=== tpu_tile_scheduler ===
==> tpu_tile_scheduler/met4.png <==
Bar = 20 µm.
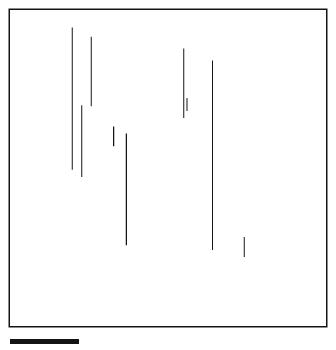
==> tpu_tile_scheduler/final_placement.png <==
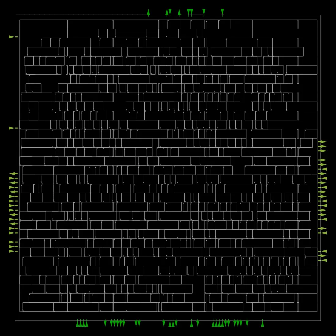
File: src/rtl/tpu_tile_scheduler.sv
// tpu_tile_scheduler
//   Job-level sequencer for the TPU datapath. Accepts one matrix job (grid of
//   output tiles, inner length, base addresses) and walks every tile through
//   load -> compute -> drain -> write-back, generating per-tile addresses.
//
// Ports
//   clk, rst                    clock, asynchronous active-high reset
//   job_start                   1-cycle pulse, accepted only while idle
//   job_rd_base/job_wr_base     first read / write-back address
//   job_tiles_r/job_tiles_c     tile grid (0 treated as 1)
//   job_k                       inner length per tile (0 treated as 1)
//   abort                       level, returns to idle at the next edge
//   read_start/read_done        queue-array load handshake
//   rd_addr/rd_size             tile read address and effective inner length
//   rempty/wfull                queue empty / full flags
//   compute_start               systolic enable, high through COMPUTE
//   write_start/write_done      write-back handshake
//   wr_addr                     tile write-back address
//   tile_row/tile_col           current tile position
//   busy/job_done/error         status: active, completion pulse, sticky timeout
module tpu_tile_scheduler #(
  parameter int datawith   = 16,
  parameter int array_size = 2,
  parameter int ADDR_W     = 10,
  parameter int TIMEOUT    = 255
) (
  input  logic              clk,
  input  logic              rst,
  input  logic              job_start,
  input  logic [ADDR_W-1:0] job_rd_base,
  input  logic [ADDR_W-1:0] job_wr_base,
  input  logic [3:0]        job_tiles_r,
  input  logic [3:0]        job_tiles_c,
  input  logic [3:0]        job_k,
  input  logic              abort,
  output logic              read_start,
  input  logic              read_done,
  output logic [ADDR_W-1:0] rd_addr,
  output logic [3:0]        rd_size,
  input  logic              rempty,
  input  logic              wfull,
  output logic              compute_start,
  output logic              write_start,
  input  logic              write_done,
  output logic [ADDR_W-1:0] wr_addr,
  output logic [3:0]        tile_row,
  output logic [3:0]        tile_col,
  output logic              busy,
  output logic              job_done,
  output logic              error
);

  // Element width does not affect addressing; addresses step in elements.
  localparam int unused_data_w = datawith;

  localparam int WCW = $clog2(TIMEOUT + 2);
  localparam int CCW = 16;
  localparam logic [ADDR_W-1:0] WR_STEP = ADDR_W'(array_size * array_size);

  typedef enum logic [2:0] {
    S_IDLE, S_LOAD, S_COMPUTE, S_DRAIN, S_WRITE, S_NEXT, S_DONE
  } state_t;

  typedef struct packed {
    logic [3:0] tiles_r;
    logic [3:0] tiles_c;
    logic [3:0] k;
  } job_t;

  state_t          state;
  job_t            job;
  logic            issued;   // start pulse of the current LOAD/WRITE already sent
  logic [WCW-1:0]  wcnt;     // cycles spent waiting for read_done/write_done
  logic [CCW-1:0]  ccnt;     // compute cycle counter
  logic [CCW-1:0]  c_last;
  logic [3:0]      k_in, r_in, c_in;
  logic            last_tile, last_col;
  logic [ADDR_W-1:0] rd_step;

  assign k_in = (job_k == 4'd0) ? 4'd1 : job_k;
  assign r_in = (job_tiles_r == 4'd0) ? 4'd1 : job_tiles_r;
  assign c_in = (job_tiles_c == 4'd0) ? 4'd1 : job_tiles_c;

  // Compute lasts k + 3N - 2 cycles: k feed cycles plus array fill/flush skew.
  assign c_last    = CCW'(job.k) + CCW'(3 * array_size - 3);
  assign last_col  = (tile_col == job.tiles_c - 4'd1);
  assign last_tile = last_col && (tile_row == job.tiles_r - 4'd1);
  assign rd_step   = ADDR_W'(int'(job.k) * array_size);

  always_ff @(posedge clk or posedge rst) begin
    if (rst) begin
      state         <= S_IDLE;
      job           <= '0;
      issued        <= 1'b0;
      wcnt          <= '0;
      ccnt          <= '0;
      read_start    <= 1'b0;
      rd_addr       <= '0;
      rd_size       <= '0;
      compute_start <= 1'b0;
      write_start   <= 1'b0;
      wr_addr       <= '0;
      tile_row      <= '0;
      tile_col      <= '0;
      busy          <= 1'b0;
      job_done      <= 1'b0;
      error         <= 1'b0;
    end else begin
      read_start  <= 1'b0;
      write_start <= 1'b0;
      job_done    <= 1'b0;
      if (abort) begin
        state         <= S_IDLE;
        compute_start <= 1'b0;
        busy          <= 1'b0;
        issued        <= 1'b0;
      end else begin
        case (state)
          S_IDLE: if (job_start) begin
            job      <= '{tiles_r: r_in, tiles_c: c_in, k: k_in};
            rd_size  <= k_in;
            error    <= 1'b0;
            tile_row <= '0;
            tile_col <= '0;
            rd_addr  <= job_rd_base;
            wr_addr  <= job_wr_base;
            busy     <= 1'b1;
            // Pulse on the first LOAD cycle unless the queue is already full.
            state      <= S_LOAD;
            read_start <= ~wfull;
            issued     <= ~wfull;
            wcnt       <= '0;
          end
          S_LOAD: begin
            if (!issued) begin
              if (!wfull) begin
                read_start <= 1'b1;
                issued     <= 1'b1;
              end
            end else if (read_done) begin
              state         <= S_COMPUTE;
              compute_start <= 1'b1;
              ccnt          <= '0;
              issued        <= 1'b0;
            end else if (wcnt >= WCW'(TIMEOUT)) begin
              error  <= 1'b1;
              busy   <= 1'b0;
              issued <= 1'b0;
              state  <= S_IDLE;
            end else begin
              wcnt <= wcnt + 1'b1;
            end
          end
          S_COMPUTE: begin
            // Starved queue stalls the feed phase only; flush cycles never stall.
            if (!(rempty && (ccnt < CCW'(job.k)))) begin
              if (ccnt == c_last) begin
                compute_start <= 1'b0;
                state         <= S_DRAIN;
              end else begin
                ccnt <= ccnt + 1'b1;
              end
            end
          end
          S_DRAIN: begin
            state       <= S_WRITE;
            write_start <= 1'b1;
            issued      <= 1'b1;
            wcnt        <= '0;
          end
          S_WRITE: begin
            if (write_done) begin
              state  <= S_NEXT;
              issued <= 1'b0;
            end else if (wcnt >= WCW'(TIMEOUT)) begin
              error  <= 1'b1;
              busy   <= 1'b0;
              issued <= 1'b0;
              state  <= S_IDLE;
            end else begin
              wcnt <= wcnt + 1'b1;
            end
          end
          S_NEXT: begin
            if (last_tile) begin
              job_done <= 1'b1;
              state    <= S_DONE;
            end else begin
              rd_addr  <= rd_addr + rd_step;
              wr_addr  <= wr_addr + WR_STEP;
              tile_col <= last_col ? 4'd0 : tile_col + 4'd1;
              tile_row <= last_col ? tile_row + 4'd1 : tile_row;
              state      <= S_LOAD;
              read_start <= ~wfull;
              issued     <= ~wfull;
              wcnt       <= '0;
            end
          end
          S_DONE: begin
            busy  <= 1'b0;
            state <= S_IDLE;
          end
          default: begin
            busy  <= 1'b0;
            state <= S_IDLE;
          end
        endcase
      end
    end
  end

endmodule

File: config.mk
export PLATFORM = sky130hd
export DESIGN_NAME = tpu_tile_scheduler
export DESIGN_NICKNAME = d
export VERILOG_FILES = /design/src/rtl/tpu_tile_scheduler.sv
export SDC_FILE = /design/constraint.sdc
export NUM_CORES = 1
export LEC_CHECK = 0
export CAP_MARGIN = 20
export CORE_UTILIZATION = 60
export CTS_BUF_LIST = sky130_fd_sc_hd__clkbuf_4
export DETAILED_ROUTE_END_ITERATION = 10
export HOLD_SLACK_MARGIN = 0.15
export PLACE_DENSITY = 0.88
export SLEW_MARGIN = 20
export SYNTH_ARGS = -nofsm -noshare
export SYNTH_HDL_FRONTEND = slang
export SYNTH_SLANG_ARGS = --single-unit
File: constraint.sdc
create_clock -name clk -period 3.9 [get_ports clk]
set_input_delay 0.39 -clock clk [delete_from_list [all_inputs] [get_ports clk]]
set_output_delay 0.39 -clock clk [all_outputs]
set_load 0.05 [all_outputs]
==> changes_impl.md <==
## Flow update

* Status: complete, no violations
* Post-DP HPWL at ~8.5 mm
* Initial antenna violation count at 0
* DR pass1 iterations at 5
* Dpl ws at ~1.2 ns
* Aoi share at 0.2233
* Reg2reg end: wcnt[3]
* Simple share at 0.2189
* Number of global-route vias before repair at between 4000 and 5000
* Reg2reg path depth at 11
* Synth flops at 75
* Final tally of hold violations at 0
* Wire per inst at 16.80 µm
* Worst vdd ir at 0.0006214 V
* Clock power frac at 0.121
* Top cells, area: dfrtp_1 (39%), o21ai_0 (5.2%), ha_1 (4.5%)
Notes on tpu_tile_scheduler/met4.png above:
The wires run mostly vertical. 7 nets have wire on it.
drt total wl: 11.95 mm
Vias: 4495

Notes on tpu_tile_scheduler/final_placement.png above:
seq_cells: 75
post-layout util: 0.7379
flop share of the area: 0.3292
Tapcells: 102
core area: 7727 µm²

[per-layer routing]
layer | wire (µm) | vias to the layer above | part of all wire | GRT usage
li1 | - | 2124 | - | -
met1 | 5197 | 2130 | 0.44 | 0.4124
met2 | 5674 | 222 | 0.47 | 0.4817
met3 | 874 | 19 | 0.073 | 0.05193
met4 | 201 | 0 | 0.017 | 0.1204
met5 | 0 | - | 0 | 0
[flip-flops by register name, summed over array words and instances (netlist names)]
register       flops
error              1
wcnt               9
issued             1
rd_addr           10
tile_col           4
write_start        1
job_done           1
compute_start      1
wr_addr           10
state              3
read_start         1
busy               1
tile_row           4
job               12
ccnt              16
[area by class of cell]
class                      count  area share
clock inverter                 5    0.005267
inverter                      23     0.01514
sequential                    75      0.3292
tap                          102     0.02238
timing repair buffer          87      0.1483
multi-input combinational    408      0.4652
clock buffer                  11     0.01448
[power by group through the flow]
stage	sequential, W	clock, W	combinational [W]
after floorplan	0.00154	0	0.00107
after global placement	0.00124	0	0.00183
after detailed placement	0.00126	0	0.00188
after CTS	0.00124	0.000439	0.00190
after global routing	0.00129	0.000466	0.00205
final	0.00125	0.000436	0.00190

=== shift_reg_ctrl ===
### src/rtl/shift_reg_pkg.sv
// Shared types and sizing helpers for the serial-in deserializer front end.
package shift_reg_pkg;

    typedef enum logic [1:0] {
        IDLE  = 2'd0,
        SHIFT = 2'd1,
        HOLD  = 2'd2
    } ctrl_state_t;

    localparam int unsigned DEFAULT_WIDTH        = 3;
    localparam int unsigned DEFAULT_CLKS_PER_BIT = 1;

    // Bits needed to hold every value 0..max_val (at least one bit).
    function automatic int unsigned count_w(input int unsigned max_val);
        return (max_val < 1) ? 1 : $clog2(max_val + 1);
    endfunction

endpackage

### src/rtl/shift_reg_en.sv
// Serial-in / parallel-out register: ser_in enters the MSB, contents move toward the LSB.
module shift_reg_en
    import shift_reg_pkg::*;
#(
    parameter int unsigned WIDTH = DEFAULT_WIDTH
) (
    input  logic             clk,
    input  logic             Reset,
    input  logic             shift_en,
    input  logic             ser_in,
    output logic [WIDTH-1:0] q
);

    logic [WIDTH-1:0] data_q;
    logic [WIDTH-1:0] data_d;

    always_comb begin
        data_d = data_q;
        if (shift_en) begin
            data_d = {ser_in, data_q[WIDTH-1:1]};
        end
    end

    always_ff @(posedge clk) begin
        if (Reset) begin
            data_q <= '0;
        end else begin
            data_q <= data_d;
        end
    end

    assign q = data_q;

endmodule

### src/rtl/shift_reg_ctrl.sv
// Deserializer controller: paces WIDTH serial bits into shift_reg_en, then
// presents the word with a valid/ready handshake and a sticky overrun flag.
module shift_reg_ctrl
    import shift_reg_pkg::*;
#(
    parameter int unsigned WIDTH        = DEFAULT_WIDTH,
    parameter int unsigned CLKS_PER_BIT = DEFAULT_CLKS_PER_BIT
) (
    input  logic                      clk,
    input  logic                      Reset,
    input  logic                      start,
    input  logic                      ser_in,
    input  logic                      word_ready,
    output logic                      shift_en,
    output logic                      busy,
    output logic                      word_valid,
    output logic [WIDTH-1:0]          word_out,
    output logic [count_w(WIDTH)-1:0] bit_cnt,
    output logic                      overrun
);

    localparam int unsigned      CNT_W    = count_w(WIDTH);
    localparam int unsigned      DIV_W    = count_w(CLKS_PER_BIT - 1);
    localparam logic [DIV_W-1:0] DIV_LAST = DIV_W'(CLKS_PER_BIT - 1);
    localparam logic [CNT_W-1:0] CNT_LAST = CNT_W'(WIDTH - 1);

    ctrl_state_t      state_q, state_d;
    logic [DIV_W-1:0] div_q, div_d;
    logic [CNT_W-1:0] cnt_q, cnt_d;
    logic [WIDTH-1:0] word_q, word_d;
    logic             ovr_q, ovr_d;
    logic [WIDTH-1:0] sr_q;

    shift_reg_en #(
        .WIDTH(WIDTH)
    ) u_sr (
        .clk      (clk),
        .Reset    (Reset),
        .shift_en (shift_en),
        .ser_in   (ser_in),
        .q        (sr_q)
    );

    assign shift_en = (state_q == SHIFT) && (div_q == DIV_LAST);

    always_comb begin
        state_d = state_q;
        div_d   = div_q;
        cnt_d   = cnt_q;
        word_d  = word_q;
        ovr_d   = ovr_q;
        case (state_q)
            IDLE: begin
                if (start) begin
                    state_d = SHIFT;
                    div_d   = '0;
                    cnt_d   = '0;
                end
            end
            SHIFT: begin
                if (shift_en) begin
                    div_d = '0;
                    cnt_d = cnt_q + 1'b1;
                    // Capture the post-shift value the datapath will hold after this edge.
                    if (cnt_q == CNT_LAST) begin
                        word_d  = {ser_in, sr_q[WIDTH-1:1]};
                        state_d = HOLD;
                    end
                end else begin
                    div_d = div_q + 1'b1;
                end
            end
            HOLD: begin
                if (word_ready) begin
                    if (start) begin
                        state_d = SHIFT;
                        div_d   = '0;
                        cnt_d   = '0;
                    end else begin
                        state_d = IDLE;
                    end
                end else if (start) begin
                    ovr_d = 1'b1;
                end
            end
            default: state_d = IDLE;
        endcase
    end

    always_ff @(posedge clk) begin
        if (Reset) begin
            state_q <= IDLE;
            div_q   <= '0;
            cnt_q   <= '0;
            word_q  <= '0;
            ovr_q   <= 1'b0;
        end else begin
            state_q <= state_d;
            div_q   <= div_d;
            cnt_q   <= cnt_d;
            word_q  <= word_d;
            ovr_q   <= ovr_d;
        end
    end

    assign busy       = (state_q != IDLE);
    assign word_valid = (state_q == HOLD);
    assign word_out   = word_q;
    assign bit_cnt    = cnt_q;
    assign overrun    = ovr_q;

endmodule

### config.mk
export PLATFORM = sky130hd
export DESIGN_NAME = shift_reg_ctrl
export DESIGN_NICKNAME = d
export VERILOG_FILES = /design/src/rtl/shift_reg_pkg.sv /design/src/rtl/shift_reg_en.sv /design/src/rtl/shift_reg_ctrl.sv
export SDC_FILE = /design/constraint.sdc
export NUM_CORES = 1
export LEC_CHECK = 0
export CAP_MARGIN = 20
export CORE_AREA = 2 2 39 41
export DETAILED_ROUTE_END_ITERATION = 6
export DIE_AREA = 0 0 41 43
export GPL_TIMING_DRIVEN = 0
export MAX_ROUTING_LAYER = met4
export PLACE_DENSITY_LB_ADDON = 0.1
export SLEW_MARGIN = 20
export SYNTH_ARGS = -nofsm -noshare
export SYNTH_HDL_FRONTEND = slang
export SYNTH_SLANG_ARGS = --single-unit
### constraint.sdc
create_clock -name clk -period 1.3 [get_ports clk]
set_input_delay 0.195 -clock clk [delete_from_list [all_inputs] [get_ports clk]]
set_output_delay 0.195 -clock clk [all_outputs]
set_load 0.05 [all_outputs]
==> shift_reg_ctrl/gate_families.png <==
Bar = 10 µm.
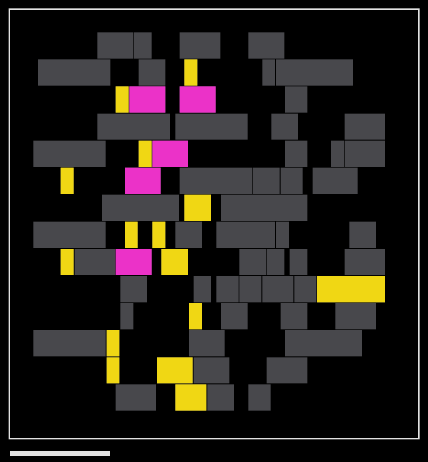
Key: yellow = NOR gates [cells 15, most used nor2_1]; magenta = multiplexers [cells 5, most used mux2i_1]
most numerous logic cell after layout: nor2_1
logic share of the area: 0.3651
fin cells: 87

==> changes_impl.md <==
## Flow update

* Status: complete, no violations
* DRC at 0
* Tot Pwr at ~0.00074 W
* Drt total wl at about 970 µm
* Main flop type: dfxtp_1
* Pleak at roughly 0.26 nW
* Area grow syn2layout at 42.11%
* Final tally of hold violations at 0
* Fp util at 0.3608
* Final net count at just under 80
* Tool Warnings at 29
* Logic area at roughly 260 µm²
* Crit-path slowest cell: dfxtp_2
* Top cells, area: dfxtp_1 (44%), mux2i_1 (10%), nor2_1 (7.5%)
* Synth flops at 11
* Antenna-violating nets left at 0
* Final WS setup at about 0.0077 ns
* Final setup viols at 0
* Clock transition at path regs at 0.07 ns
* Final tally of max-slew violations at 0
* Largest net degree at the start of global routing at 11
* CP Class: flop to output pin
* DR pass1 iterations at 2
* Register area share after synthesis at 0.4411
* Die footprint at around 1800 µm²
* Number of enable flip-flop cells at 0
* Clock Tree Buf Depth at 2
==> shift_reg_ctrl/cell_classes.png <==
Bar = 10 µm. Fill, decap, tap and diode cells in gray.
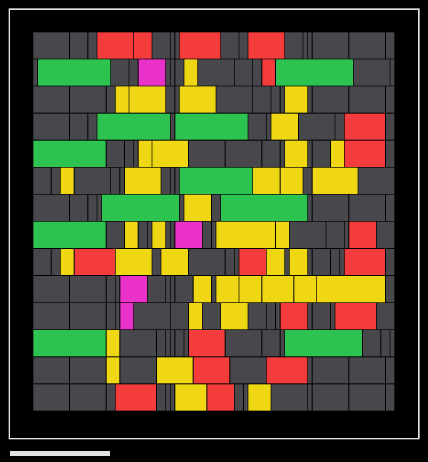
Key: green = flops [cells 11, share of their area 33%]; yellow = all other logic [cells 38, share of their area 39%]; red = other buffers and delay cells [cells 18, share of their area 25%]; magenta = clock drivers and dummy loads [cells 4, share of their area 3.8%]
flop share of the area: 0.3210
design area: 709.4 µm²

## kinds of logic after synthesis
group,share of synthesized area
flip-flops,0.4411
AND/OR/NAND/NOR,0.3158
buffers and inverters,0.04511
adder cells (fa/ha/maj),0.02506
multiplexers,0.1003
AND-OR/OR-AND,0.07267
## state kept, by name (all words and copies together), names as in the netlist
signal	count
word_out	3
overrun	1
div_q	1
bit_cnt	2
state_q	2
u_sr.q	2
## report_power, final
| group | switching [W] | internal [W] | leakage, nW |
|---|---|---|---|
| clock network | 0.000121 | 0.000119 | 0.0150 |
| logic | 0.0000773 | 0.0000684 | 0.158 |
| registers | 0.00000810 | 0.000346 | 0.0912 |
| total | 0.000206 | 0.000534 | 0.265 |
## routing by layer
layer | vias to the layer above | track usage
met2 | 8 | 0.1844
met4 | 0 | 0.1000
met3 | 4 | 0.04712
li1 | 216 | -
met1 | 183 | 0.1803
met5 | - | -
## timing repair
action	CTS	global route
resized	37	1
setup buffers	3	0
endpoints found under the hold margin	0	0
endpoints found under the setup margin	9	2
pin swaps	1	0
## area by class of cell
type	count	area share
inverter	2	0.01058
buffer	2	0.02116
sequential	11	0.3210
timing repair buffer	16	0.2169
tap	16	0.02822
clock buffer	4	0.03704
multi-input combinational	36	0.3651

=== spv_input_debouncer ===
==> spv_input_debouncer/gate_families.png <==
Bar = 20 µm.
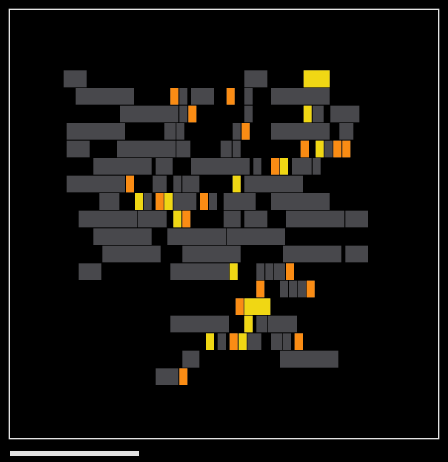
==> spv_input_debouncer/final_placement.png <==
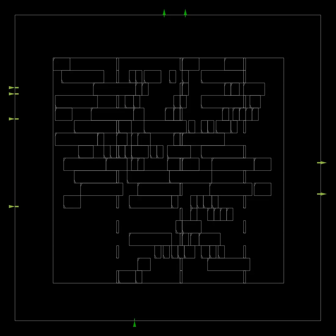
==> src/rtl/spv_input_debouncer.sv <==
// Per-channel 2-flop synchroniser + counter debouncer for the {S,P,V} switches.
// Define EDGE_DETECT_EN to add the registered rise/fall pulse outputs.
module spv_input_debouncer #(
   parameter int unsigned DEBOUNCE_CYCLES = 4
) (
   input  logic       clk,
   input  logic       rst,
   input  logic [2:0] raw,
   output logic [2:0] clean,
   output logic       change
`ifdef EDGE_DETECT_EN
   ,
   output logic [2:0] rise,
   output logic [2:0] fall
`endif
);

   localparam int unsigned CNT_W = $clog2(DEBOUNCE_CYCLES + 1);
   localparam logic [CNT_W-1:0] CNT_LAST = CNT_W'(DEBOUNCE_CYCLES - 1);

   typedef enum logic {
      STABLE,
      COUNTING
   } state_t;

   logic [2:0]       sync1_q;
   logic [2:0]       sync2_q;
   logic [2:0]       clean_q;
   logic [2:0]       clean_d;
   logic             change_q;
   logic             change_d;
   state_t           state_q [3];
   state_t           state_d [3];
   logic [CNT_W-1:0] cnt_q   [3];
   logic [CNT_W-1:0] cnt_d   [3];
`ifdef EDGE_DETECT_EN
   logic [2:0]       rise_q;
   logic [2:0]       rise_d;
   logic [2:0]       fall_q;
   logic [2:0]       fall_d;
`endif

   always_ff @(posedge clk or posedge rst) begin
      if (rst) begin
         sync1_q  <= '0;
         sync2_q  <= '0;
         clean_q  <= '0;
         change_q <= 1'b0;
         for (int unsigned i = 0; i < 3; i++) begin
            state_q[i] <= STABLE;
            cnt_q[i]   <= '0;
         end
`ifdef EDGE_DETECT_EN
         rise_q   <= '0;
         fall_q   <= '0;
`endif
      end else begin
         sync1_q  <= raw;
         sync2_q  <= sync1_q;
         clean_q  <= clean_d;
         change_q <= change_d;
         for (int unsigned i = 0; i < 3; i++) begin
            state_q[i] <= state_d[i];
            cnt_q[i]   <= cnt_d[i];
         end
`ifdef EDGE_DETECT_EN
         rise_q   <= rise_d;
         fall_q   <= fall_d;
`endif
      end
   end

   always_comb begin
      clean_d = clean_q;
      for (int unsigned i = 0; i < 3; i++) begin
         state_d[i] = state_q[i];
         cnt_d[i]   = cnt_q[i];
         case (state_q[i])
            STABLE: begin
               if (sync2_q[i] != clean_q[i]) begin
                  // A one-cycle qualification window accepts on the first mismatch.
                  if (DEBOUNCE_CYCLES == 1) begin
                     clean_d[i] = sync2_q[i];
                  end else begin
                     cnt_d[i]   = CNT_W'(1);
                     state_d[i] = COUNTING;
                  end
               end else begin
                  cnt_d[i] = '0;
               end
            end
            COUNTING: begin
               if (sync2_q[i] == clean_q[i]) begin
                  cnt_d[i]   = '0;
                  state_d[i] = STABLE;
               end else if (cnt_q[i] == CNT_LAST) begin
                  clean_d[i] = sync2_q[i];
                  cnt_d[i]   = '0;
                  state_d[i] = STABLE;
               end else begin
                  cnt_d[i] = cnt_q[i] + 1'b1;
               end
            end
            default: begin
               cnt_d[i]   = '0;
               state_d[i] = STABLE;
            end
         endcase
      end
   end

   // Pulses are computed from the pending update so they land with the new clean value.
   always_comb begin
      change_d = |(clean_d ^ clean_q);
`ifdef EDGE_DETECT_EN
      rise_d   = clean_d & ~clean_q;
      fall_d   = ~clean_d & clean_q;
`endif
   end

   assign clean  = clean_q;
   assign change = change_q;
`ifdef EDGE_DETECT_EN
   assign rise   = rise_q;
   assign fall   = fall_q;
`endif

endmodule

==> config.mk <==
export PLATFORM = sky130hd
export DESIGN_NAME = spv_input_debouncer
export DESIGN_NICKNAME = d
export VERILOG_FILES = /design/src/rtl/spv_input_debouncer.sv
export SDC_FILE = /design/constraint.sdc
export NUM_CORES = 1
export LEC_CHECK = 0
export ABC_AREA = 1
export ABC_CLOCK_PERIOD_IN_PS = 2000
export CAP_MARGIN = 20
export CELL_PAD_IN_SITES_DETAIL_PLACEMENT = 0
export CELL_PAD_IN_SITES_GLOBAL_PLACEMENT = 1
export CORE_MARGIN = 8
export CORE_UTILIZATION = 35
export DETAILED_ROUTE_END_ITERATION = 7
export GPL_ROUTABILITY_DRIVEN = 0
export PLACE_DENSITY = 0.7
export SLEW_MARGIN = 5
export SYNTH_ARGS = -nofsm -noshare
export SYNTH_HDL_FRONTEND = slang
export SYNTH_SLANG_ARGS = --single-unit
==> constraint.sdc <==
create_clock -name clk -period 2 [get_ports clk]
set_clock_uncertainty 0.05 [all_clocks]
set_input_delay 0.3 -clock clk [delete_from_list [all_inputs] [get_ports clk]]
set_output_delay 0.3 -clock clk [all_outputs]
set_load 0.01 [all_outputs]
==> changes_impl.md <==
## Flow update

* Final WS setup at ~0.42 ns
* Comb gates at approximately 50
* First-pass GRT wire length at ~2.2 mm
* Ant. Diodes at 0
* Post-CTS resize count at 0
* Crit share post-route at 0.7918
* Area grow syn2layout at 18.12%
* XOR-XNOR Cells, Area Fraction at 0
* Endpoint type of the worst setup path: output pin
* Status: complete, no violations
* Post-Syn Instances at 91
* Die footprint at roughly 4400 µm²
* Non-clock buffering overhead at 0.08323
* Clock-cell share of area at 0.03448
* Pleak at 0.5408 nW
* Top cells, area: dfrtp_1 (62%), nand2_1 (8.4%), inv_1 (6.7%)
* Final tally of hold violations at 0
* Crit path max-delay family: buffers and inverters
* Drt total wl at around 1.2 mm
* Vias per cell at 4.231
* Setup TNS at 0 ns
* Clock Tree Buf Depth at 2
## Picture notes: spv_input_debouncer/gate_families.png
Key: yellow = NOR gates [cells 13, most used nor2_1]; orange = inverters [cells 19, most used inv_1]
most numerous logic cell after layout: dfrtp_1
fin cells: 134
logic share of the area: 0.2556

## Picture notes: spv_input_debouncer/final_placement.png
row cnt: 18
flop share of the area: 0.5232

## where the power goes
part           internal (W)  total [W]  switching (W)
combinational      0.000149   0.000340       0.000191
clock              0.000111   0.000231       0.000120
sequential         0.000546   0.000614      0.0000679
total              0.000806    0.00118       0.000379
## placed cells by master, fill, tap and decap left out, types with 2 or more instances in the layout
master / n
a21oi_2: 2
clkbuf_4: 3
clkdlybuf4s50_1: 8
dfrtp_1: 22
ha_1: 3
inv_1: 16
inv_2: 3
nand2_1: 20
nand2_2: 4
nand3_1: 2
nand3_2: 2
nor2_1: 11
nor2_4: 2
o21ai_0: 2
## worst register-to-register path, stage by stage, from the launching register on
cell and delay, ns:
dfrtp_1 0.40, ha_1 0.23, nand2_2 0.12, nor2_4 0.05
nand2_1 0.07, nand3_2 0.07
## per-layer routing
| metal | vias up | share of wire |
|---|---|---|
| met4 | 0 | 0.0066 |
| met2 | 8 | 0.46 |
| met1 | 258 | 0.48 |
| met5 | - | 0 |
| met3 | 2 | 0.049 |
| li1 | 299 | - |

=== t_ff_counter_bank ===
==> t_ff_counter_bank/final_placement.png <==
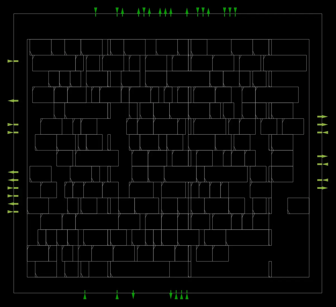
==> t_ff_counter_bank/cell_classes.png <==
Bar = 20 µm. Fill, decap, tap and diode cells in gray.
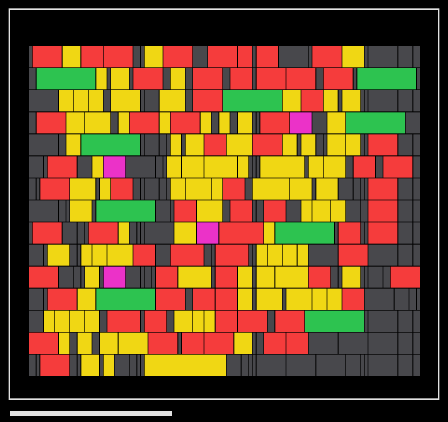
==> t_ff_counter_bank/met1.png <==
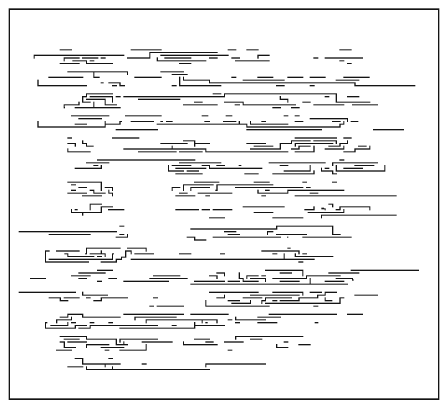
--- config.mk ---
export PLATFORM = sky130hd
export DESIGN_NAME = t_ff_counter_bank
export DESIGN_NICKNAME = d
export VERILOG_FILES = /design/src/rtl/t_ff_counter_bank_pkg.sv /design/src/rtl/t_ff_counter_bank_cell.sv /design/src/rtl/t_ff_counter_bank.sv
export SDC_FILE = /design/constraint.sdc
export NUM_CORES = 1
export LEC_CHECK = 0
export CORE_ASPECT_RATIO = 0.9
export CORE_MARGIN = 2
export CORE_UTILIZATION = 40
export CTS_BUF_LIST = sky130_fd_sc_hd__clkbuf_4 sky130_fd_sc_hd__clkbuf_8 sky130_fd_sc_hd__clkbuf_16
export DETAILED_ROUTE_END_ITERATION = 10
export PLACE_DENSITY = 0.74
export SYNTH_ARGS = -nofsm -noshare
export SYNTH_HDL_FRONTEND = slang
export SYNTH_SLANG_ARGS = --single-unit
--- constraint.sdc ---
create_clock -name Clock -period 2.4 [get_ports Clock]
set_input_delay 0.72 -clock Clock [delete_from_list [all_inputs] [get_ports Clock]]
set_output_delay 0.72 -clock Clock [all_outputs]
set_load 0.01 [all_outputs]
--- src/rtl/t_ff_counter_bank_pkg.sv ---
// Shared definitions for the toggle-cell counter bank.
package t_ff_counter_bank_pkg;

  typedef enum logic [1:0] {
    MODE_TOGGLE = 2'b00,
    MODE_LOAD   = 2'b01,
    MODE_UP     = 2'b10,
    MODE_DOWN   = 2'b11
  } mode_e;

endpackage

--- src/rtl/t_ff_counter_bank_cell.sv ---
// Single toggle cell: sync reset to RstVal, parallel load, else conditional toggle.
module t_ff_cell (
  input  logic Clock,
  input  logic Reset,
  input  logic En,
  input  logic Tin,
  input  logic LoadEn,
  input  logic Din,
  input  logic RstVal,
  output logic Q
);

  always_ff @(posedge Clock) begin
    if (Reset) begin
      Q <= RstVal;
    end else if (LoadEn) begin
      Q <= Din;
    end else if (En) begin
      Q <= Q ^ Tin;
    end
  end

endmodule

--- src/rtl/t_ff_counter_bank.sv ---
// WIDTH-bit bank of toggle cells: per-bit toggle, load, up/down count with sticky overflow.
module t_ff_counter_bank
  import t_ff_counter_bank_pkg::*;
#(
  parameter int unsigned          WIDTH       = 8,
  parameter logic [WIDTH-1:0]     RESET_VALUE = '0,
  parameter int unsigned          SATURATE    = 0
) (
  input  logic             Clock,
  input  logic             Reset,
  input  logic             En,
  input  logic [1:0]       Mode,
  input  logic [WIDTH-1:0] T,
  input  logic [WIDTH-1:0] D,
  input  logic             OvfClr,
  output logic [WIDTH-1:0] Q,
  output logic [WIDTH-1:0] QNot,
  output logic             TermCount,
  output logic             Overflow
);

  mode_e            mode;
  logic [WIDTH-1:0] q;
  logic [WIDTH-1:0] up_t;
  logic [WIDTH-1:0] dn_t;
  logic [WIDTH-1:0] tin;
  logic             at_max;
  logic             at_min;
  logic             load_en;

  assign mode    = mode_e'(Mode);
  assign at_max  = &q;
  assign at_min  = ~|q;
  assign load_en = En && (mode == MODE_LOAD);

  // Ripple carry/borrow chains: cell i toggles when all lower bits are 1 (up) or 0 (down).
  always_comb begin
    up_t    = '0;
    dn_t    = '0;
    up_t[0] = 1'b1;
    dn_t[0] = 1'b1;
    for (int unsigned i = 1; i < WIDTH; i++) begin
      up_t[i] = up_t[i-1] & q[i-1];
      dn_t[i] = dn_t[i-1] & ~q[i-1];
    end
  end

  // Saturation suppresses the terminal toggle so Q holds at the limit.
  always_comb begin
    tin = '0;
    unique case (mode)
      MODE_TOGGLE: tin = T;
      MODE_LOAD:   tin = '0;
      MODE_UP:     tin = ((SATURATE != 0) && at_max) ? '0 : up_t;
      MODE_DOWN:   tin = ((SATURATE != 0) && at_min) ? '0 : dn_t;
      default:     tin = '0;
    endcase
  end

  for (genvar i = 0; i < WIDTH; i++) begin : g_cell
    t_ff_cell u_cell (
      .Clock  (Clock),
      .Reset  (Reset),
      .En     (En),
      .Tin    (tin[i]),
      .LoadEn (load_en),
      .Din    (D[i]),
      .RstVal (RESET_VALUE[i]),
      .Q      (q[i])
    );
  end

  assign Q         = q;
  assign QNot      = ~q;
  assign TermCount = En && (((mode == MODE_UP) && at_max) || ((mode == MODE_DOWN) && at_min));

  // A set event wins over a coincident clear.
  always_ff @(posedge Clock) begin
    if (Reset) begin
      Overflow <= 1'b0;
    end else if (TermCount) begin
      Overflow <= 1'b1;
    end else if (OvfClr) begin
      Overflow <= 1'b0;
    end
  end

endmodule
==> changes_impl.md <==
## Flow update

* Internal power at 0.0003849 W
* Post-CTS resize count at 17
* Grt ovf at 0
* Register area at 180.2 µm²
* Clock power frac at 0.244
* Fin cells at 192
* Area grow syn2layout at 63.21%
* Multiplexer share of the synthesized area at 0.03650
* Register area share after synthesis at 0.2102
* Reg2reg path depth at 9
* CP Class: primary input to output pin
* Post-DP HPWL at 2.034 mm
* Final net count at 190
* Origin of the critical flop-to-flop path: g_cell[0].u_cell.Q
* Status: complete, no violations
* Invs w/o clock at 12
* Die W at between 50 and 60 µm
* Comb gates at a little under 80
* Hold path depth at 2
* Top cell area share at 0.2102
About t_ff_counter_bank/final_placement.png:
flop share of the area: 0.1288
Tapcells: 25
core area: 1971 µm²
row cnt: 15

About t_ff_counter_bank/cell_classes.png:
Key: red = other buffers and delay cells [cells 65, share of their area 43%]; green = flops [cells 9, share of their area 13%]; yellow = all other logic [cells 89, share of their area 41%]; magenta = clock drivers and dummy loads [cells 4, share of their area 2.2%]
post-layout util: 0.7098
design area: 1399 µm²

About t_ff_counter_bank/met1.png:
The longest straight run is 22.5 µm. The layer carries 1150 µm of wire. The layer holds 41% of the routed length. 161 nets have wire on it. The wires run mostly horizontal.
drt total wl: 2.827 mm
met1 Use GR: 0.2862
Vias: 1019

## metrics by stage
stage	util	hold WS [ns]	setup WS, ns	setup TNS (ns)	area (µm²)
6_report	0.7098	0.4889	0.02317	0	1399
5_1_grt	0.7098	0.5418	-0.03914	-0.03914	1399
4_1_cts	0.6927	0.4852	0.01360	0	1365
3_5_place_dp	0.6635	0.4758	-0.8132	-1.385	1308
3_3_place_gp	0.6635	0.4671	-0.8113	-1.274	1308
2_1_floorplan	-	0.4934	0.01357	0	857.1
## state kept, by name, summed over array words and instances (netlist names)
register,cells
Overflow,1
g_cell.u_cell.Q,8
## placed cells by master (no fill, tap or decap), types with 3 or more instances in the layout
cell / count
dfxtp_1: 9
clkdlybuf4s50_1: 36
o21ai_0: 3
nand3_1: 6
a21oi_1: 12
clkbuf_4: 4
nor3_1: 5
buf_4: 24
a31oi_1: 3
inv_1: 12
buf_6: 3
and3_1: 5
nor2_1: 4
nand2_1: 5
## per-layer routing
layer | global-route usage | vias up | wire (µm)
met5 | 0 | - | 0
met4 | 0.09231 | 0 | 33
met3 | 0.06563 | 4 | 192
met2 | 0.4200 | 33 | 1452
met1 | 0.2862 | 462 | 1149
li1 | - | 520 | -

=== uart_frame_tx_flat ===
==> uart_frame_tx_flat/registers.png <==
Bar = 20 µm. Other sequential cells in the stronger gray, the rest of the logic in the fainter gray.
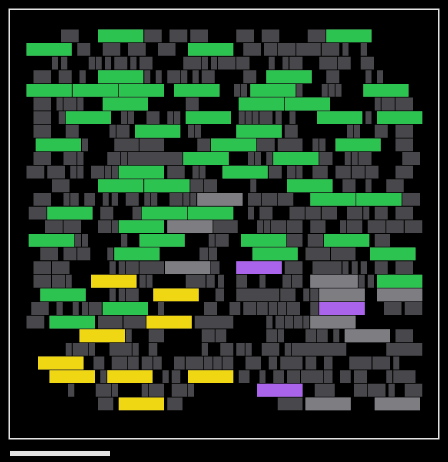
===== config.mk =====
export PLATFORM = sky130hd
export DESIGN_NAME = uart_frame_tx_flat
export DESIGN_NICKNAME = d
export VERILOG_FILES = /design/src/rtl/uart_pkg.sv /design/src/rtl/uart_frame_tx_if.sv /design/src/rtl/uart_baud_tick.sv /design/src/rtl/uart_frame_tx.sv /design/src/flat_wrapper.sv
export SDC_FILE = /design/constraint.sdc
export NUM_CORES = 1
export LEC_CHECK = 0
export CAP_MARGIN = 10
export CORE_MARGIN = 3
export CORE_UTILIZATION = 53
export DETAILED_ROUTE_END_ITERATION = 8
export GPL_TIMING_DRIVEN = 1
export HOLD_SLACK_MARGIN = 0.05
export PLACE_DENSITY_LB_ADDON = 0.05
export RECOVER_POWER = 50
export SLEW_MARGIN = 20
export SYNTH_ARGS = -nofsm -noshare
export SYNTH_HDL_FRONTEND = slang
export SYNTH_SLANG_ARGS = --single-unit

===== constraint.sdc =====
create_clock -name clk -period 2.9 [get_ports clk]
set_input_delay 0.29 -clock clk [delete_from_list [all_inputs] [get_ports clk]]
set_output_delay 0.29 -clock clk [all_outputs]
set_load 0.05 [all_outputs]

===== src/rtl/uart_pkg.sv =====
// Shared definitions for the UART transmitter and the companion receiver.
// Contents:
//   PAR_NONE / PAR_EVEN / PAR_ODD : parity mode encodings.
//   state_t                       : character framing states.
//   frame_bits()                  : line bit periods per character.
//   char_parity()                 : parity bit for one character.
package uart_pkg;

    localparam int PAR_NONE = 0;
    localparam int PAR_EVEN = 1;
    localparam int PAR_ODD  = 2;

    typedef enum logic [2:0] {
        IDLE,
        START_BIT,
        DATA,
        PAR,
        STOP
    } state_t;

    // Bit periods per character: start + data + optional parity + stop.
    function automatic int frame_bits(input int data_bits, input int parity,
                                      input int stop_bits);
        return 1 + data_bits + ((parity != PAR_NONE) ? 1 : 0) + stop_bits;
    endfunction

    // Parity over the low data_bits of a character. Even parity makes the
    // total number of ones even; odd parity is its inverse.
    function automatic logic char_parity(input logic [7:0] data,
                                         input int data_bits, input int parity);
        logic x;
        x = 1'b0;
        for (int i = 0; i < 8; i++) begin
            if (i < data_bits) begin
                x = x ^ data[i];
            end
        end
        return (parity == PAR_ODD) ? ~x : x;
    endfunction

endpackage


===== src/rtl/uart_frame_tx_if.sv =====
// Handshake bundle between the frame scheduler and the UART transmitter.
// Signals:
//   start      : single-cycle transfer request (scheduler -> tx)
//   bus_in     : WIDTH-bit payload, character 0 in the low bits (scheduler -> tx)
//   busy       : transfer in progress (tx -> scheduler)
//   done       : one-cycle end-of-transfer pulse (tx -> scheduler)
//   serial_out : UART line, idle high (tx -> pin)
// Modports: master = scheduler side, slave = transmitter side.
interface uart_frame_tx_if #(
    parameter int WIDTH = 48
);
    logic             start;
    logic [WIDTH-1:0] bus_in;
    logic             busy;
    logic             done;
    logic             serial_out;

    modport master (
        output start,
        output bus_in,
        input  busy,
        input  done,
        input  serial_out
    );

    modport slave (
        input  start,
        input  bus_in,
        output busy,
        output done,
        output serial_out
    );
endinterface


===== src/rtl/uart_baud_tick.sv =====
// Bit-period timer shared by the UART transmitter and receiver.
// Ports:
//   clk    : system clock
//   rst_n  : asynchronous active-low reset
//   clear  : hold the counter at zero (next bit period starts after release)
//   tick   : one-cycle pulse in the last cycle of each CYCLES_PER_BIT period
module uart_baud_tick #(
    parameter int CYCLES_PER_BIT = 391
) (
    input  logic clk,
    input  logic rst_n,
    input  logic clear,
    output logic tick
);
    localparam int CW = (CYCLES_PER_BIT > 2) ? $clog2(CYCLES_PER_BIT) : 1;

    logic [CW-1:0] cnt_reg;

    assign tick = !clear && (cnt_reg == CW'(CYCLES_PER_BIT - 1));

    always_ff @(posedge clk or negedge rst_n) begin
        if (!rst_n) begin
            cnt_reg <= '0;
        end else if (clear || tick) begin
            cnt_reg <= '0;
        end else begin
            cnt_reg <= cnt_reg + 1'b1;
        end
    end
endmodule


===== src/rtl/uart_frame_tx.sv =====
// Multi-character UART transmitter. A start request captures NUM_BYTES
// characters of DATA_BITS each and sends them back to back, LSB first, each
// framed as start bit, data, optional parity, STOP_BITS stop bits.
// Ports:
//   clk   : system clock
//   rst_n : asynchronous active-low reset (line forced idle high)
//   tx    : slave side of uart_frame_tx_if (start, bus_in, busy, done, serial_out)
module uart_frame_tx
    import uart_pkg::*;
#(
    parameter int NUM_BYTES      = 6,
    parameter int DATA_BITS      = 8,
    parameter int CYCLES_PER_BIT = 391,
    parameter int PARITY         = 0,
    parameter int STOP_BITS      = 1
) (
    input  logic            clk,
    input  logic            rst_n,
    uart_frame_tx_if.slave  tx
);
    localparam int W      = NUM_BYTES * DATA_BITS;
    localparam int BYTE_W = (NUM_BYTES > 1) ? $clog2(NUM_BYTES) : 1;
    localparam int BIT_W  = 3;

    // Reject unsupported configurations at elaboration.
    generate
        if (NUM_BYTES < 1 || NUM_BYTES > 16) begin : g_bad_num_bytes
            $fatal(1, "uart_frame_tx: NUM_BYTES must be 1..16");
        end
        if (DATA_BITS < 5 || DATA_BITS > 8) begin : g_bad_data_bits
            $fatal(1, "uart_frame_tx: DATA_BITS must be 5..8");
        end
        if (CYCLES_PER_BIT < 2) begin : g_bad_cycles
            $fatal(1, "uart_frame_tx: CYCLES_PER_BIT must be >= 2");
        end
        if (PARITY < 0 || PARITY > 2) begin : g_bad_parity
            $fatal(1, "uart_frame_tx: PARITY must be 0, 1 or 2");
        end
        if (STOP_BITS < 1 || STOP_BITS > 2) begin : g_bad_stop
            $fatal(1, "uart_frame_tx: STOP_BITS must be 1 or 2");
        end
    endgenerate

    state_t              state_reg, state_next;
    logic [W-1:0]        shift_reg, shift_next;
    logic                parity_reg, parity_next;
    logic [BIT_W-1:0]    bit_cnt_reg, bit_cnt_next;
    logic [BYTE_W-1:0]   byte_cnt_reg, byte_cnt_next;
    logic                serial_reg, serial_next;
    logic                busy_reg, busy_next;
    logic                done_reg, done_next;
    logic                tick;
    logic                baud_clear;

    // The bit timer runs only while a transfer is active; holding it clear in
    // IDLE makes the first start bit last exactly one full period.
    assign baud_clear = (state_reg == IDLE);

    uart_baud_tick #(
        .CYCLES_PER_BIT(CYCLES_PER_BIT)
    ) u_baud (
        .clk  (clk),
        .rst_n(rst_n),
        .clear(baud_clear),
        .tick (tick)
    );

    always_comb begin
        state_next    = state_reg;
        shift_next    = shift_reg;
        parity_next   = parity_reg;
        bit_cnt_next  = bit_cnt_reg;
        byte_cnt_next = byte_cnt_reg;
        done_next     = 1'b0;

        unique case (state_reg)
            IDLE: begin
                if (tx.start) begin
                    shift_next    = tx.bus_in;
                    parity_next   = char_parity(8'(tx.bus_in[DATA_BITS-1:0]),
                                                DATA_BITS, PARITY);
                    bit_cnt_next  = '0;
                    byte_cnt_next = '0;
                    state_next    = START_BIT;
                end
            end
            START_BIT: begin
                if (tick) begin
                    bit_cnt_next = '0;
                    state_next   = DATA;
                end
            end
            DATA: begin
                if (tick) begin
                    // Shifting every data bit leaves the next character
                    // sitting in the low bits when this one is finished.
                    shift_next = shift_reg >> 1;
                    if (bit_cnt_reg == BIT_W'(DATA_BITS - 1)) begin
                        bit_cnt_next = '0;
                        state_next   = (PARITY != PAR_NONE) ? PAR : STOP;
                    end else begin
                        bit_cnt_next = bit_cnt_reg + 1'b1;
                    end
                end
            end
            PAR: begin
                if (tick) begin
                    bit_cnt_next = '0;
                    state_next   = STOP;
                end
            end
            STOP: begin
                if (tick) begin
                    if (bit_cnt_reg == BIT_W'(STOP_BITS - 1)) begin
                        bit_cnt_next = '0;
                        if (byte_cnt_reg == BYTE_W'(NUM_BYTES - 1)) begin
                            byte_cnt_next = '0;
                            done_next     = 1'b1;
                            state_next    = IDLE;
                        end else begin
                            byte_cnt_next = byte_cnt_reg + 1'b1;
                            parity_next   = char_parity(8'(shift_reg[DATA_BITS-1:0]),
                                                        DATA_BITS, PARITY);
                            state_next    = START_BIT;
                        end
                    end else begin
                        bit_cnt_next = bit_cnt_reg + 1'b1;
                    end
                end
            end
            default: begin
                state_next = IDLE;
            end
        endcase

        // Line level follows the state being entered so serial_out is a
        // plain register with no combinational path to the pin.
        unique case (state_next)
            START_BIT: serial_next = 1'b0;
            DATA:      serial_next = shift_next[0];
            PAR:       serial_next = parity_next;
            default:   serial_next = 1'b1;
        endcase

        busy_next = (state_next != IDLE);
    end

    always_ff @(posedge clk or negedge rst_n) begin
        if (!rst_n) begin
            state_reg    <= IDLE;
            shift_reg    <= '0;
            parity_reg   <= 1'b0;
            bit_cnt_reg  <= '0;
            byte_cnt_reg <= '0;
            serial_reg   <= 1'b1;
            busy_reg     <= 1'b0;
            done_reg     <= 1'b0;
        end else begin
            state_reg    <= state_next;
            shift_reg    <= shift_next;
            parity_reg   <= parity_next;
            bit_cnt_reg  <= bit_cnt_next;
            byte_cnt_reg <= byte_cnt_next;
            serial_reg   <= serial_next;
            busy_reg     <= busy_next;
            done_reg     <= done_next;
        end
    end

    assign tx.serial_out = serial_reg;
    assign tx.busy       = busy_reg;
    assign tx.done       = done_reg;

endmodule


===== src/flat_wrapper.sv =====
// flat-port wrapper written by rule: the top's interface ports become plain ports
module uart_frame_tx_flat import uart_pkg::*;
#(
    parameter int NUM_BYTES      = 6,
    parameter int DATA_BITS      = 8,
    parameter int CYCLES_PER_BIT = 391,
    parameter int PARITY         = 0,
    parameter int STOP_BITS      = 1
)
  (clk, rst_n, tx_start, tx_bus_in, tx_busy, tx_done, tx_serial_out);
  uart_frame_tx_if #(.WIDTH(48)) tx_i ();
  input  logic clk;
  input  logic rst_n;
  input wire logic [$bits(tx_i.start)-1:0] tx_start;
  input wire logic [$bits(tx_i.bus_in)-1:0] tx_bus_in;
  output wire logic [$bits(tx_i.busy)-1:0] tx_busy;
  output wire logic [$bits(tx_i.done)-1:0] tx_done;
  output wire logic [$bits(tx_i.serial_out)-1:0] tx_serial_out;
  assign tx_i.start = tx_start;
  assign tx_i.bus_in = tx_bus_in;
  assign tx_busy = tx_i.busy;
  assign tx_done = tx_i.done;
  assign tx_serial_out = tx_i.serial_out;
  uart_frame_tx #(.NUM_BYTES(NUM_BYTES), .DATA_BITS(DATA_BITS), .CYCLES_PER_BIT(CYCLES_PER_BIT), .PARITY(PARITY), .STOP_BITS(STOP_BITS)) u_core (.clk(clk), .rst_n(rst_n), .tx(tx_i));
endmodule

==> changes_impl.md <==
## Flow update

* Met3 wire length at 384 µm
* Post-DP HPWL at 4.505 mm
* Logic area at about 1500 µm²
* Drt total wl at a little under 7 mm
* Worst path bufs/invs at 1
* Clock insertion delay at the later pin of the skew report at approximately 0.34 ns
* Final tally of hold violations at 0
* Largest register FFs at between 40 and 50
* Net Switching at ~0.00044 W
* Area grow syn2layout at 23.71%
* Unrepaired setup endpoints after global routing: false
* Synth flops at around 70
* Status: complete, but fails checks
* Die Ht at approximately 85 µm
* Vias at ~2600
* Comb group at between 0.00015 and 0.0002 W
* Failing checks: max-capacitance violations, max-slew violations
* Final tally of max-slew violations at 29
* Final min period at between 2 and 2.5 ns
* Tally of max-capacitance violations at 1
* Row cnt at 28
About uart_frame_tx_flat/registers.png:
Key: green = u_core.shift_reg [flops 48]; purple = u_core.state_reg [flops 3]; yellow = u_core.u_baud.cnt_reg [flops 9]
Another 10 sequential cells are not colored.
sequential power: 0.00104 W
flop share of the area: 0.4242
register area: 1753 µm²

[metal layers]
metal / up-vias / track usage
li1: 1280 / -
met1: 1240 / 0.3050
met2: 77 / 0.3037
met3: 6 / 0.05631
met4: 0 / 0.07482
met5: - / 0
[cell type report]
cell class,count,share of cell area
flip-flops and latches,70,0.4242
clock buffers,12,0.03512
inverters,5,0.004541
multi-input cells,248,0.3569
well taps,75,0.02271
clock inverters,4,0.01695
repair buffers,58,0.1396
[Yosys cell counts (2+ instances only)]
library cell	n	share of area
nor3_1	2	0.0030
nor2_1	16	0.018
o21ai_0	11	0.016
nand3b_1	4	0.0090
xnor2_1	13	0.034
and2_1	2	0.0037
nand2_1	97	0.11
clkbuf_1	8	0.0090
buf_6	2	0.0067
dfrtp_1	69	0.52
buf_2	7	0.010
a21oi_1	4	0.0060
inv_1	5	0.0056
buf_4	2	0.0045
nand4_1	3	0.0056
a22oi_1	47	0.11
nand3_1	5	0.0075
mux2i_1	2	0.0060
nand2b_1	6	0.011
ha_1	5	0.019
xor2_1	8	0.021
nor4_1	2	0.0037
o31ai_1	2	0.0045
[timing repair]
action	CTS	global route
endpoints found under the hold margin	28	0
hold buffers	1	0
setup endpoints to repair	0	0

=== pt_write_coalescer ===
**src/rtl/pt_mem_pkg.sv**
```systemverilog
// rtl/pt_mem_pkg.sv - shared frame geometry, write-buffer entry layout and pending-state type
package pt_mem_pkg;

  localparam int H_ACTIVE = 640;
  localparam int V_ACTIVE = 480;
  localparam int PIXEL_W  = 18;
  localparam int WORD_W   = 36;
  localparam int MADDR_W  = 18;

  typedef struct packed {
    logic [MADDR_W-1:0] addr;
    logic [1:0]         be;
    logic [WORD_W-1:0]  wdata;
  } pt_wr_entry_t;

  typedef enum logic {ST_IDLE, ST_HOLD} pend_state_t;

  // A half-word written on its own: the pixel sits in its lane, the other lane is disabled.
  function automatic pt_wr_entry_t single_entry(input logic [MADDR_W-1:0] addr,
                                                input logic               half,
                                                input logic [PIXEL_W-1:0] data);
    single_entry.addr  = addr;
    single_entry.be    = half ? 2'b10 : 2'b01;
    single_entry.wdata = half ? {data, {PIXEL_W{1'b0}}} : {{PIXEL_W{1'b0}}, data};
  endfunction

endpackage

```
**src/rtl/sync_fifo.sv**
```systemverilog
// rtl/sync_fifo.sv - register-based FIFO with occupancy count; push while full is legal with a pop
module sync_fifo #(
  parameter int WIDTH = 56,
  parameter int DEPTH = 8
) (
  input  logic                     clk,
  input  logic                     reset_n,
  input  logic                     push,
  input  logic [WIDTH-1:0]         wdata,
  input  logic                     pop,
  output logic [WIDTH-1:0]         rdata,
  output logic                     empty,
  output logic                     full,
  output logic [$clog2(DEPTH):0]   count
);
  localparam int AW = $clog2(DEPTH);

  logic [WIDTH-1:0] mem [DEPTH];
  logic [AW:0]      wptr, rptr;
  logic             do_push, do_pop;

  // The extra MSB distinguishes full from empty when the index bits match.
  assign empty   = (wptr == rptr);
  assign full    = (wptr[AW] != rptr[AW]) && (wptr[AW-1:0] == rptr[AW-1:0]);
  assign count   = wptr - rptr;
  assign do_pop  = pop && !empty;
  assign do_push = push && (!full || do_pop);
  assign rdata   = mem[rptr[AW-1:0]];

  always_ff @(posedge clk or negedge reset_n) begin
    if (!reset_n) begin
      wptr <= '0;
      rptr <= '0;
    end else begin
      if (do_push) wptr <= wptr + 1'b1;
      if (do_pop)  rptr <= rptr + 1'b1;
    end
  end

  always_ff @(posedge clk) begin
    if (do_push) mem[wptr[AW-1:0]] <= wdata;
  end

endmodule

```
**src/rtl/pt_write_coalescer.sv**
```systemverilog
// rtl/pt_write_coalescer.sv - pairs even/odd pixels into 36-bit frame-buffer words and buffers them for the arbiter
module pt_write_coalescer #(
  parameter int FIFO_DEPTH = 8,
  parameter int HOLD_MAX   = 15,
  parameter int H_ACTIVE   = pt_mem_pkg::H_ACTIVE,
  parameter int V_ACTIVE   = pt_mem_pkg::V_ACTIVE
) (
  input  logic        clk,
  input  logic        reset_n,
  input  logic [17:0] pt_pixel_write,
  input  logic [9:0]  pt_x,
  input  logic [8:0]  pt_y,
  input  logic        pt_wr,
  input  logic        frame_flag,
  output logic        ptflag,
  output logic        mem_req,
  input  logic        mem_grant,
  output logic [17:0] mem_addr,
  output logic [35:0] mem_wdata,
  output logic [1:0]  mem_be,
  output logic        overflow,
  output logic [15:0] drop_count
);
  import pt_mem_pkg::*;

  localparam int          AW    = $clog2(FIFO_DEPTH);
  localparam int          CW    = $clog2(HOLD_MAX + 1);
  localparam logic [9:0]  X_END = 10'(H_ACTIVE);
  localparam logic [8:0]  Y_END = 9'(V_ACTIVE);

  logic [18:0]        lin;
  logic [MADDR_W-1:0] new_addr;
  logic               new_half, in_range, pix_ok, space, accept, pop, push, load;
  logic               same_word, timeout, flush_q, flush_next;
  pend_state_t        state, state_next;
  logic [MADDR_W-1:0] pend_addr;
  logic               pend_half;
  logic [PIXEL_W-1:0] pend_data;
  logic [CW-1:0]      hold_cnt;
  pt_wr_entry_t       push_entry, head;
  logic               fifo_empty, fifo_full;
  logic [AW:0]        fifo_count, count_next;

  // y*640 as (y<<9)+(y<<7); bit 0 of the pixel index selects the half-word.
  assign lin      = {1'b0, pt_y, 9'd0} + {3'd0, pt_y, 7'd0} + {9'd0, pt_x};
  assign new_addr = lin[18:1];
  assign new_half = lin[0];
  assign in_range = (pt_x < X_END) && (pt_y < Y_END);

  assign mem_req    = !fifo_empty;
  assign pop        = mem_req && mem_grant;
  assign space      = !fifo_full || pop;
  assign pix_ok     = pt_wr && in_range;
  assign accept     = pix_ok && space;
  assign same_word  = (pend_addr == new_addr);
  assign timeout    = (hold_cnt >= CW'(HOLD_MAX));
  assign count_next = fifo_count + {{AW{1'b0}}, push} - {{AW{1'b0}}, pop};

  always_comb begin
    state_next = state;
    flush_next = flush_q;
    push       = 1'b0;
    load       = 1'b0;
    push_entry = '0;
    case (state)
      ST_IDLE: begin
        flush_next = 1'b0;
        if (accept) begin
          load       = 1'b1;
          state_next = ST_HOLD;
          flush_next = frame_flag;
        end
      end
      ST_HOLD: begin
        if (accept) begin
          if (same_word && (new_half != pend_half)) begin
            push       = 1'b1;
            push_entry = '{addr: pend_addr, be: 2'b11,
                           wdata: pend_half ? {pend_data, pt_pixel_write}
                                            : {pt_pixel_write, pend_data}};
            state_next = ST_IDLE;
            flush_next = 1'b0;
          end else if (same_word) begin
            load       = 1'b1;
            flush_next = flush_q || frame_flag;
          end else begin
            push       = 1'b1;
            push_entry = single_entry(pend_addr, pend_half, pend_data);
            load       = 1'b1;
            flush_next = frame_flag;
          end
        end else if ((frame_flag || flush_q || timeout) && space) begin
          push       = 1'b1;
          push_entry = single_entry(pend_addr, pend_half, pend_data);
          state_next = ST_IDLE;
          flush_next = 1'b0;
        end else begin
          flush_next = flush_q || frame_flag;
        end
      end
      default: state_next = ST_IDLE;
    endcase
  end

  always_ff @(posedge clk or negedge reset_n) begin
    if (!reset_n) begin
      state      <= ST_IDLE;
      flush_q    <= 1'b0;
      pend_addr  <= '0;
      pend_half  <= 1'b0;
      pend_data  <= '0;
      hold_cnt   <= '0;
      ptflag     <= 1'b0;
      overflow   <= 1'b0;
      drop_count <= '0;
    end else begin
      state   <= state_next;
      flush_q <= flush_next;
      if (load) begin
        pend_addr <= new_addr;
        pend_half <= new_half;
        pend_data <= pt_pixel_write;
        hold_cnt  <= '0;
      end else if (state == ST_HOLD && !timeout) begin
        hold_cnt <= hold_cnt + 1'b1;
      end
      // Two free slots leave room for a strobe issued in the cycle ptflag drops.
      ptflag <= (count_next <= (AW+1)'(FIFO_DEPTH - 2));
      if (pix_ok && !space) overflow <= 1'b1;
      if (pt_wr && !in_range && drop_count != 16'hFFFF) drop_count <= drop_count + 1'b1;
    end
  end

  sync_fifo #(.WIDTH($bits(pt_wr_entry_t)), .DEPTH(FIFO_DEPTH)) u_fifo (
    .clk     (clk),
    .reset_n (reset_n),
    .push    (push),
    .wdata   (push_entry),
    .pop     (pop),
    .rdata   (head),
    .empty   (fifo_empty),
    .full    (fifo_full),
    .count   (fifo_count)
  );

  assign mem_addr  = mem_req ? head.addr  : '0;
  assign mem_wdata = mem_req ? head.wdata : '0;
  assign mem_be    = mem_req ? head.be    : '0;

endmodule

```
**config.mk**
```make
export PLATFORM = sky130hd
export DESIGN_NAME = pt_write_coalescer
export DESIGN_NICKNAME = d
export VERILOG_FILES = /design/src/rtl/pt_mem_pkg.sv /design/src/rtl/sync_fifo.sv /design/src/rtl/pt_write_coalescer.sv
export SDC_FILE = /design/constraint.sdc
export NUM_CORES = 1
export LEC_CHECK = 0
export ABC_AREA = 1
export CAP_MARGIN = 0
export CORE_MARGIN = 2
export CORE_UTILIZATION = 45
export CTS_CLUSTER_DIAMETER = 200
export DETAILED_ROUTE_END_ITERATION = 10
export PLACE_DENSITY = 0.65
export SYNTH_ARGS = -nofsm -noshare
export SYNTH_HDL_FRONTEND = slang
export SYNTH_SLANG_ARGS = --single-unit
export TNS_END_PERCENT = 30
```
**constraint.sdc**
```tcl
create_clock -name clk -period 11.85 [get_ports clk]
set_input_delay 2.37 -clock clk [delete_from_list [all_inputs] [get_ports clk]]
set_output_delay 2.37 -clock clk [all_outputs]
set_load 0.01 [all_outputs]
```
==> pt_write_coalescer/met4.png <==
Bar = 50 µm.
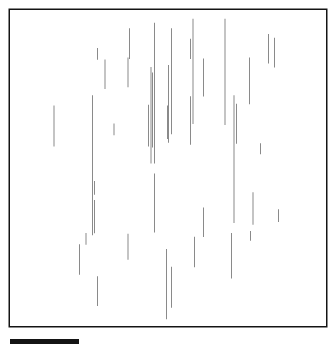
The layer carries 1390 µm of wire. The longest straight run is 101 µm. 20 nets have wire on it. The layer holds 2.5% of the routed length. The wires run mostly vertical.
drt total wl: 55.17 mm
Vias: 15539

==> changes_impl.md <==
## Flow update

* Post-Syn Instances at between 2000 and 2500
* Internal power at just over 0.004 W
* Post-CTS resize count at 0
* Clock insertion delay at the later pin of the skew report at ~0.6 ns
* Chip Area, Yosys at between 20000 and 25000 µm²
* Critical Path AT at 8.31 ns
* First-pass GRT wire length at approximately 86 mm
* Setup TNS at 0 ns
* CTS sink cnt at a little over 500
* Status: complete, no violations
* Dpl ws at 3.459 ns
* Yosys cell types at a little over 40
* Delay of the slowest critical-path stage at roughly 0.57 ns
* Multiplexer share of the synthesized area at 0
* Crit path max-delay family: adder cells
==> pt_write_coalescer/final_placement.png <==
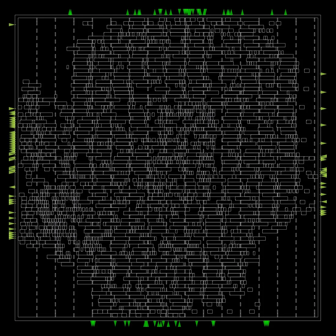
core area: 49860 µm²
# fillers: 4401
fin cells: 2832
Tapcells: 672
flop share of the area: 0.5877

==> registers in the layout (all words and copies together) (netlist names) <==
signal,flops
u_fifo.rptr,4
ptflag,1
pend_addr,18
drop_count,16
pend_data,18
hold_cnt,4
u_fifo.wptr,4
overflow,1
u_fifo.mem,448
pend_half,1
flush_q,1
state,1
==> area by class of cell <==
type                    instances  area (µm²)  area share
flip-flops and latches        517       15190      0.5877
multi-input cells            1296        6495      0.2514
clock buffers                  67        1368     0.05292
repair buffers                135        1301     0.05036
well taps                     672       840.8     0.03254
inverters                     118       450.4     0.01743
clock inverters                27       197.7    0.007651
==> layer usage <==
layer  part of all wire  track usage  wire length [µm]  vias up
met5                  0            0                 0        -
met1               0.44       0.2911             24170     7582
met2               0.47       0.3438             25850      553
met3              0.068      0.03313              3762       89
met4              0.025      0.07026              1389        0
li1                   -            -                 -     7315
==> through the flow <==
step	total power [W]	hold slack, ns
4_1_cts	0.006611	0.4746
6_report	0.006565	0.4778
3_5_place_dp	0.005076	0.4501
3_3_place_gp	0.005034	0.4430
5_1_grt	0.006950	0.4913
2_1_floorplan	0.004013	0.4645

=== dpram_arbiter ===
==> dpram_arbiter/metal_stack.png <==
Bar = 20 µm.
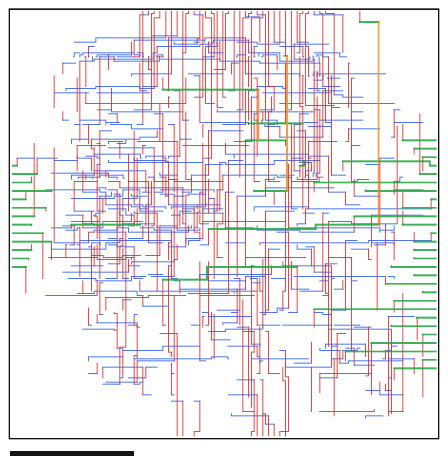
==> dpram_arbiter/final_placement.png <==
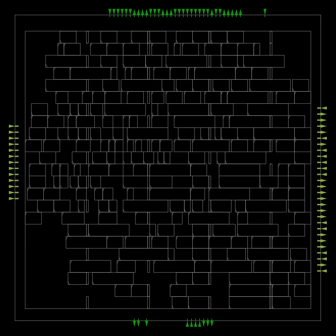
<file path="config.mk">
export PLATFORM = sky130hd
export DESIGN_NAME = dpram_arbiter
export DESIGN_NICKNAME = d
export VERILOG_FILES = /design/src/rtl/dpram_arbiter.sv
export SDC_FILE = /design/constraint.sdc
export NUM_CORES = 1
export LEC_CHECK = 0
export CORE_MARGIN = 2
export CORE_UTILIZATION = 39
export DETAILED_ROUTE_END_ITERATION = 10
export PLACE_DENSITY = 0.79
export REMOVE_ABC_BUFFERS = 1
export SLEW_MARGIN = 25
export SYNTH_ARGS = -nofsm -noshare
export SYNTH_HDL_FRONTEND = slang
export SYNTH_SLANG_ARGS = --single-unit
</file>
<file path="constraint.sdc">
create_clock -name clk -period 5.3 [get_ports clk]
set_clock_uncertainty 0.05 [all_clocks]
set_input_delay 1.325 -clock clk [delete_from_list [all_inputs] [get_ports clk]]
set_output_delay 1.325 -clock clk [all_outputs]
set_load 0.03 [all_outputs]
</file>
<file path="src/rtl/dpram_arbiter.sv">
// Arbitrates NCLI clients onto one write port and one read port of a dual-port RAM.
// Independent round-robin per port; read responses are routed back via a tag pipeline.
module dpram_arbiter #(
   parameter int NCLI   = 2,
   parameter int AW     = 5,
   parameter int DW     = 8,
   parameter int RD_LAT = 1
) (
   input  logic                 clk,
   input  logic                 rst,
   input  logic [NCLI-1:0]      wreq_valid,
   output logic [NCLI-1:0]      wreq_ready,
   input  logic [NCLI*AW-1:0]   wreq_addr,
   input  logic [NCLI*DW-1:0]   wreq_data,
   input  logic [NCLI-1:0]      rreq_valid,
   output logic [NCLI-1:0]      rreq_ready,
   input  logic [NCLI*AW-1:0]   rreq_addr,
   output logic [NCLI-1:0]      rsp_valid,
   output logic [DW-1:0]        rsp_data,
   output logic                 wr_en,
   output logic [AW-1:0]        wr_addr,
   output logic [DW-1:0]        w_data,
   output logic                 rd_en,
   output logic [AW-1:0]        rd_addr,
   input  logic [DW-1:0]        r_data,
   output logic                 busy
);
   localparam int PW = (NCLI > 1) ? $clog2(NCLI) : 1;

   logic [NCLI-1:0][AW-1:0] w_addr_l, r_addr_l;
   logic [NCLI-1:0][DW-1:0] w_data_l;

   for (genvar i = 0; i < NCLI; i++) begin : g_lane
      assign w_addr_l[i] = wreq_addr[i*AW +: AW];
      assign w_data_l[i] = wreq_data[i*DW +: DW];
      assign r_addr_l[i] = rreq_addr[i*AW +: AW];
   end

   // Returns {found, index}; walking k downward lets the lowest offset from ptr win.
   function automatic logic [PW:0] rr_pick(input logic [NCLI-1:0] req, input logic [PW-1:0] ptr);
      logic [PW:0]   r;
      logic [PW-1:0] s;
      int            idx;
      r = '0;
      for (int k = NCLI-1; k >= 0; k--) begin
         idx = int'(ptr) + k;
         if (idx >= NCLI) idx -= NCLI;
         s = PW'(idx);
         if (req[s]) r = {1'b1, s};
      end
      return r;
   endfunction

   function automatic logic [PW-1:0] rr_next(input logic [PW-1:0] g);
      return (g == PW'(NCLI-1)) ? '0 : g + PW'(1);
   endfunction

   logic [PW-1:0] wr_ptr, rd_ptr, w_sel, r_sel;
   logic [PW:0]   w_pick, r_pick;
   logic          w_go, r_go, hazard;

   assign w_pick = rr_pick(wreq_valid, wr_ptr);
   assign r_pick = rr_pick(rreq_valid, rd_ptr);
   assign w_sel  = w_pick[PW-1:0];
   assign r_sel  = r_pick[PW-1:0];
   assign w_go   = w_pick[PW] & ~rst;
   // A read colliding with this cycle's write waits one cycle so it returns the new data.
   assign hazard = w_go && (r_addr_l[r_sel] == w_addr_l[w_sel]);
   assign r_go   = r_pick[PW] & ~rst & ~hazard;

   assign wreq_ready = w_go ? (NCLI'(1) << w_sel) : '0;
   assign rreq_ready = r_go ? (NCLI'(1) << r_sel) : '0;

   logic [RD_LAT:0]           tag_vld;
   logic [RD_LAT:0][PW-1:0]   tag_id;

   always_ff @(posedge clk or posedge rst) begin
      if (rst) begin
         wr_ptr    <= '0;
         rd_ptr    <= '0;
         wr_en     <= 1'b0;
         wr_addr   <= '0;
         w_data    <= '0;
         rd_en     <= 1'b0;
         rd_addr   <= '0;
         tag_vld   <= '0;
         tag_id    <= '0;
         rsp_valid <= '0;
         rsp_data  <= '0;
      end else begin
         wr_en <= w_go;
         if (w_go) begin
            wr_addr <= w_addr_l[w_sel];
            w_data  <= w_data_l[w_sel];
            wr_ptr  <= rr_next(w_sel);
         end
         rd_en <= r_go;
         if (r_go) begin
            rd_addr <= r_addr_l[r_sel];
            rd_ptr  <= rr_next(r_sel);
         end
         tag_vld[0] <= r_go;
         tag_id[0]  <= r_sel;
         for (int i = 1; i <= RD_LAT; i++) begin
            tag_vld[i] <= tag_vld[i-1];
            tag_id[i]  <= tag_id[i-1];
         end
         // Last tag stage lines up with the cycle r_data is valid.
         rsp_valid <= tag_vld[RD_LAT] ? (NCLI'(1) << tag_id[RD_LAT]) : '0;
         if (tag_vld[RD_LAT]) rsp_data <= r_data;
      end
   end

   assign busy = wr_en | rd_en | (|tag_vld);

endmodule

</file>
==> changes_impl.md <==
## Flow update

* Area leader, netlist: dfrtp_1
* Status: complete, no violations
* Post-CTS Setup Bufs at 0
* Yosys Instances at around 140
* Chip Area, Yosys at approximately 1600 µm²
* CP Class: primary input to output pin
* CP endpoint: rreq_ready[0]
* Final setup viols at 0
* Register area at slightly below 900 µm²
* Top comb family, area: AND-OR/OR-AND gates
* Final net count at ~280
* Placed cell areas at 2556 µm²
* Final WS setup at ~0.5 ns
* Clock-net power at between 0.0002 and 0.00025 W
* Aoi share at 0.1507
## Picture notes: dpram_arbiter/metal_stack.png
Key: green = met3 [wire length 338 µm]; blue = met1 [wire length 1770 µm]; orange = met4 [wire length 62.6 µm]; red = met2 [wire length 2110 µm]
drt total wl: 4.277 mm
total global-route track usage: 0.1920
wire per inst: 15.17 µm

## Picture notes: dpram_arbiter/final_placement.png
core area: 4029 µm²
row cnt: 23

==> metal layers <==
metal	wire length [µm]	share of wire	vias up
met5	0	0	-
met4	62	0.014	0
met3	337	0.079	6
met2	2107	0.49	57
met1	1770	0.41	681
li1	-	-	690
==> how the worst min path moves through the flow <==
stage	from	endpoint
3_3_place_gp	tag_id[0]	tag_id[1]
5_1_grt	tag_id[0]	tag_id[1]
4_1_cts	tag_id[0]	tag_id[1]
3_5_place_dp	tag_id[0]	tag_id[1]
2_1_floorplan	tag_id[0]	tag_id[1]
6_report	tag_id[0]	tag_id[1]
==> cell usage in the layout (no fill, tap or decap), types with 2 or more instances in the layout <==
cell | synthesis | routed
dlymetal6s2s_1 | 0 | 2
clkbuf_8 | 0 | 6
o21ai_0 | 6 | 6
nor2_1 | 4 | 4
nand3_1 | 6 | 6
and2_1 | 3 | 3
and3_1 | 6 | 6
a221oi_1 | 5 | 5
dfrtp_1 | 35 | 35
clkdlybuf4s50_1 | 0 | 81
mux2_2 | 12 | 12
a222oi_1 | 8 | 8
a31oi_1 | 3 | 3
buf_4 | 2 | 7
mux2i_1 | 5 | 5
xnor2_1 | 2 | 2
o21ai_1 | 4 | 4
nand2_1 | 5 | 5
inv_1 | 15 | 15

=== ahb_slave_mem_ws ===
==> ahb_slave_mem_ws/cell_classes.png <==
Bar = 50 µm. Fill, decap, tap and diode cells in gray.
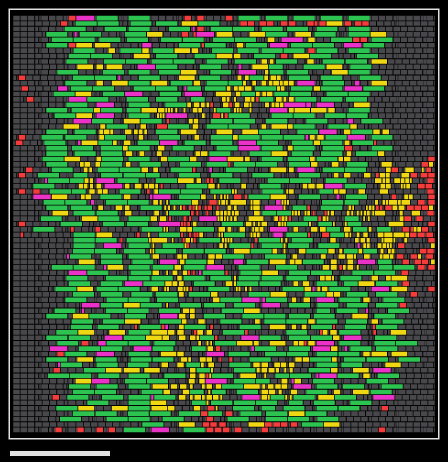
==> ahb_slave_mem_ws/gate_families.png <==
Bar = 50 µm.
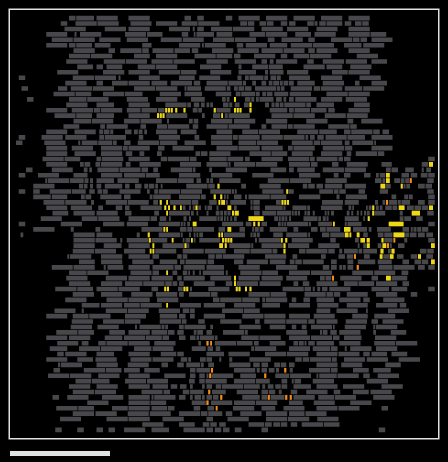
[src/rtl/ahb_pkg.sv]
// ---------------------------------------------------------------------------
// ahb_pkg
// Shared AHB-Lite encodings and the data-phase state type used by the
// memory slave and its helpers.
//   HTRANS_*   : transfer type encodings
//   HSIZE_*    : transfer size encodings (2^HSIZE bytes)
//   HRESP_*    : response encodings
//   dp_state_t : data-phase FSM states of ahb_slave_mem_ws
// ---------------------------------------------------------------------------
package ahb_pkg;

   localparam logic [1:0] HTRANS_IDLE   = 2'b00;
   localparam logic [1:0] HTRANS_BUSY   = 2'b01;
   localparam logic [1:0] HTRANS_NONSEQ = 2'b10;
   localparam logic [1:0] HTRANS_SEQ    = 2'b11;

   localparam logic [2:0] HSIZE_BYTE  = 3'b000;
   localparam logic [2:0] HSIZE_HALF  = 3'b001;
   localparam logic [2:0] HSIZE_WORD  = 3'b010;
   localparam logic [2:0] HSIZE_DWORD = 3'b011;

   localparam logic [1:0] HRESP_OKAY  = 2'b00;
   localparam logic [1:0] HRESP_ERROR = 2'b01;

   typedef enum logic [2:0] {
      DP_IDLE,
      DP_WAIT,
      DP_LAST,
      DP_ERR1,
      DP_ERR2
   } dp_state_t;

endpackage

[src/rtl/ahb_bytelane_dec.sv]
// ---------------------------------------------------------------------------
// ahb_bytelane_dec
// Combinational byte-lane strobe decoder: 2^hsize contiguous lanes starting
// at lane addr_lo. Oversize transfers are rejected upstream, so their strobe
// value is irrelevant.
//   hsize   in  3                 transfer size code
//   addr_lo in  LANE_W            byte offset within the bus word
//   strb    out DATA_WIDTH/8      one bit per byte lane
// ---------------------------------------------------------------------------
module ahb_bytelane_dec #(
   parameter  int DATA_WIDTH = 32,
   localparam int BYTES      = DATA_WIDTH / 8,
   localparam int LANE_W     = $clog2(BYTES)
) (
   input  logic [2:0]        hsize,
   input  logic [LANE_W-1:0] addr_lo,
   output logic [BYTES-1:0]  strb
);

   logic [BYTES-1:0] base;

   // NOTE: every signal driven here gets a default first so no path leaves
   // it unassigned, which would otherwise infer a latch.
   always_comb begin
      base = '0;
      for (int i = 0; i < BYTES; i++) begin
         if (i < (1 << hsize)) begin
            base[i] = 1'b1;
         end
      end
      strb = base << addr_lo;
   end

endmodule

[src/rtl/ahb_slave_mem_ws.sv]
// ---------------------------------------------------------------------------
// ahb_slave_mem_ws
// AHB-Lite memory slave with byte-lane writes, parameterised wait states,
// write->read forwarding and a two-cycle ERROR response for out-of-range,
// misaligned and oversize transfers.
//   HCLK      in  1           bus clock
//   HRESET    in  1           synchronous active-high reset
//   HSEL      in  1           slave select
//   HADDR     in  ADDR_WIDTH  byte address (top decode bits ignored)
//   HTRANS    in  2           transfer type
//   HWRITE    in  1           1 = write
//   HSIZE     in  3           2^HSIZE bytes
//   HBURST    in  3           unused; every beat carries its own address
//   HWDATA    in  DATA_WIDTH  write data (data phase)
//   HREADY    in  1           bus-level ready
//   HRDATA    out DATA_WIDTH  read data
//   HREADYOUT out 1           slave ready
//   HRESP     out 2           OKAY / ERROR
// ---------------------------------------------------------------------------
module ahb_slave_mem_ws
   import ahb_pkg::*;
#(
   parameter int ADDR_WIDTH   = 32,
   parameter int DATA_WIDTH   = 32,
   parameter int ADDR_DEPTH   = 16,
   parameter int NO_OF_SLAVES = 4,
   parameter int WAIT_STATES  = 0
) (
   input  logic                  HCLK,
   input  logic                  HRESET,
   input  logic                  HSEL,
   input  logic [ADDR_WIDTH-1:0] HADDR,
   input  logic [1:0]            HTRANS,
   input  logic                  HWRITE,
   input  logic [2:0]            HSIZE,
   input  logic [2:0]            HBURST,
   input  logic [DATA_WIDTH-1:0] HWDATA,
   input  logic                  HREADY,
   output logic [DATA_WIDTH-1:0] HRDATA,
   output logic                  HREADYOUT,
   output logic [1:0]            HRESP
);

   localparam int BYTES  = DATA_WIDTH / 8;
   localparam int LANE_W = $clog2(BYTES);
   localparam int DEC_W  = $clog2(NO_OF_SLAVES);
   localparam int WORD_W = (ADDR_DEPTH > 1) ? $clog2(ADDR_DEPTH) : 1;

   localparam logic [ADDR_WIDTH-1:0] ADDR_MASK = {ADDR_WIDTH{1'b1}} >> DEC_W;
   localparam logic [ADDR_WIDTH-1:0] DEPTH_LIM = ADDR_WIDTH'(ADDR_DEPTH);
   // Counter is loaded with WAIT_STATES-1 so DP_WAIT lasts WAIT_STATES cycles.
   localparam logic [3:0]            WS_LOAD   = (WAIT_STATES > 0) ? 4'(WAIT_STATES - 1) : 4'd0;

   // ---------------- address-phase decode ----------------
   logic [ADDR_WIDTH-1:0] addr_a;
   logic [ADDR_WIDTH-1:0] size_mask;
   logic [ADDR_WIDTH-1:0] word_idx_full;
   logic                  accept;
   logic                  misaligned;
   logic                  oversize;
   logic                  out_of_range;
   logic                  bad_xfer;
   logic                  good_accept;
   logic [WORD_W-1:0]     acc_word;
   logic [BYTES-1:0]      acc_strb;

   assign addr_a        = HADDR & ADDR_MASK;
   // HTRANS[1] is set exactly for NONSEQ and SEQ.
   assign accept        = HSEL & HREADY & HTRANS[1];
   assign size_mask     = (ADDR_WIDTH'(1) << HSIZE) - ADDR_WIDTH'(1);
   assign misaligned    = |(addr_a & size_mask);
   assign oversize      = (32'd8 << HSIZE) > 32'(DATA_WIDTH);
   assign word_idx_full = addr_a >> LANE_W;
   assign out_of_range  = word_idx_full >= DEPTH_LIM;
   assign bad_xfer      = misaligned | oversize | out_of_range;
   assign good_accept   = accept & ~bad_xfer;
   assign acc_word      = word_idx_full[WORD_W-1:0];

   ahb_bytelane_dec #(
      .DATA_WIDTH (DATA_WIDTH)
   ) u_lane_dec (
      .hsize   (HSIZE),
      .addr_lo (addr_a[LANE_W-1:0]),
      .strb    (acc_strb)
   );

   // ---------------- data-phase FSM ----------------
   dp_state_t  state;
   dp_state_t  next_state;
   logic [3:0] wait_cnt;

   // NOTE: clocked state uses non-blocking assignments so every register
   // samples the pre-edge values, independent of statement order.
   always_ff @(posedge HCLK) begin
      if (HRESET) begin
         state <= DP_IDLE;
      end else begin
         state <= next_state;
      end
   end

   always_comb begin
      next_state = DP_IDLE;
      HREADYOUT  = 1'b1;
      HRESP      = HRESP_OKAY;

      unique case (state)
         DP_WAIT: HREADYOUT = 1'b0;
         DP_ERR1: begin
            HREADYOUT = 1'b0;
            HRESP     = HRESP_ERROR;
         end
         DP_ERR2: HRESP = HRESP_ERROR;
         default: ;
      endcase

      if (accept) begin
         if (bad_xfer) begin
            next_state = DP_ERR1;
         end else if (WAIT_STATES > 0) begin
            next_state = DP_WAIT;
         end else begin
            next_state = DP_LAST;
         end
      end else begin
         unique case (state)
            DP_WAIT: next_state = (wait_cnt == 4'd0) ? DP_LAST : DP_WAIT;
            DP_ERR1: next_state = DP_ERR2;
            default: next_state = DP_IDLE;
         endcase
      end
   end

   // ---------------- storage and datapath ----------------
   logic [DATA_WIDTH-1:0] mem [ADDR_DEPTH];
   logic                  dp_write;
   logic [WORD_W-1:0]     dp_word;
   logic [BYTES-1:0]      dp_strb;
   logic                  wr_en;
   logic                  fwd_hit;
   logic [DATA_WIDTH-1:0] fwd_word;

   // A write lands on the single edge that ends its DP_LAST cycle.
   assign wr_en   = (state == DP_LAST) & dp_write;
   assign fwd_hit = wr_en & (dp_word == acc_word);

   // Merge of the completing write into the word being read.
   always_comb begin
      fwd_word = mem[acc_word];
      for (int i = 0; i < BYTES; i++) begin
         if (dp_strb[i]) begin
            fwd_word[8*i +: 8] = HWDATA[8*i +: 8];
         end
      end
   end

   always_ff @(posedge HCLK) begin
      if (HRESET) begin
         dp_write <= 1'b0;
         dp_word  <= '0;
         dp_strb  <= '0;
         wait_cnt <= '0;
         HRDATA   <= '0;
      end else begin
         if (accept) begin
            // Errored writes are never marked pending, so they cannot reach memory.
            dp_write <= HWRITE & ~bad_xfer;
            dp_word  <= acc_word;
            dp_strb  <= acc_strb;
            wait_cnt <= WS_LOAD;
         end else if ((state == DP_WAIT) && (wait_cnt != 4'd0)) begin
            wait_cnt <= wait_cnt - 4'd1;
         end

         if (good_accept && !HWRITE) begin
            HRDATA <= fwd_hit ? fwd_word : mem[acc_word];
         end
      end
   end

   // NOTE: the memory array has no reset branch; clearing it would need a
   // per-word reset mux and contents are not guaranteed after reset anyway.
   always_ff @(posedge HCLK) begin
      if (!HRESET && wr_en) begin
         for (int i = 0; i < BYTES; i++) begin
            if (dp_strb[i]) begin
               mem[dp_word][8*i +: 8] <= HWDATA[8*i +: 8];
            end
         end
      end
   end

   logic unused_bits;
   assign unused_bits = ^{HTRANS[0], HBURST};

endmodule

[config.mk]
export PLATFORM = sky130hd
export DESIGN_NAME = ahb_slave_mem_ws
export DESIGN_NICKNAME = d
export VERILOG_FILES = /design/src/rtl/ahb_pkg.sv /design/src/rtl/ahb_bytelane_dec.sv /design/src/rtl/ahb_slave_mem_ws.sv
export SDC_FILE = /design/constraint.sdc
export NUM_CORES = 1
export LEC_CHECK = 0
export CAP_MARGIN = 10
export CORE_UTILIZATION = 50
export DETAILED_ROUTE_END_ITERATION = 10
export GPL_ROUTABILITY_DRIVEN = 0
export GPL_TIMING_DRIVEN = 0
export PLACE_DENSITY = 0.68
export SLEW_MARGIN = 20
export SYNTH_ARGS = -nofsm -noshare
export SYNTH_HDL_FRONTEND = slang
export SYNTH_HIERARCHICAL = 1
export SYNTH_SLANG_ARGS = --single-unit
[constraint.sdc]
create_clock -name HCLK -period 7.4 [get_ports HCLK]
set_clock_uncertainty 0.15 [all_clocks]
set_input_delay 1.48 -clock HCLK [delete_from_list [all_inputs] [get_ports HCLK]]
set_output_delay 1.48 -clock HCLK [all_outputs]
set_load 0.02 [all_outputs]
==> changes_impl.md <==
## Flow update

* Status: complete, no violations
* Number of enable flip-flop cells at just over 500
* Main flop type: edfxtp_1
* Critical Path Source: HSIZE[1]
* Fmax achieved at roughly 200 MHz
* Wire per inst at between 20 and 30 µm
* Critical-path cell list: clkdlybuf4s50_1, buf_2, or3_1, ha_1, o21a_1, o22a_1, a311oi_2, clkbuf_1, a21oi_1, a31o_1
* CTS hold repair buffers at 0
* Crit start category: primary input
* WHS Endpoint: dp_write
* Tightest Pin Transition at between 1 and 1.5 ns
* Final tally of hold violations at 0
* CP Class: primary input to flop
* Logic area at about 5800 µm²
* Drt total wl at approximately 56 mm
* P per Cell Area at between 200 and 300 nW/µm²
* Area grow syn2layout at 15.93%
* Met2 Track Usage GR at 0.3837
* Synth flops at roughly 560
* Register area share after synthesis at 0.7209
* Port Buffers at approximately 100
* Reg2reg path depth at 5
* Post-Syn Instances at 1276
* Met3 Track Usage GR at 0.04855
* Dpl ws at roughly 1.9 ns
* I/O Pins at ~110
* Final min period at 4.909 ns
* Unrepaired setup endpoints after global routing: false
* XOR-XNOR Cells, Area Fraction at 0.002319
* DR iter-0 viols at about 1400
## Picture notes: ahb_slave_mem_ws/cell_classes.png
Key: yellow = all other logic [cells 631, share of their area 23%]; magenta = clock drivers and dummy loads [cells 100, share of their area 7.2%]; green = flops [cells 560, share of their area 64%]; red = other buffers and delay cells [cells 187, share of their area 5.7%]
design area: 26270 µm²
post-layout util: 0.5915
row cnt: 77
flop share of the area: 0.6218

## Picture notes: ahb_slave_mem_ws/gate_families.png
Key: yellow = NOR gates [cells 106, most used nor2_1]; orange = inverters [cells 20, most used inv_1]
logic share of the area: 0.2218
most numerous logic cell after layout: edfxtp_1
fin cells: 2070

report_power, final:
group          leakage [nW]  switching (W)  internal (W)
Clock                 0.899        0.00115       0.00169
Sequential             4.99     0.00000188       0.00345
Combinational          2.49       0.000224      0.000137
Total                  8.38        0.00137       0.00528
cells by family (layout without fill, tap and decap cells):
logic type	Yosys count	in the layout
DFF	560	560
AOI/OAI and AO/OA	205	205
and+or+nand+nor	203	203
muxes	192	192
buffers and inverters	105	307
xor gates and xnor gates	6	6
adders and majority gates	4	4
other	1	1
placed cells by master (no fill, tap or decap), types with 17 or more instances in the layout:
| master | n |
|---|---|
| buf_2 | 30 |
| inv_1 | 20 |
| mux2i_1 | 96 |
| o211ai_1 | 48 |
| edfxtp_1 | 512 |
| clkdlybuf4s50_1 | 102 |
| clkbuf_16 | 57 |
| nand2_1 | 33 |
| nand2b_1 | 20 |
| dfxtp_1 | 48 |
| o21ai_1 | 17 |
| clkbuf_1 | 55 |
| a22oi_1 | 32 |
| nor2_1 | 75 |
| a21oi_1 | 28 |
| mux4_2 | 96 |
state kept, by name, summed over array words and instances, names as in the netlist:
signal    cells
HRDATA       32
dp_strb       4
dp_word       4
dp_write      1
mem         512
state         3
wait_cnt      4

=== pixel_write_queue ===
### config.mk
export PLATFORM = sky130hd
export DESIGN_NAME = pixel_write_queue
export DESIGN_NICKNAME = d
export VERILOG_FILES = /design/src/rtl/pwq_pkg.sv /design/src/rtl/pwq_storage.sv /design/src/rtl/pixel_write_queue.sv
export SDC_FILE = /design/constraint.sdc
export NUM_CORES = 1
export LEC_CHECK = 0
export CAP_MARGIN = 25
export CORE_ASPECT_RATIO = 0.6
export CORE_MARGIN = 2
export CORE_UTILIZATION = 51
export CTS_CLUSTER_SIZE = 14
export DETAILED_ROUTE_END_ITERATION = 10
export PLACE_DENSITY = 0.8
export SLEW_MARGIN = 20
export SYNTH_ARGS = -nofsm -noshare
export SYNTH_HDL_FRONTEND = slang
export SYNTH_SLANG_ARGS = --single-unit
### constraint.sdc
create_clock -name clock -period 2.6 [get_ports clock]
set_clock_uncertainty 0.1 [all_clocks]
set_input_delay 0.39 -clock clock [delete_from_list [all_inputs] [get_ports clock]]
set_output_delay 0.39 -clock clock [all_outputs]
set_load 0.01 [all_outputs]
### src/rtl/pwq_pkg.sv
// Shared types and constants for the pixel write queue.
// Latency: n/a (types, constants and a helper function only).
// Backpressure: n/a.
package pwq_pkg;

    localparam int ADDR_W            = 19;
    localparam int DATA_W            = 3;
    localparam int FB_PIXELS_DEFAULT = 307200;

    // One queued framebuffer write
    typedef struct packed {
        logic [ADDR_W-1:0] addr;
        logic [DATA_W-1:0] data;
    } pwq_entry_t;

    // Event counter that sticks at all-ones instead of wrapping
    typedef logic [15:0] pwq_cnt_t;

    function automatic pwq_cnt_t pwq_sat_inc(input pwq_cnt_t cnt);
        return (cnt == 16'hFFFF) ? cnt : cnt + 16'd1;
    endfunction

endpackage

### src/rtl/pwq_storage.sv
// Entry array for the pixel write queue: one write port, async head read, in-place tail data update.
// Latency: writes visible on the read port the cycle after the write edge; reads are combinational.
// Backpressure: none here; the owner decides when the write ports may fire.
module pwq_storage
    import pwq_pkg::*;
#(
    parameter int DEPTH = 16,
    parameter int PTR_W = $clog2(DEPTH)
) (
    input  logic              clock,
    input  logic              wr_en,
    input  logic [PTR_W-1:0]  wr_ptr,
    input  pwq_entry_t        wr_entry,
    input  logic [PTR_W-1:0]  rd_ptr,
    output pwq_entry_t        rd_entry,
    input  logic              tail_en,
    input  logic [PTR_W-1:0]  tail_ptr,
    input  logic [DATA_W-1:0] tail_data
);

    pwq_entry_t mem [DEPTH];

    // Append a new entry, or overwrite only the colour of the youngest entry
    always_ff @(posedge clock) begin
        if (wr_en) begin
            mem[wr_ptr] <= wr_entry;
        end else if (tail_en) begin
            mem[tail_ptr].data <= tail_data;
        end
    end

    assign rd_entry = mem[rd_ptr];

endmodule

### src/rtl/pixel_write_queue.sv
// Buffers pixel writes and drains them into the framebuffer port on granted cycles; PWQ_COALESCE_EN merges same-address writes to the tail.
// Latency: accept at edge E, earliest fb_wenable after edge E+1 (fb_grant high); then 1 write/cycle while granted.
// Backpressure: in_ready = (level != DEPTH); full in-range writes are dropped and counted, out-of-frame writes are counted and discarded.
module pixel_write_queue
    import pwq_pkg::*;
#(
    parameter int DEPTH     = 16,
    parameter int FB_PIXELS = FB_PIXELS_DEFAULT
) (
    input  logic                       clock,
    input  logic                       resetn,
    input  logic [ADDR_W-1:0]          in_waddr,
    input  logic [DATA_W-1:0]          in_wdata,
    input  logic                       in_wenable,
    output logic                       in_ready,
    input  logic                       flush,
    input  logic                       fb_grant,
    output logic [ADDR_W-1:0]          fb_waddr,
    output logic [DATA_W-1:0]          fb_wdata,
    output logic                       fb_wenable,
    output logic [$clog2(DEPTH):0]     level,
    output pwq_cnt_t                   drop_count,
    output pwq_cnt_t                   oob_count
);

    localparam int                PTR_W    = $clog2(DEPTH);
    localparam int                LVL_W    = PTR_W + 1;
    localparam logic [LVL_W-1:0]  LVL_FULL = LVL_W'(DEPTH);
    localparam logic [LVL_W-1:0]  LVL_ONE  = LVL_W'(1);
    localparam logic [31:0]       FB_LIM   = 32'(FB_PIXELS);

    logic [1:0]       rst_sync;
    logic             rst_n;
    logic [PTR_W-1:0] rd_ptr;
    logic [PTR_W-1:0] wr_ptr;
    logic [PTR_W-1:0] tail_ptr;
    logic [LVL_W-1:0] level_q;
    pwq_entry_t       head_entry;
    pwq_entry_t       new_entry;
    logic             in_range;
    logic             not_empty;
    logic             pop;
    logic             push;
    logic             coalesce;
    logic             drop;
    logic             oob;

    // Reset drops asynchronously but leaves on a clock edge
    always_ff @(posedge clock or negedge resetn) begin
        if (!resetn) begin
            rst_sync <= 2'b00;
        end else begin
            rst_sync <= {rst_sync[0], 1'b1};
        end
    end

    assign rst_n = rst_sync[1];

    assign in_range  = ({{(32-ADDR_W){1'b0}}, in_waddr} < FB_LIM);
    assign not_empty = (level_q != '0);
    assign in_ready  = (level_q != LVL_FULL);
    assign pop       = fb_grant && not_empty && !flush;
    assign tail_ptr  = wr_ptr - 1'b1;
    assign new_entry = '{addr: in_waddr, data: in_wdata};

`ifdef PWQ_COALESCE_EN
    logic [ADDR_W-1:0] tail_addr_q;

    // Tail merge is legal only while the tail is queued and not leaving this cycle
    always_comb begin
        coalesce = in_wenable && in_range && !flush && not_empty
                   && (in_waddr == tail_addr_q)
                   && !(pop && (level_q == LVL_ONE));
    end

    // Track the youngest entry's address so the storage needs no second read port
    always_ff @(posedge clock or negedge rst_n) begin
        if (!rst_n) begin
            tail_addr_q <= '0;
        end else if (push) begin
            tail_addr_q <= in_waddr;
        end
    end
`else
    assign coalesce = 1'b0;
`endif

    // Classify the incoming write: new entry, merge, lost to full, or out of frame
    always_comb begin
        push = in_wenable && in_range && !flush && in_ready && !coalesce;
        drop = in_wenable && in_range && !flush && !in_ready && !coalesce;
        oob  = in_wenable && !in_range;
    end

    pwq_storage #(
        .DEPTH (DEPTH),
        .PTR_W (PTR_W)
    ) u_storage (
        .clock     (clock),
        .wr_en     (push),
        .wr_ptr    (wr_ptr),
        .wr_entry  (new_entry),
        .rd_ptr    (rd_ptr),
        .rd_entry  (head_entry),
        .tail_en   (coalesce),
        .tail_ptr  (tail_ptr),
        .tail_data (in_wdata)
    );

    // Pointers and occupancy; flush wins over any same-cycle push or pop
    always_ff @(posedge clock or negedge rst_n) begin
        if (!rst_n) begin
            rd_ptr  <= '0;
            wr_ptr  <= '0;
            level_q <= '0;
        end else if (flush) begin
            rd_ptr  <= '0;
            wr_ptr  <= '0;
            level_q <= '0;
        end else begin
            if (push) begin
                wr_ptr <= wr_ptr + 1'b1;
            end
            if (pop) begin
                rd_ptr <= rd_ptr + 1'b1;
            end
            case ({push, pop})
                2'b10:   level_q <= level_q + 1'b1;
                2'b01:   level_q <= level_q - 1'b1;
                default: level_q <= level_q;
            endcase
        end
    end

    // Framebuffer port: strobe for one cycle per popped entry, hold address/data otherwise
    always_ff @(posedge clock or negedge rst_n) begin
        if (!rst_n) begin
            fb_waddr   <= '0;
            fb_wdata   <= '0;
            fb_wenable <= 1'b0;
        end else if (pop) begin
            fb_waddr   <= head_entry.addr;
            fb_wdata   <= head_entry.data;
            fb_wenable <= 1'b1;
        end else begin
            fb_wenable <= 1'b0;
        end
    end

    // Loss counters survive flush and stick at their maximum
    always_ff @(posedge clock or negedge rst_n) begin
        if (!rst_n) begin
            drop_count <= '0;
            oob_count  <= '0;
        end else begin
            if (drop) begin
                drop_count <= pwq_sat_inc(drop_count);
            end
            if (oob) begin
                oob_count <= pwq_sat_inc(oob_count);
            end
        end
    end

    assign level = level_q;

endmodule

==> pixel_write_queue/met4.png <==
Bar = 50 µm.
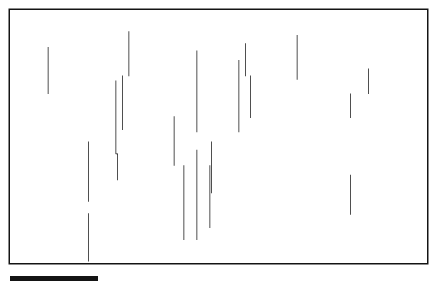
The wires run mostly vertical. The layer holds 1.7% of the routed length. The longest straight run is 51.0 µm. The layer carries 591 µm of wire. 11 nets have wire on it.
drt total wl: 35.52 mm
Vias: 8559

==> pixel_write_queue/cell_classes.png <==
Bar = 50 µm. Fill, decap, tap and diode cells in gray.
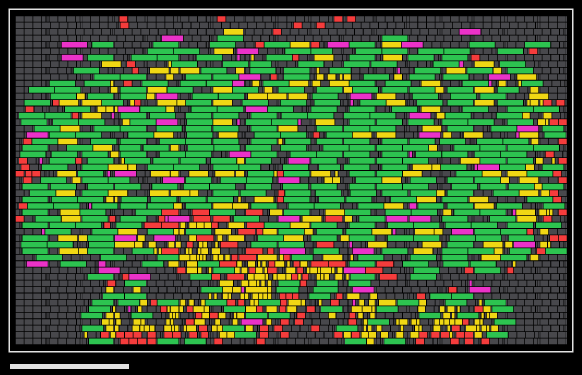
Key: yellow = all other logic [cells 384, share of their area 22%]; red = other buffers and delay cells [cells 157, share of their area 8.7%]; magenta = clock drivers and dummy loads [cells 67, share of their area 6.0%]; green = flops [cells 422, share of their area 64%]
core area: 32290 µm²
post-layout util: 0.6174
design area: 19940 µm²

==> changes_impl.md <==
## Flow update

* Status: complete, but fails checks
* Net Switching at between 0.004 and 0.005 W
* Top class by area: sequential cells
* Total global-route track usage at 0.2132
* Max H-tree Level at 2
* Die W at around 240 µm
* Comb pwr share at 0.217
* Clock power frac at 0.315
* Worst hold-check path type: flop to async pin
* Final setup viols at 1
* Largest register FFs at 352
* Final WS setup at -0.05671 ns
* Post-synthesis async set-or-reset flop share at 0.1659
* Crit share post-route at 1.022
* Reg2reg path depth at 11
* Aoi share at 0.02227
* First-pass GRT wire length at between 50 and 60 mm
* Number of enable flip-flop cells at between 300 and 400
* Failing checks: negative setup slack
* Final net count at about 1000
* Clock-net power at around 0.0054 W
* Grt ovf at 0
* Non-clock buffering overhead at 0.08473
* Non-CTS buffers at 157
* Top sig layer: met4
* Crit path max-delay family: simple AND/OR/NAND/NOR gates
* Gr busiest metal: met2
* Met3 Track Usage GR at 0.04303
* Port Buffers at between 80 and 90
[layout by cell type (no fill, tap or decap), types with 9 or more instances in the layout]
cell             netlist  final
buf_12                 0     23
buf_4                  2     45
clkbuf_1              15     18
clkbuf_16              0     39
clkdlybuf4s50_1        0     86
dfrtp_1               70     65
edfxtp_1             352    352
ha_1                  10      9
inv_1                 13      9
mux2i_1               48     48
mux4_2                88     88
nand2_1               45     43
nand3_1               13     13
nand4_1               11     11
nor2_1                16     16
nor4_1                10      9
o221ai_1              22     22
xnor2_1               16     16
xor2_1                17     17
[stage by stage]
step | utilization | cells | TNS (ns) | hold slack (ns) | power (W)
floorplan | - | 843 | -0.1544 | -0.005591 | 0.01031
global placement | 0.5801 | 1384 | -113.35 | 0.1881 | 0.01168
detailed placement | 0.5801 | 1384 | -128.14 | 0.1843 | 0.01176
CTS | 0.6171 | 1454 | -0.06181 | 0.1952 | 0.01713
global route | 0.6174 | 1454 | -0.2081 | 0.2153 | 0.01767
finish | 0.6174 | 1454 | -0.05671 | 0.1760 | 0.01698

=== run_detect_scheduler ===
==> run_detect_scheduler/metal_stack.png <==
Bar = 20 µm.
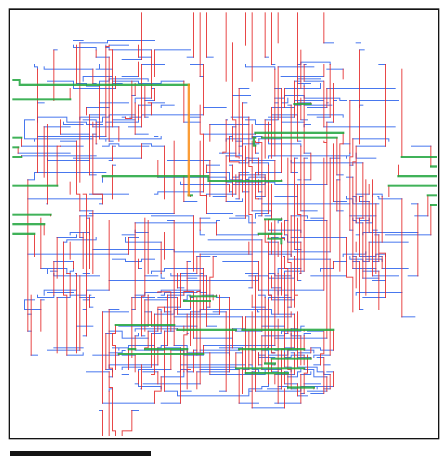
==> run_detect_scheduler/cell_classes.png <==
Bar = 20 µm. Fill, decap, tap and diode cells in gray.
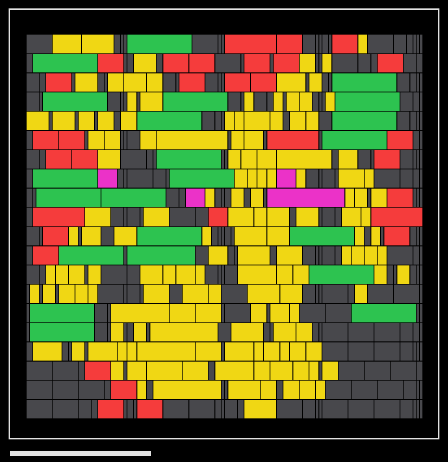
### config.mk
export PLATFORM = sky130hd
export DESIGN_NAME = run_detect_scheduler
export DESIGN_NICKNAME = d
export VERILOG_FILES = /design/src/rtl/run_detect_scheduler.sv
export SDC_FILE = /design/constraint.sdc
export NUM_CORES = 1
export LEC_CHECK = 0
export CAP_MARGIN = 5
export CORE_MARGIN = 2
export CORE_UTILIZATION = 52
export CTS_CLUSTER_SIZE = 24
export DETAILED_ROUTE_END_ITERATION = 16
export PLACE_DENSITY = 0.82
export SLEW_MARGIN = 25
export SYNTH_ARGS = -nofsm -noshare
export SYNTH_HDL_FRONTEND = slang
export SYNTH_SLANG_ARGS = --single-unit
export TNS_END_PERCENT = 10
### constraint.sdc
create_clock -name clk -period 4.1 [get_ports clk]
set_input_delay 0.82 -clock clk [delete_from_list [all_inputs] [get_ports clk]]
set_output_delay 0.82 -clock clk [all_outputs]
set_load 0.1 [all_outputs]
### src/rtl/run_detect_scheduler.sv
// Round-robin scheduler sharing one Moore run-of-ones detector across N serial channels.
// Each channel keeps its own saturating run counter; one granted channel advances per cycle.
module run_detect_scheduler #(
  parameter int N       = 4,
  parameter int RUN_LEN = 3,
  parameter int HIT_W   = 8
) (
  input  logic             clk,
  input  logic             reset,
  input  logic [N-1:0]     req,
  input  logic [N-1:0]     bit_in,
  input  logic [N-1:0]     clr,
  output logic [N-1:0]     grant,
  output logic [N-1:0]     found,
  output logic             found_any,
  output logic [HIT_W-1:0] hits
);

  localparam int CW = $clog2(RUN_LEN + 1);
  localparam int PW = $clog2(N);
  localparam logic [CW-1:0] FULL = CW'(RUN_LEN);

  logic [PW-1:0] rr_ptr;
  logic [PW-1:0] gidx;
  logic [PW-1:0] cand;
  logic [PW:0]   sum;
  logic          any_grant;
  logic [CW-1:0] run_cnt  [N];
  logic [CW-1:0] cnt_next [N];
  logic [N-1:0]  found_next;
  logic          hit_rise;

  // Search from the pointer upward, wrapping modulo N; the first requester wins.
  always_comb begin
    grant     = '0;
    gidx      = '0;
    any_grant = 1'b0;
    sum       = '0;
    cand      = '0;
    for (int k = 0; k < N; k++) begin
      sum = {1'b0, rr_ptr} + (PW+1)'(k);
      if (sum >= (PW+1)'(N)) sum = sum - (PW+1)'(N);
      cand = sum[PW-1:0];
      if (!any_grant && req[cand]) begin
        grant[cand] = 1'b1;
        gidx        = cand;
        any_grant   = 1'b1;
      end
    end
  end

  // Clear beats the grant update, but the grant is still consumed by the pointer.
  always_comb begin
    for (int i = 0; i < N; i++) begin
      cnt_next[i] = run_cnt[i];
      if (clr[i]) begin
        cnt_next[i] = '0;
      end else if (grant[i]) begin
        if (!bit_in[i])             cnt_next[i] = '0;
        else if (run_cnt[i] != FULL) cnt_next[i] = run_cnt[i] + 1'b1;
      end
      found_next[i] = (cnt_next[i] == FULL);
    end
    hit_rise = |(found_next & ~found);
  end

  always_ff @(posedge clk or posedge reset) begin
    if (reset) begin
      rr_ptr <= '0;
      found  <= '0;
      hits   <= '0;
      for (int i = 0; i < N; i++) run_cnt[i] <= '0;
    end else begin
      if (any_grant) rr_ptr <= (gidx == PW'(N - 1)) ? '0 : gidx + 1'b1;
      for (int i = 0; i < N; i++) run_cnt[i] <= cnt_next[i];
      found <= found_next;
      if (hit_rise && (hits != '1)) hits <= hits + 1'b1;
    end
  end

  assign found_any = |found;

endmodule

==> changes_impl.md <==
## Flow update

* Slew HR at 0.3481
* Endpoint type of the worst setup path: output pin
* Cts bufs inserted at 3
* R2R setup slack at 0.72 ns
* Hold Crit Start: hits[7]
* Gr busiest metal: met2
* Syn_area_per_cell at 9.619 µm²
* Chip Area, Yosys at 1664 µm²
* Ant. Diodes at 0
* Reg2reg end: hits[1]
* Status: complete, no violations
* Wl on met1 at around 1.5 mm
* Fmax achieved at about 250 MHz
* Clock buffers at 3
* Tapcells at roughly 44
* Top cells, area: dfrtp_1 (33%), mux2i_1 (5.4%), ha_1 (5.3%)
* Register area share after synthesis at 0.3308
* First-pass GRT wire length at between 6 and 7 mm
* Synth flops at 22
## Picture notes: run_detect_scheduler/metal_stack.png
Key: blue = met1 [wire length 1550 µm]; green = met3 [wire length 227 µm]; orange = met4 [wire length 15.6 µm]; red = met2 [wire length 1910 µm]
total global-route track usage: 0.2195
Vias: 1465
drt total wl: 3.702 mm

## Picture notes: run_detect_scheduler/cell_classes.png
Key: yellow = all other logic [cells 145, share of their area 53%]; green = flops [cells 22, share of their area 27%]; magenta = clock drivers and dummy loads [cells 4, share of their area 2.6%]; red = other buffers and delay cells [cells 31, share of their area 17%]
flop share of the area: 0.2638
design area: 2092 µm²
post-layout util: 0.6852
core area: 3053 µm²
row cnt: 20

==> state kept, by name, summed over array words and instances, names as in the netlist, named ones only <==
register,count
hits,8
run_cnt,8
found,4
rr_ptr,1
==> kinds of logic (layout without fill, tap and decap cells) <==
kind of cell,after synthesis,count (layout),share of synthesized area
buf+inv,15,44,0.04436
simple gates,63,63,0.2000
mux,18,18,0.1466
xor+xnor,8,8,0.04211
flops,22,22,0.3308
fa+ha+maj,7,7,0.05263
compound gates,40,40,0.1835
==> through the flow <==
step	setup slack, ns	cell area (µm²)	cells
after floorplan	0.1758	1664	173
after global placement	0.2607	2027	242
after detailed placement	0.1763	2027	242
after CTS	0.03029	2082	246
after global routing	0.06016	2092	246
final	0.1586	2092	246
==> how the worst max path moves through the flow <==
stage,startpoint,to
finish,req[0],grant[3]
global route,req[0],grant[3]
CTS,rr_ptr[1],grant[0]
detailed placement,req[0],grant[0]
global placement,req[0],grant[3]
floorplan,rr_ptr[1],hits[1]

=== mips_mem_loader ===
==> mips_mem_loader/final_placement.png <==
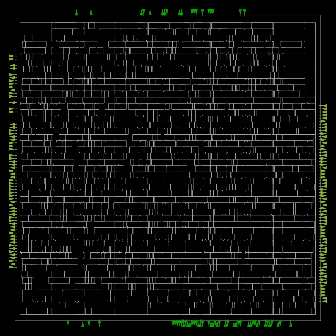
==> mips_mem_loader/met4.png <==
Bar = 50 µm.
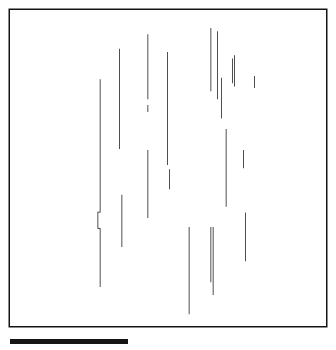
==> mips_mem_loader/metal_stack.png <==
Bar = 50 µm.
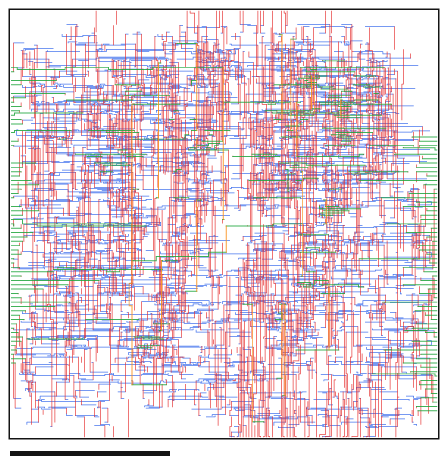
<file path="src/rtl/mips_mem_loader.sv">
// mips_mem_loader: loads header+payload segments into core memory, runs the core, dumps a memory window.
// Optional MIPS_LOADER_WDOG_EN: RUN-state watchdog that forces the dump after WDOG_CYCLES.
module mips_mem_loader #(
  parameter int AW = 10,
  parameter int DW = 32,
  parameter int WDOG_CYCLES = 4096
) (
  input  logic          clk1,
  input  logic          rst_n,
  input  logic          in_valid,
  output logic          in_ready,
  input  logic [DW-1:0] in_data,
  output logic          mem_we,
  output logic          mem_re,
  output logic [AW-1:0] mem_addr,
  output logic [DW-1:0] mem_wdata,
  input  logic [DW-1:0] mem_rdata,
  output logic          cpu_hold,
  output logic          cpu_start,
  input  logic          cpu_halted,
  input  logic [AW-1:0] dump_base,
  input  logic [15:0]   dump_len,
  output logic          out_valid,
  input  logic          out_ready,
  output logic [DW-1:0] out_data,
  output logic [AW-1:0] out_addr,
  output logic          busy,
  output logic          done,
  output logic          error
);
  typedef enum logic [2:0] {HDR, DATA, START, RUN, DUMP, DONE} st_t;
  st_t state, nxt;
  logic [15:0] count, rd_left, out_left;
  logic [AW-1:0] addr, wa, rd_ptr, pa;
  logic acc, pend, to, ovf, unused_ok;
  assign acc = in_valid & in_ready;
  assign ovf = in_data[31:16] != 16'd0 &&
               (32'(in_data[AW-1:0]) + 32'(in_data[31:16])) > (32'd1 << AW);
  assign mem_re = state == DUMP && rd_left != 16'd0 && !pend && (!out_valid || out_ready);
  assign mem_addr = mem_re ? rd_ptr : wa;
  assign unused_ok = ^{in_data[15:AW], WDOG_CYCLES};
`ifdef MIPS_LOADER_WDOG_EN
  logic [31:0] wd;
  always_ff @(posedge clk1 or negedge rst_n)
    if (!rst_n) wd <= '0;
    else if (state == START) wd <= 32'd1;
    else if (state == RUN) wd <= wd + 32'd1;
  assign to = state == RUN && wd == 32'(WDOG_CYCLES - 1);
`else
  assign to = 1'b0;
`endif
  always_ff @(posedge clk1 or negedge rst_n)
    if (!rst_n) state <= HDR;
    else state <= nxt;
  always_comb begin
    nxt = state;
    case (state)
      HDR:   if (acc) nxt = in_data[31:16] == 16'd0 ? START : DATA;
      DATA:  if (acc && count == 16'd1) nxt = HDR;
      START: nxt = RUN;
      RUN:   if (cpu_halted || to) nxt = dump_len == 16'd0 ? DONE : DUMP;
      DUMP:  if (out_valid && out_ready && out_left == 16'd1) nxt = DONE;
      default: nxt = state;
    endcase
  end
  // Control outputs are registered from the next state so reset values hold exactly.
  always_ff @(posedge clk1 or negedge rst_n)
    if (!rst_n) begin
      in_ready  <= 1'b0;
      cpu_start <= 1'b0;
      cpu_hold  <= 1'b1;
      busy      <= 1'b0;
      done      <= 1'b0;
    end else begin
      in_ready  <= nxt == HDR || nxt == DATA;
      cpu_start <= nxt == START;
      cpu_hold  <= !(nxt == START || nxt == RUN);
      busy      <= nxt != DONE && (nxt != HDR || busy);
      done      <= nxt == DONE;
    end
  always_ff @(posedge clk1 or negedge rst_n)
    if (!rst_n) begin
      count     <= '0;
      addr      <= '0;
      wa        <= '0;
      mem_we    <= 1'b0;
      mem_wdata <= '0;
      error     <= 1'b0;
      rd_ptr    <= '0;
      rd_left   <= '0;
      out_left  <= '0;
      pend      <= 1'b0;
      pa        <= '0;
      out_valid <= 1'b0;
      out_data  <= '0;
      out_addr  <= '0;
    end else begin
      mem_we <= state == DATA && acc;
      if (state == HDR && acc) begin
        count <= in_data[31:16];
        addr  <= in_data[AW-1:0];
        if (ovf) error <= 1'b1;
      end
      if (state == DATA && acc) begin
        wa        <= addr;
        mem_wdata <= in_data;
        addr      <= addr + 1'b1;
        count     <= count - 16'd1;
      end
      if (to) error <= 1'b1;
      if (state == RUN) begin
        rd_ptr   <= dump_base;
        rd_left  <= dump_len;
        out_left <= dump_len;
      end
      pend <= mem_re;
      if (mem_re) begin
        pa      <= rd_ptr;
        rd_ptr  <= rd_ptr + 1'b1;
        rd_left <= rd_left - 16'd1;
      end
      out_valid <= pend || (out_valid && !out_ready);
      if (pend) begin
        out_data <= mem_rdata;
        out_addr <= pa;
      end
      if (out_valid && out_ready) out_left <= out_left - 16'd1;
    end
endmodule

</file>
<file path="config.mk">
export PLATFORM = sky130hd
export DESIGN_NAME = mips_mem_loader
export DESIGN_NICKNAME = d
export VERILOG_FILES = /design/src/rtl/mips_mem_loader.sv
export SDC_FILE = /design/constraint.sdc
export NUM_CORES = 1
export LEC_CHECK = 0
export CORE_MARGIN = 2
export CORE_UTILIZATION = 51
export CTS_CLUSTER_SIZE = 10
export DETAILED_ROUTE_END_ITERATION = 6
export PLACE_DENSITY = 0.8
export REMOVE_ABC_BUFFERS = 1
export SLEW_MARGIN = 20
export SYNTH_ARGS = -nofsm -noshare
export SYNTH_HDL_FRONTEND = slang
export SYNTH_SLANG_ARGS = --single-unit
</file>
<file path="constraint.sdc">
create_clock -name clk1 -period 2.75 [get_ports clk1]
set_input_delay 0.55 -clock clk1 [delete_from_list [all_inputs] [get_ports clk1]]
set_output_delay 0.55 -clock clk1 [all_outputs]
set_load 0.1 [all_outputs]
</file>
==> changes_impl.md <==
## Flow update

* Tightest Pin Transition at ~0.63 ns
* Failing checks: negative setup slack
* Tally of max-capacitance violations at 0
* Clock power frac at 0.310
* Invs w/o clock at 25
* Logic share of the area at 0.3448
* Top cells by count: nand2_1 (242), dfrtp_1 (173), nor2_1 (58)
* Register area share after synthesis at 0.5062
* Slew HR at 0.5767
* Initial antenna violation count at 0
* Clock-net power at ~0.0026 W
* Pleak at 5.881 nW
* CTS sink cnt at ~170
* Final setup viols at 11
* Status: complete, but fails checks
* Final WS setup at -0.1370 ns
* Core area at about 17000 µm²
* Final net count at 1318
* First-pass GRT wire length at just over 40 mm
* Die footprint at 17930 µm²
* Reg power frac at 0.380
* Final tally of max-slew violations at 0
* Worst vdd ir at 0.0004812 V
* Root Driver: clkbuf_16
* Worst hold-check path type: flop to flop
* Reg2reg end: rd_left[9]
## Picture notes: mips_mem_loader/final_placement.png
fin cells: 1438
seq_cells: 174

## Picture notes: mips_mem_loader/met4.png
The wires run mostly vertical. The longest straight run is 56.1 µm.
drt total wl: 25.64 mm
Vias: 8352

## Picture notes: mips_mem_loader/metal_stack.png
Key: red = met2 [wire length 12600 µm]; orange = met4 [wire length 517 µm]; blue = met1 [wire length 10600 µm]; green = met3 [wire length 1960 µm]
total global-route track usage: 0.2870
wire per inst: 17.83 µm

worst max-delay path by stage:
| stage | startpoint | endpoint | slack, ns | depth (start not counted) |
|---|---|---|---|---|
| 6_report | rd_left[0] | mem_addr[9] | -0.14 | 9 |
| 5_1_grt | rd_left[6] | mem_addr[8] | -0.20 | 8 |
| 4_1_cts | rd_left[6] | mem_addr[6] | -0.14 | 8 |
| 3_5_place_dp | in_data[16] | error | -0.53 | 10 |
| 2_1_floorplan | rd_left[0] | mem_addr[3] | -1.86 | 8 |
| 3_3_place_gp | in_data[16] | error | -0.48 | 11 |
cells by family (layout without fill, tap and decap cells):
family / count (synthesis) / count (layout) / share of synthesized area
adder cells (fa/ha/maj): 18 / 18 / 0.02705
buffers and inverters: 70 / 362 / 0.03126
multiplexers: 47 / 47 / 0.06078
AND/OR/NAND/NOR: 415 / 415 / 0.2151
flip-flops: 174 / 174 / 0.5062
AND-OR/OR-AND: 198 / 198 / 0.1556
XOR/XNOR: 4 / 4 / 0.004072
per-layer routing:
metal  GRT usage  wire length [µm]  vias up
li1            -                 -     3857
met1      0.3814             10580     4039
met2      0.4801             12580      410
met3     0.05215              1959       46
met4     0.09220               516        0
met5           0                 0        -

=== pulse_stretcher ===
==> pulse_stretcher/cell_classes.png <==
Bar = 10 µm. Fill, decap, tap and diode cells in gray.
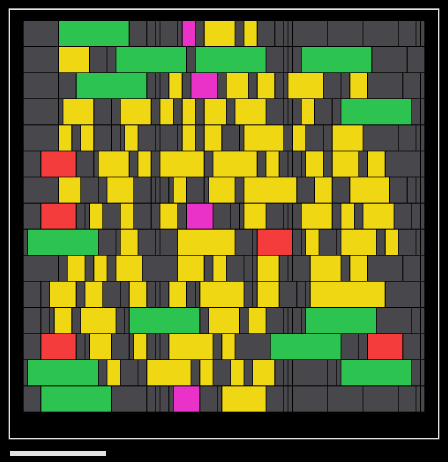
==> pulse_stretcher/final_placement.png <==
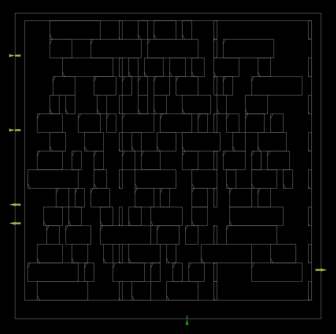
==> pulse_stretcher/gate_families.png <==
Bar = 10 µm.
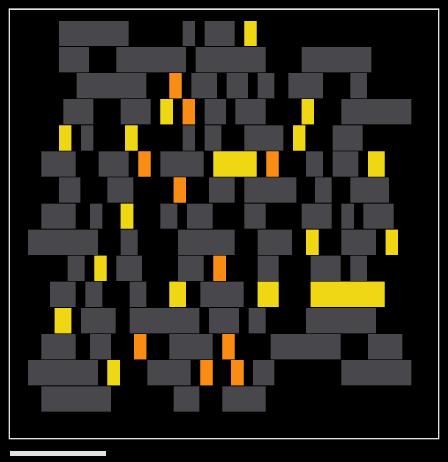
## src/rtl/pulse_stretcher.sv

```systemverilog
// Stretches single-cycle triggers into WIDTH-cycle level pulses followed by a GAP-cycle hold-off.
// Optional feature macro: PULSE_STRETCHER_RETRIGGER_EN (a trigger while the pulse is high restarts it).
module pulse_stretcher #(
   parameter int WIDTH = 8,
   parameter int GAP   = 2,
   parameter int CNT_W = 8
) (
   input  logic clk,
   input  logic reset,
   input  logic in,
   output logic out,
   output logic busy,
   output logic drop
);

   localparam logic [1:0] S_IDLE   = 2'd0;
   localparam logic [1:0] S_ACTIVE = 2'd1;
   localparam logic [1:0] S_HOLD   = 2'd2;

   // Counters hold "cycles remaining minus one", so a zero count means last cycle of the phase.
   localparam logic [CNT_W-1:0] WIDTH_LOAD = CNT_W'(WIDTH - 1);
   localparam logic [CNT_W-1:0] GAP_LOAD   = CNT_W'((GAP > 0) ? (GAP - 1) : 0);

   logic [1:0]       state_q, state_d;
   logic [CNT_W-1:0] cnt_q, cnt_d;
   logic             out_q, out_d;
   logic             busy_q, busy_d;
   logic             drop_q, drop_d;

   always_comb begin
      state_d = state_q;
      cnt_d   = cnt_q;
      drop_d  = 1'b0;
      case (state_q)
         S_IDLE: begin
            if (in) begin
               state_d = S_ACTIVE;
               cnt_d   = WIDTH_LOAD;
            end
         end
         S_ACTIVE: begin
`ifdef PULSE_STRETCHER_RETRIGGER_EN
            if (in) begin
               cnt_d = WIDTH_LOAD;
            end else if (cnt_q != '0) begin
               cnt_d = cnt_q - CNT_W'(1);
            end else if (GAP > 0) begin
               state_d = S_HOLD;
               cnt_d   = GAP_LOAD;
            end else begin
               state_d = S_IDLE;
            end
`else
            drop_d = in;
            if (cnt_q != '0) begin
               cnt_d = cnt_q - CNT_W'(1);
            end else if (GAP > 0) begin
               state_d = S_HOLD;
               cnt_d   = GAP_LOAD;
            end else begin
               state_d = S_IDLE;
            end
`endif
         end
         S_HOLD: begin
            drop_d = in;
            if (cnt_q != '0) begin
               cnt_d = cnt_q - CNT_W'(1);
            end else begin
               state_d = S_IDLE;
            end
         end
         default: begin
            state_d = S_IDLE;
            cnt_d   = '0;
         end
      endcase
      // Outputs are registered copies of the next-state decode, so they change with the state.
      out_d  = (state_d == S_ACTIVE);
      busy_d = (state_d != S_IDLE);
   end

   always_ff @(posedge clk) begin
      if (reset) begin
         state_q <= S_IDLE;
         cnt_q   <= '0;
         out_q   <= 1'b0;
         busy_q  <= 1'b0;
         drop_q  <= 1'b0;
      end else begin
         state_q <= state_d;
         cnt_q   <= cnt_d;
         out_q   <= out_d;
         busy_q  <= busy_d;
         drop_q  <= drop_d;
      end
   end

   assign out  = out_q;
   assign busy = busy_q;
   assign drop = drop_q;

endmodule

```

## config.mk

```make
export PLATFORM = sky130hd
export DESIGN_NAME = pulse_stretcher
export DESIGN_NICKNAME = d
export VERILOG_FILES = /design/src/rtl/pulse_stretcher.sv
export SDC_FILE = /design/constraint.sdc
export NUM_CORES = 1
export LEC_CHECK = 0
export CAP_MARGIN = 20
export CELL_PAD_IN_SITES_DETAIL_PLACEMENT = 1
export CELL_PAD_IN_SITES_GLOBAL_PLACEMENT = 1
export CORE_UTILIZATION = 45
export CTS_CLUSTER_DIAMETER = 50
export CTS_CLUSTER_SIZE = 14
export DETAILED_ROUTE_END_ITERATION = 8
export PLACE_DENSITY = 0.81
export SLEW_MARGIN = 20
export SYNTH_ARGS = -nofsm -noshare
export SYNTH_HDL_FRONTEND = slang
export SYNTH_SLANG_ARGS = --single-unit
export TNS_END_PERCENT = 100
```

## constraint.sdc

```tcl
create_clock -name clk -period 3.92 [get_ports clk]
set_input_delay 0.392 -clock clk [delete_from_list [all_inputs] [get_ports clk]]
set_output_delay 0.392 -clock clk [all_outputs]
set_load 0.02 [all_outputs]
```

==> changes_impl.md <==
## Flow update

* Vias at between 700 and 800
* Clock transition at path regs at around 0.09 ns
* DR iter-0 viols at 4
* Status: complete, no violations
* Comb pwr share at 0.414
* Vias per cell at 5.770
* Tally of max-capacitance violations at 0
* Initial antenna violation count at 0
* Syn_area_per_cell at just under 9 µm²
* # fillers at around 220
* Adder-Cell Fraction of Synth Area at 0.07657
* Largest net degree at the start of global routing at 11
* Crit share post-route at 0.5026
* CTS hold repair buffers at 0
* Cell depth of the worst setup path at 6
* Hold slack at 0.5080 ns
* Chip Area, Yosys at 817.0 µm²
* Fraction of power spent switching nets at 0.3989
* Root Driver: clkbuf_4
* Multiplexer share of the synthesized area at 0.01225
## Picture notes: pulse_stretcher/cell_classes.png
Key: yellow = all other logic [cells 79, share of their area 62%]; green = flops [cells 13, share of their area 30%]; magenta = clock drivers and dummy loads [cells 4, share of their area 3.0%]; red = other buffers and delay cells [cells 5, share of their area 5.7%]
flop share of the area: 0.2865
design area: 908.4 µm²
row cnt: 15
core area: 1708 µm²

## Picture notes: pulse_stretcher/final_placement.png
fin cells: 126
seq_cells: 13

## Picture notes: pulse_stretcher/gate_families.png
Key: orange = inverters [cells 10, most used inv_1]; yellow = NOR gates [cells 17, most used nor2_1]
logic share of the area: 0.5537
most numerous logic cell after layout: dfxtp_1

[final cells by class]
cell class              count  area share
multi-input cells          69      0.5537
flip-flops and latches     13      0.2865
repair buffers              5     0.05510
inverters                  10     0.04132
well taps                  25     0.03444
clock buffers               4     0.02893
[through the flow]
stage	util	instance area, µm²	worst slack, ns	std cells
global placement	0.5165	882.1	1.929	122
detailed placement	0.5165	882.1	1.885	122
global route	0.5319	908.4	1.744	126
finish	0.5319	908.4	1.950	126
floorplan	-	817.0	2.185	94
CTS	0.5319	908.4	1.908	126
[sequential cells by signal, indices dropped and copies added (netlist names)]
name     flops
out          1
cnt_q        8
busy         1
drop         1
state_q      2
[metal layers]
layer,global-route usage,up-vias,routed length [µm]
met5,0,-,0
met4,0.1455,0,44
met3,0.02449,5,47
met2,0.3647,10,869
met1,0.2685,352,863
li1,-,360,-
[path summary, 6_finish.rpt]
| kind | end | startpoint | slack [ns] |
|---|---|---|---|
| setup / recovery | cnt_q[5] | cnt_q[0] | 1.95 |
| hold / removal | cnt_q[0] | cnt_q[0] | 0.51 |
| setup reg to reg | cnt_q[5] | cnt_q[0] | 1.95 |
| hold reg to reg | cnt_q[0] | cnt_q[0] | 0.51 |


## Gallery

Sequential cells colored by netlist name.
picture 1
Bar = 20 µm. Other sequential cells in the stronger gray, the rest of the logic in the fainter gray.
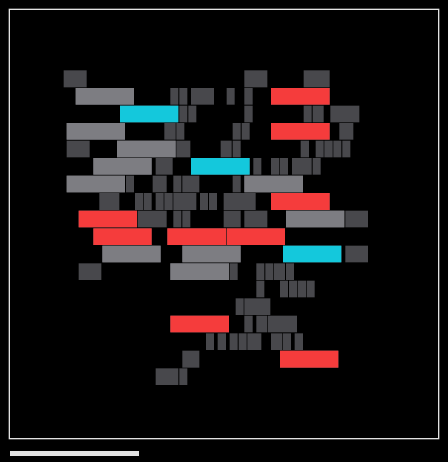
picture 2
Bar = 10 µm. Other sequential cells in the stronger gray, the rest of the logic in the fainter gray.
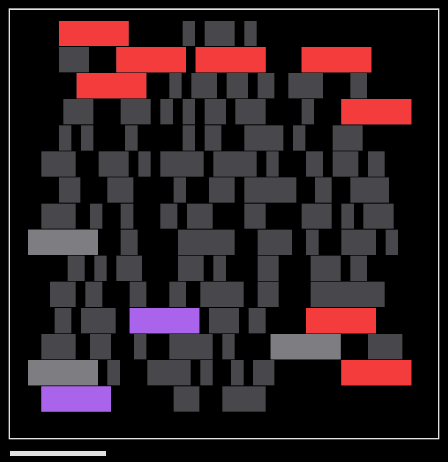
picture 3
Bar = 10 µm. Other sequential cells in the stronger gray, the rest of the logic in the fainter gray.
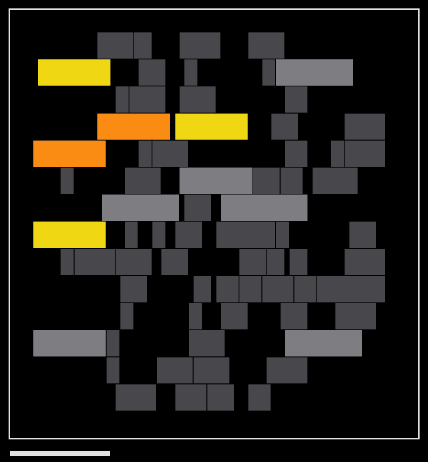
picture 4
Bar = 20 µm. Other sequential cells in the stronger gray, the rest of the logic in the fainter gray.
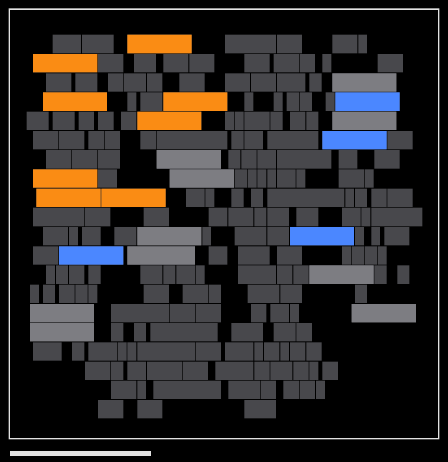
picture 5
Bar = 20 µm. Other sequential cells in the stronger gray, the rest of the logic in the fainter gray.
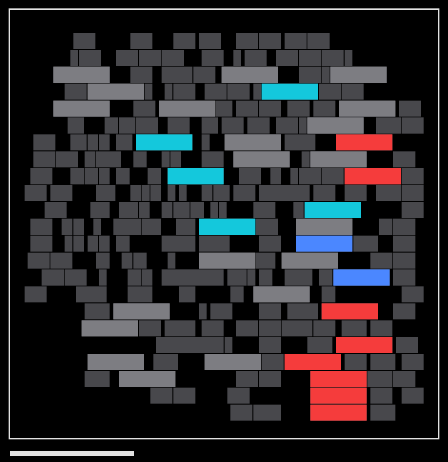
- fewest cells: picture 3
- picture 2 = pulse_stretcher
- picture 4 = run_detect_scheduler
- picture 3 = shift_reg_ctrl
- picture 5 = dpram_arbiter
- picture 1 = spv_input_debouncer

Key to picture 4:
Key: blue = found [flops 4]; orange = hits [flops 8, where upper left]


==> screenshots <==
Metal layers overlaid.
Plate I
Bar = 50 µm.
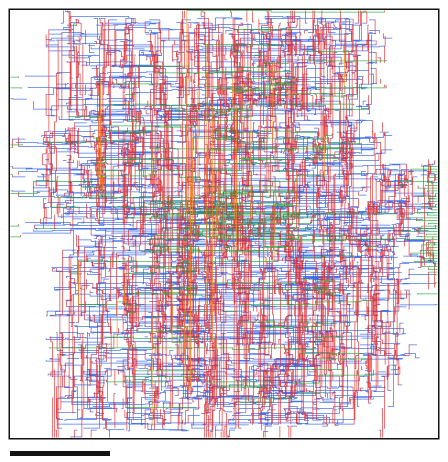
Plate II
Bar = 50 µm.
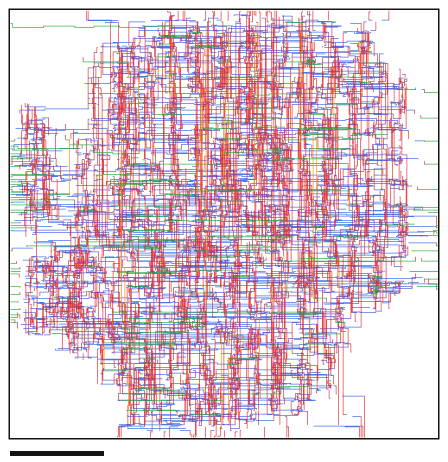
Plate III
Bar = 50 µm.
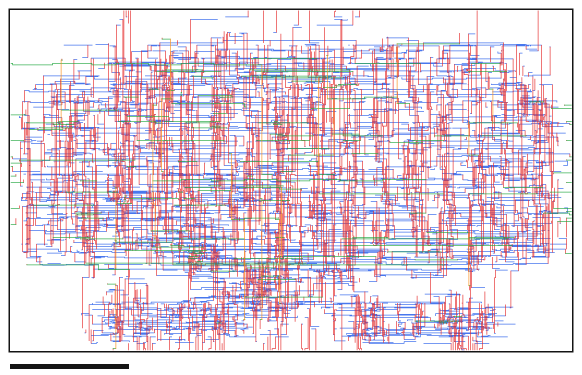
Plate IV
Bar = 20 µm.
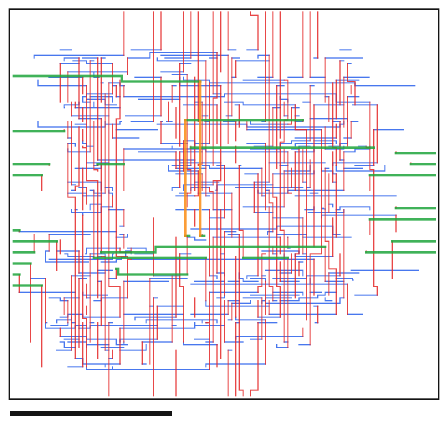
Plate V
Bar = 10 µm.
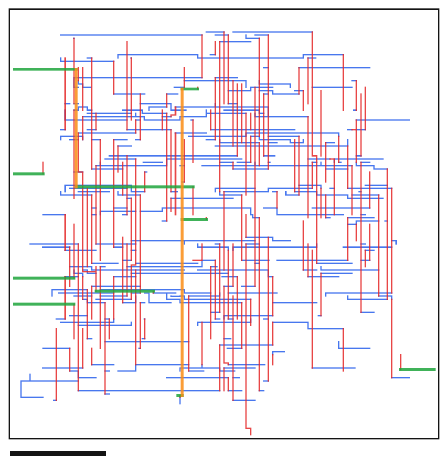
Plate VI
Bar = 20 µm.
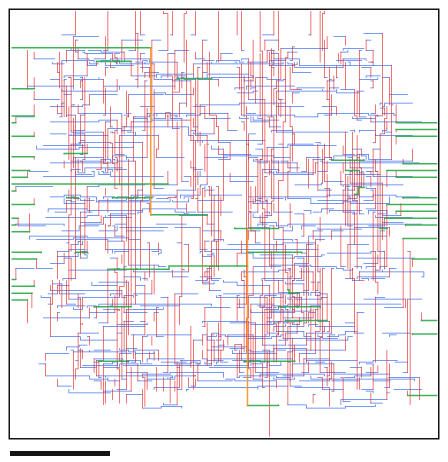
pulse_stretcher -> Plate V
t_ff_counter_bank -> Plate IV
ahb_slave_mem_ws -> Plate I
pixel_write_queue -> Plate III
pt_write_coalescer -> Plate II
uart_frame_tx_flat -> Plate VI
The one with the smallest die is Plate V.

Key to Plate V:
Key: green = met3 [wire length 47.9 µm]; blue = met1 [wire length 864 µm]; orange = met4 [wire length 44.2 µm]; red = met2 [wire length 870 µm]

Power is estimated from default activity; no workload was simulated.
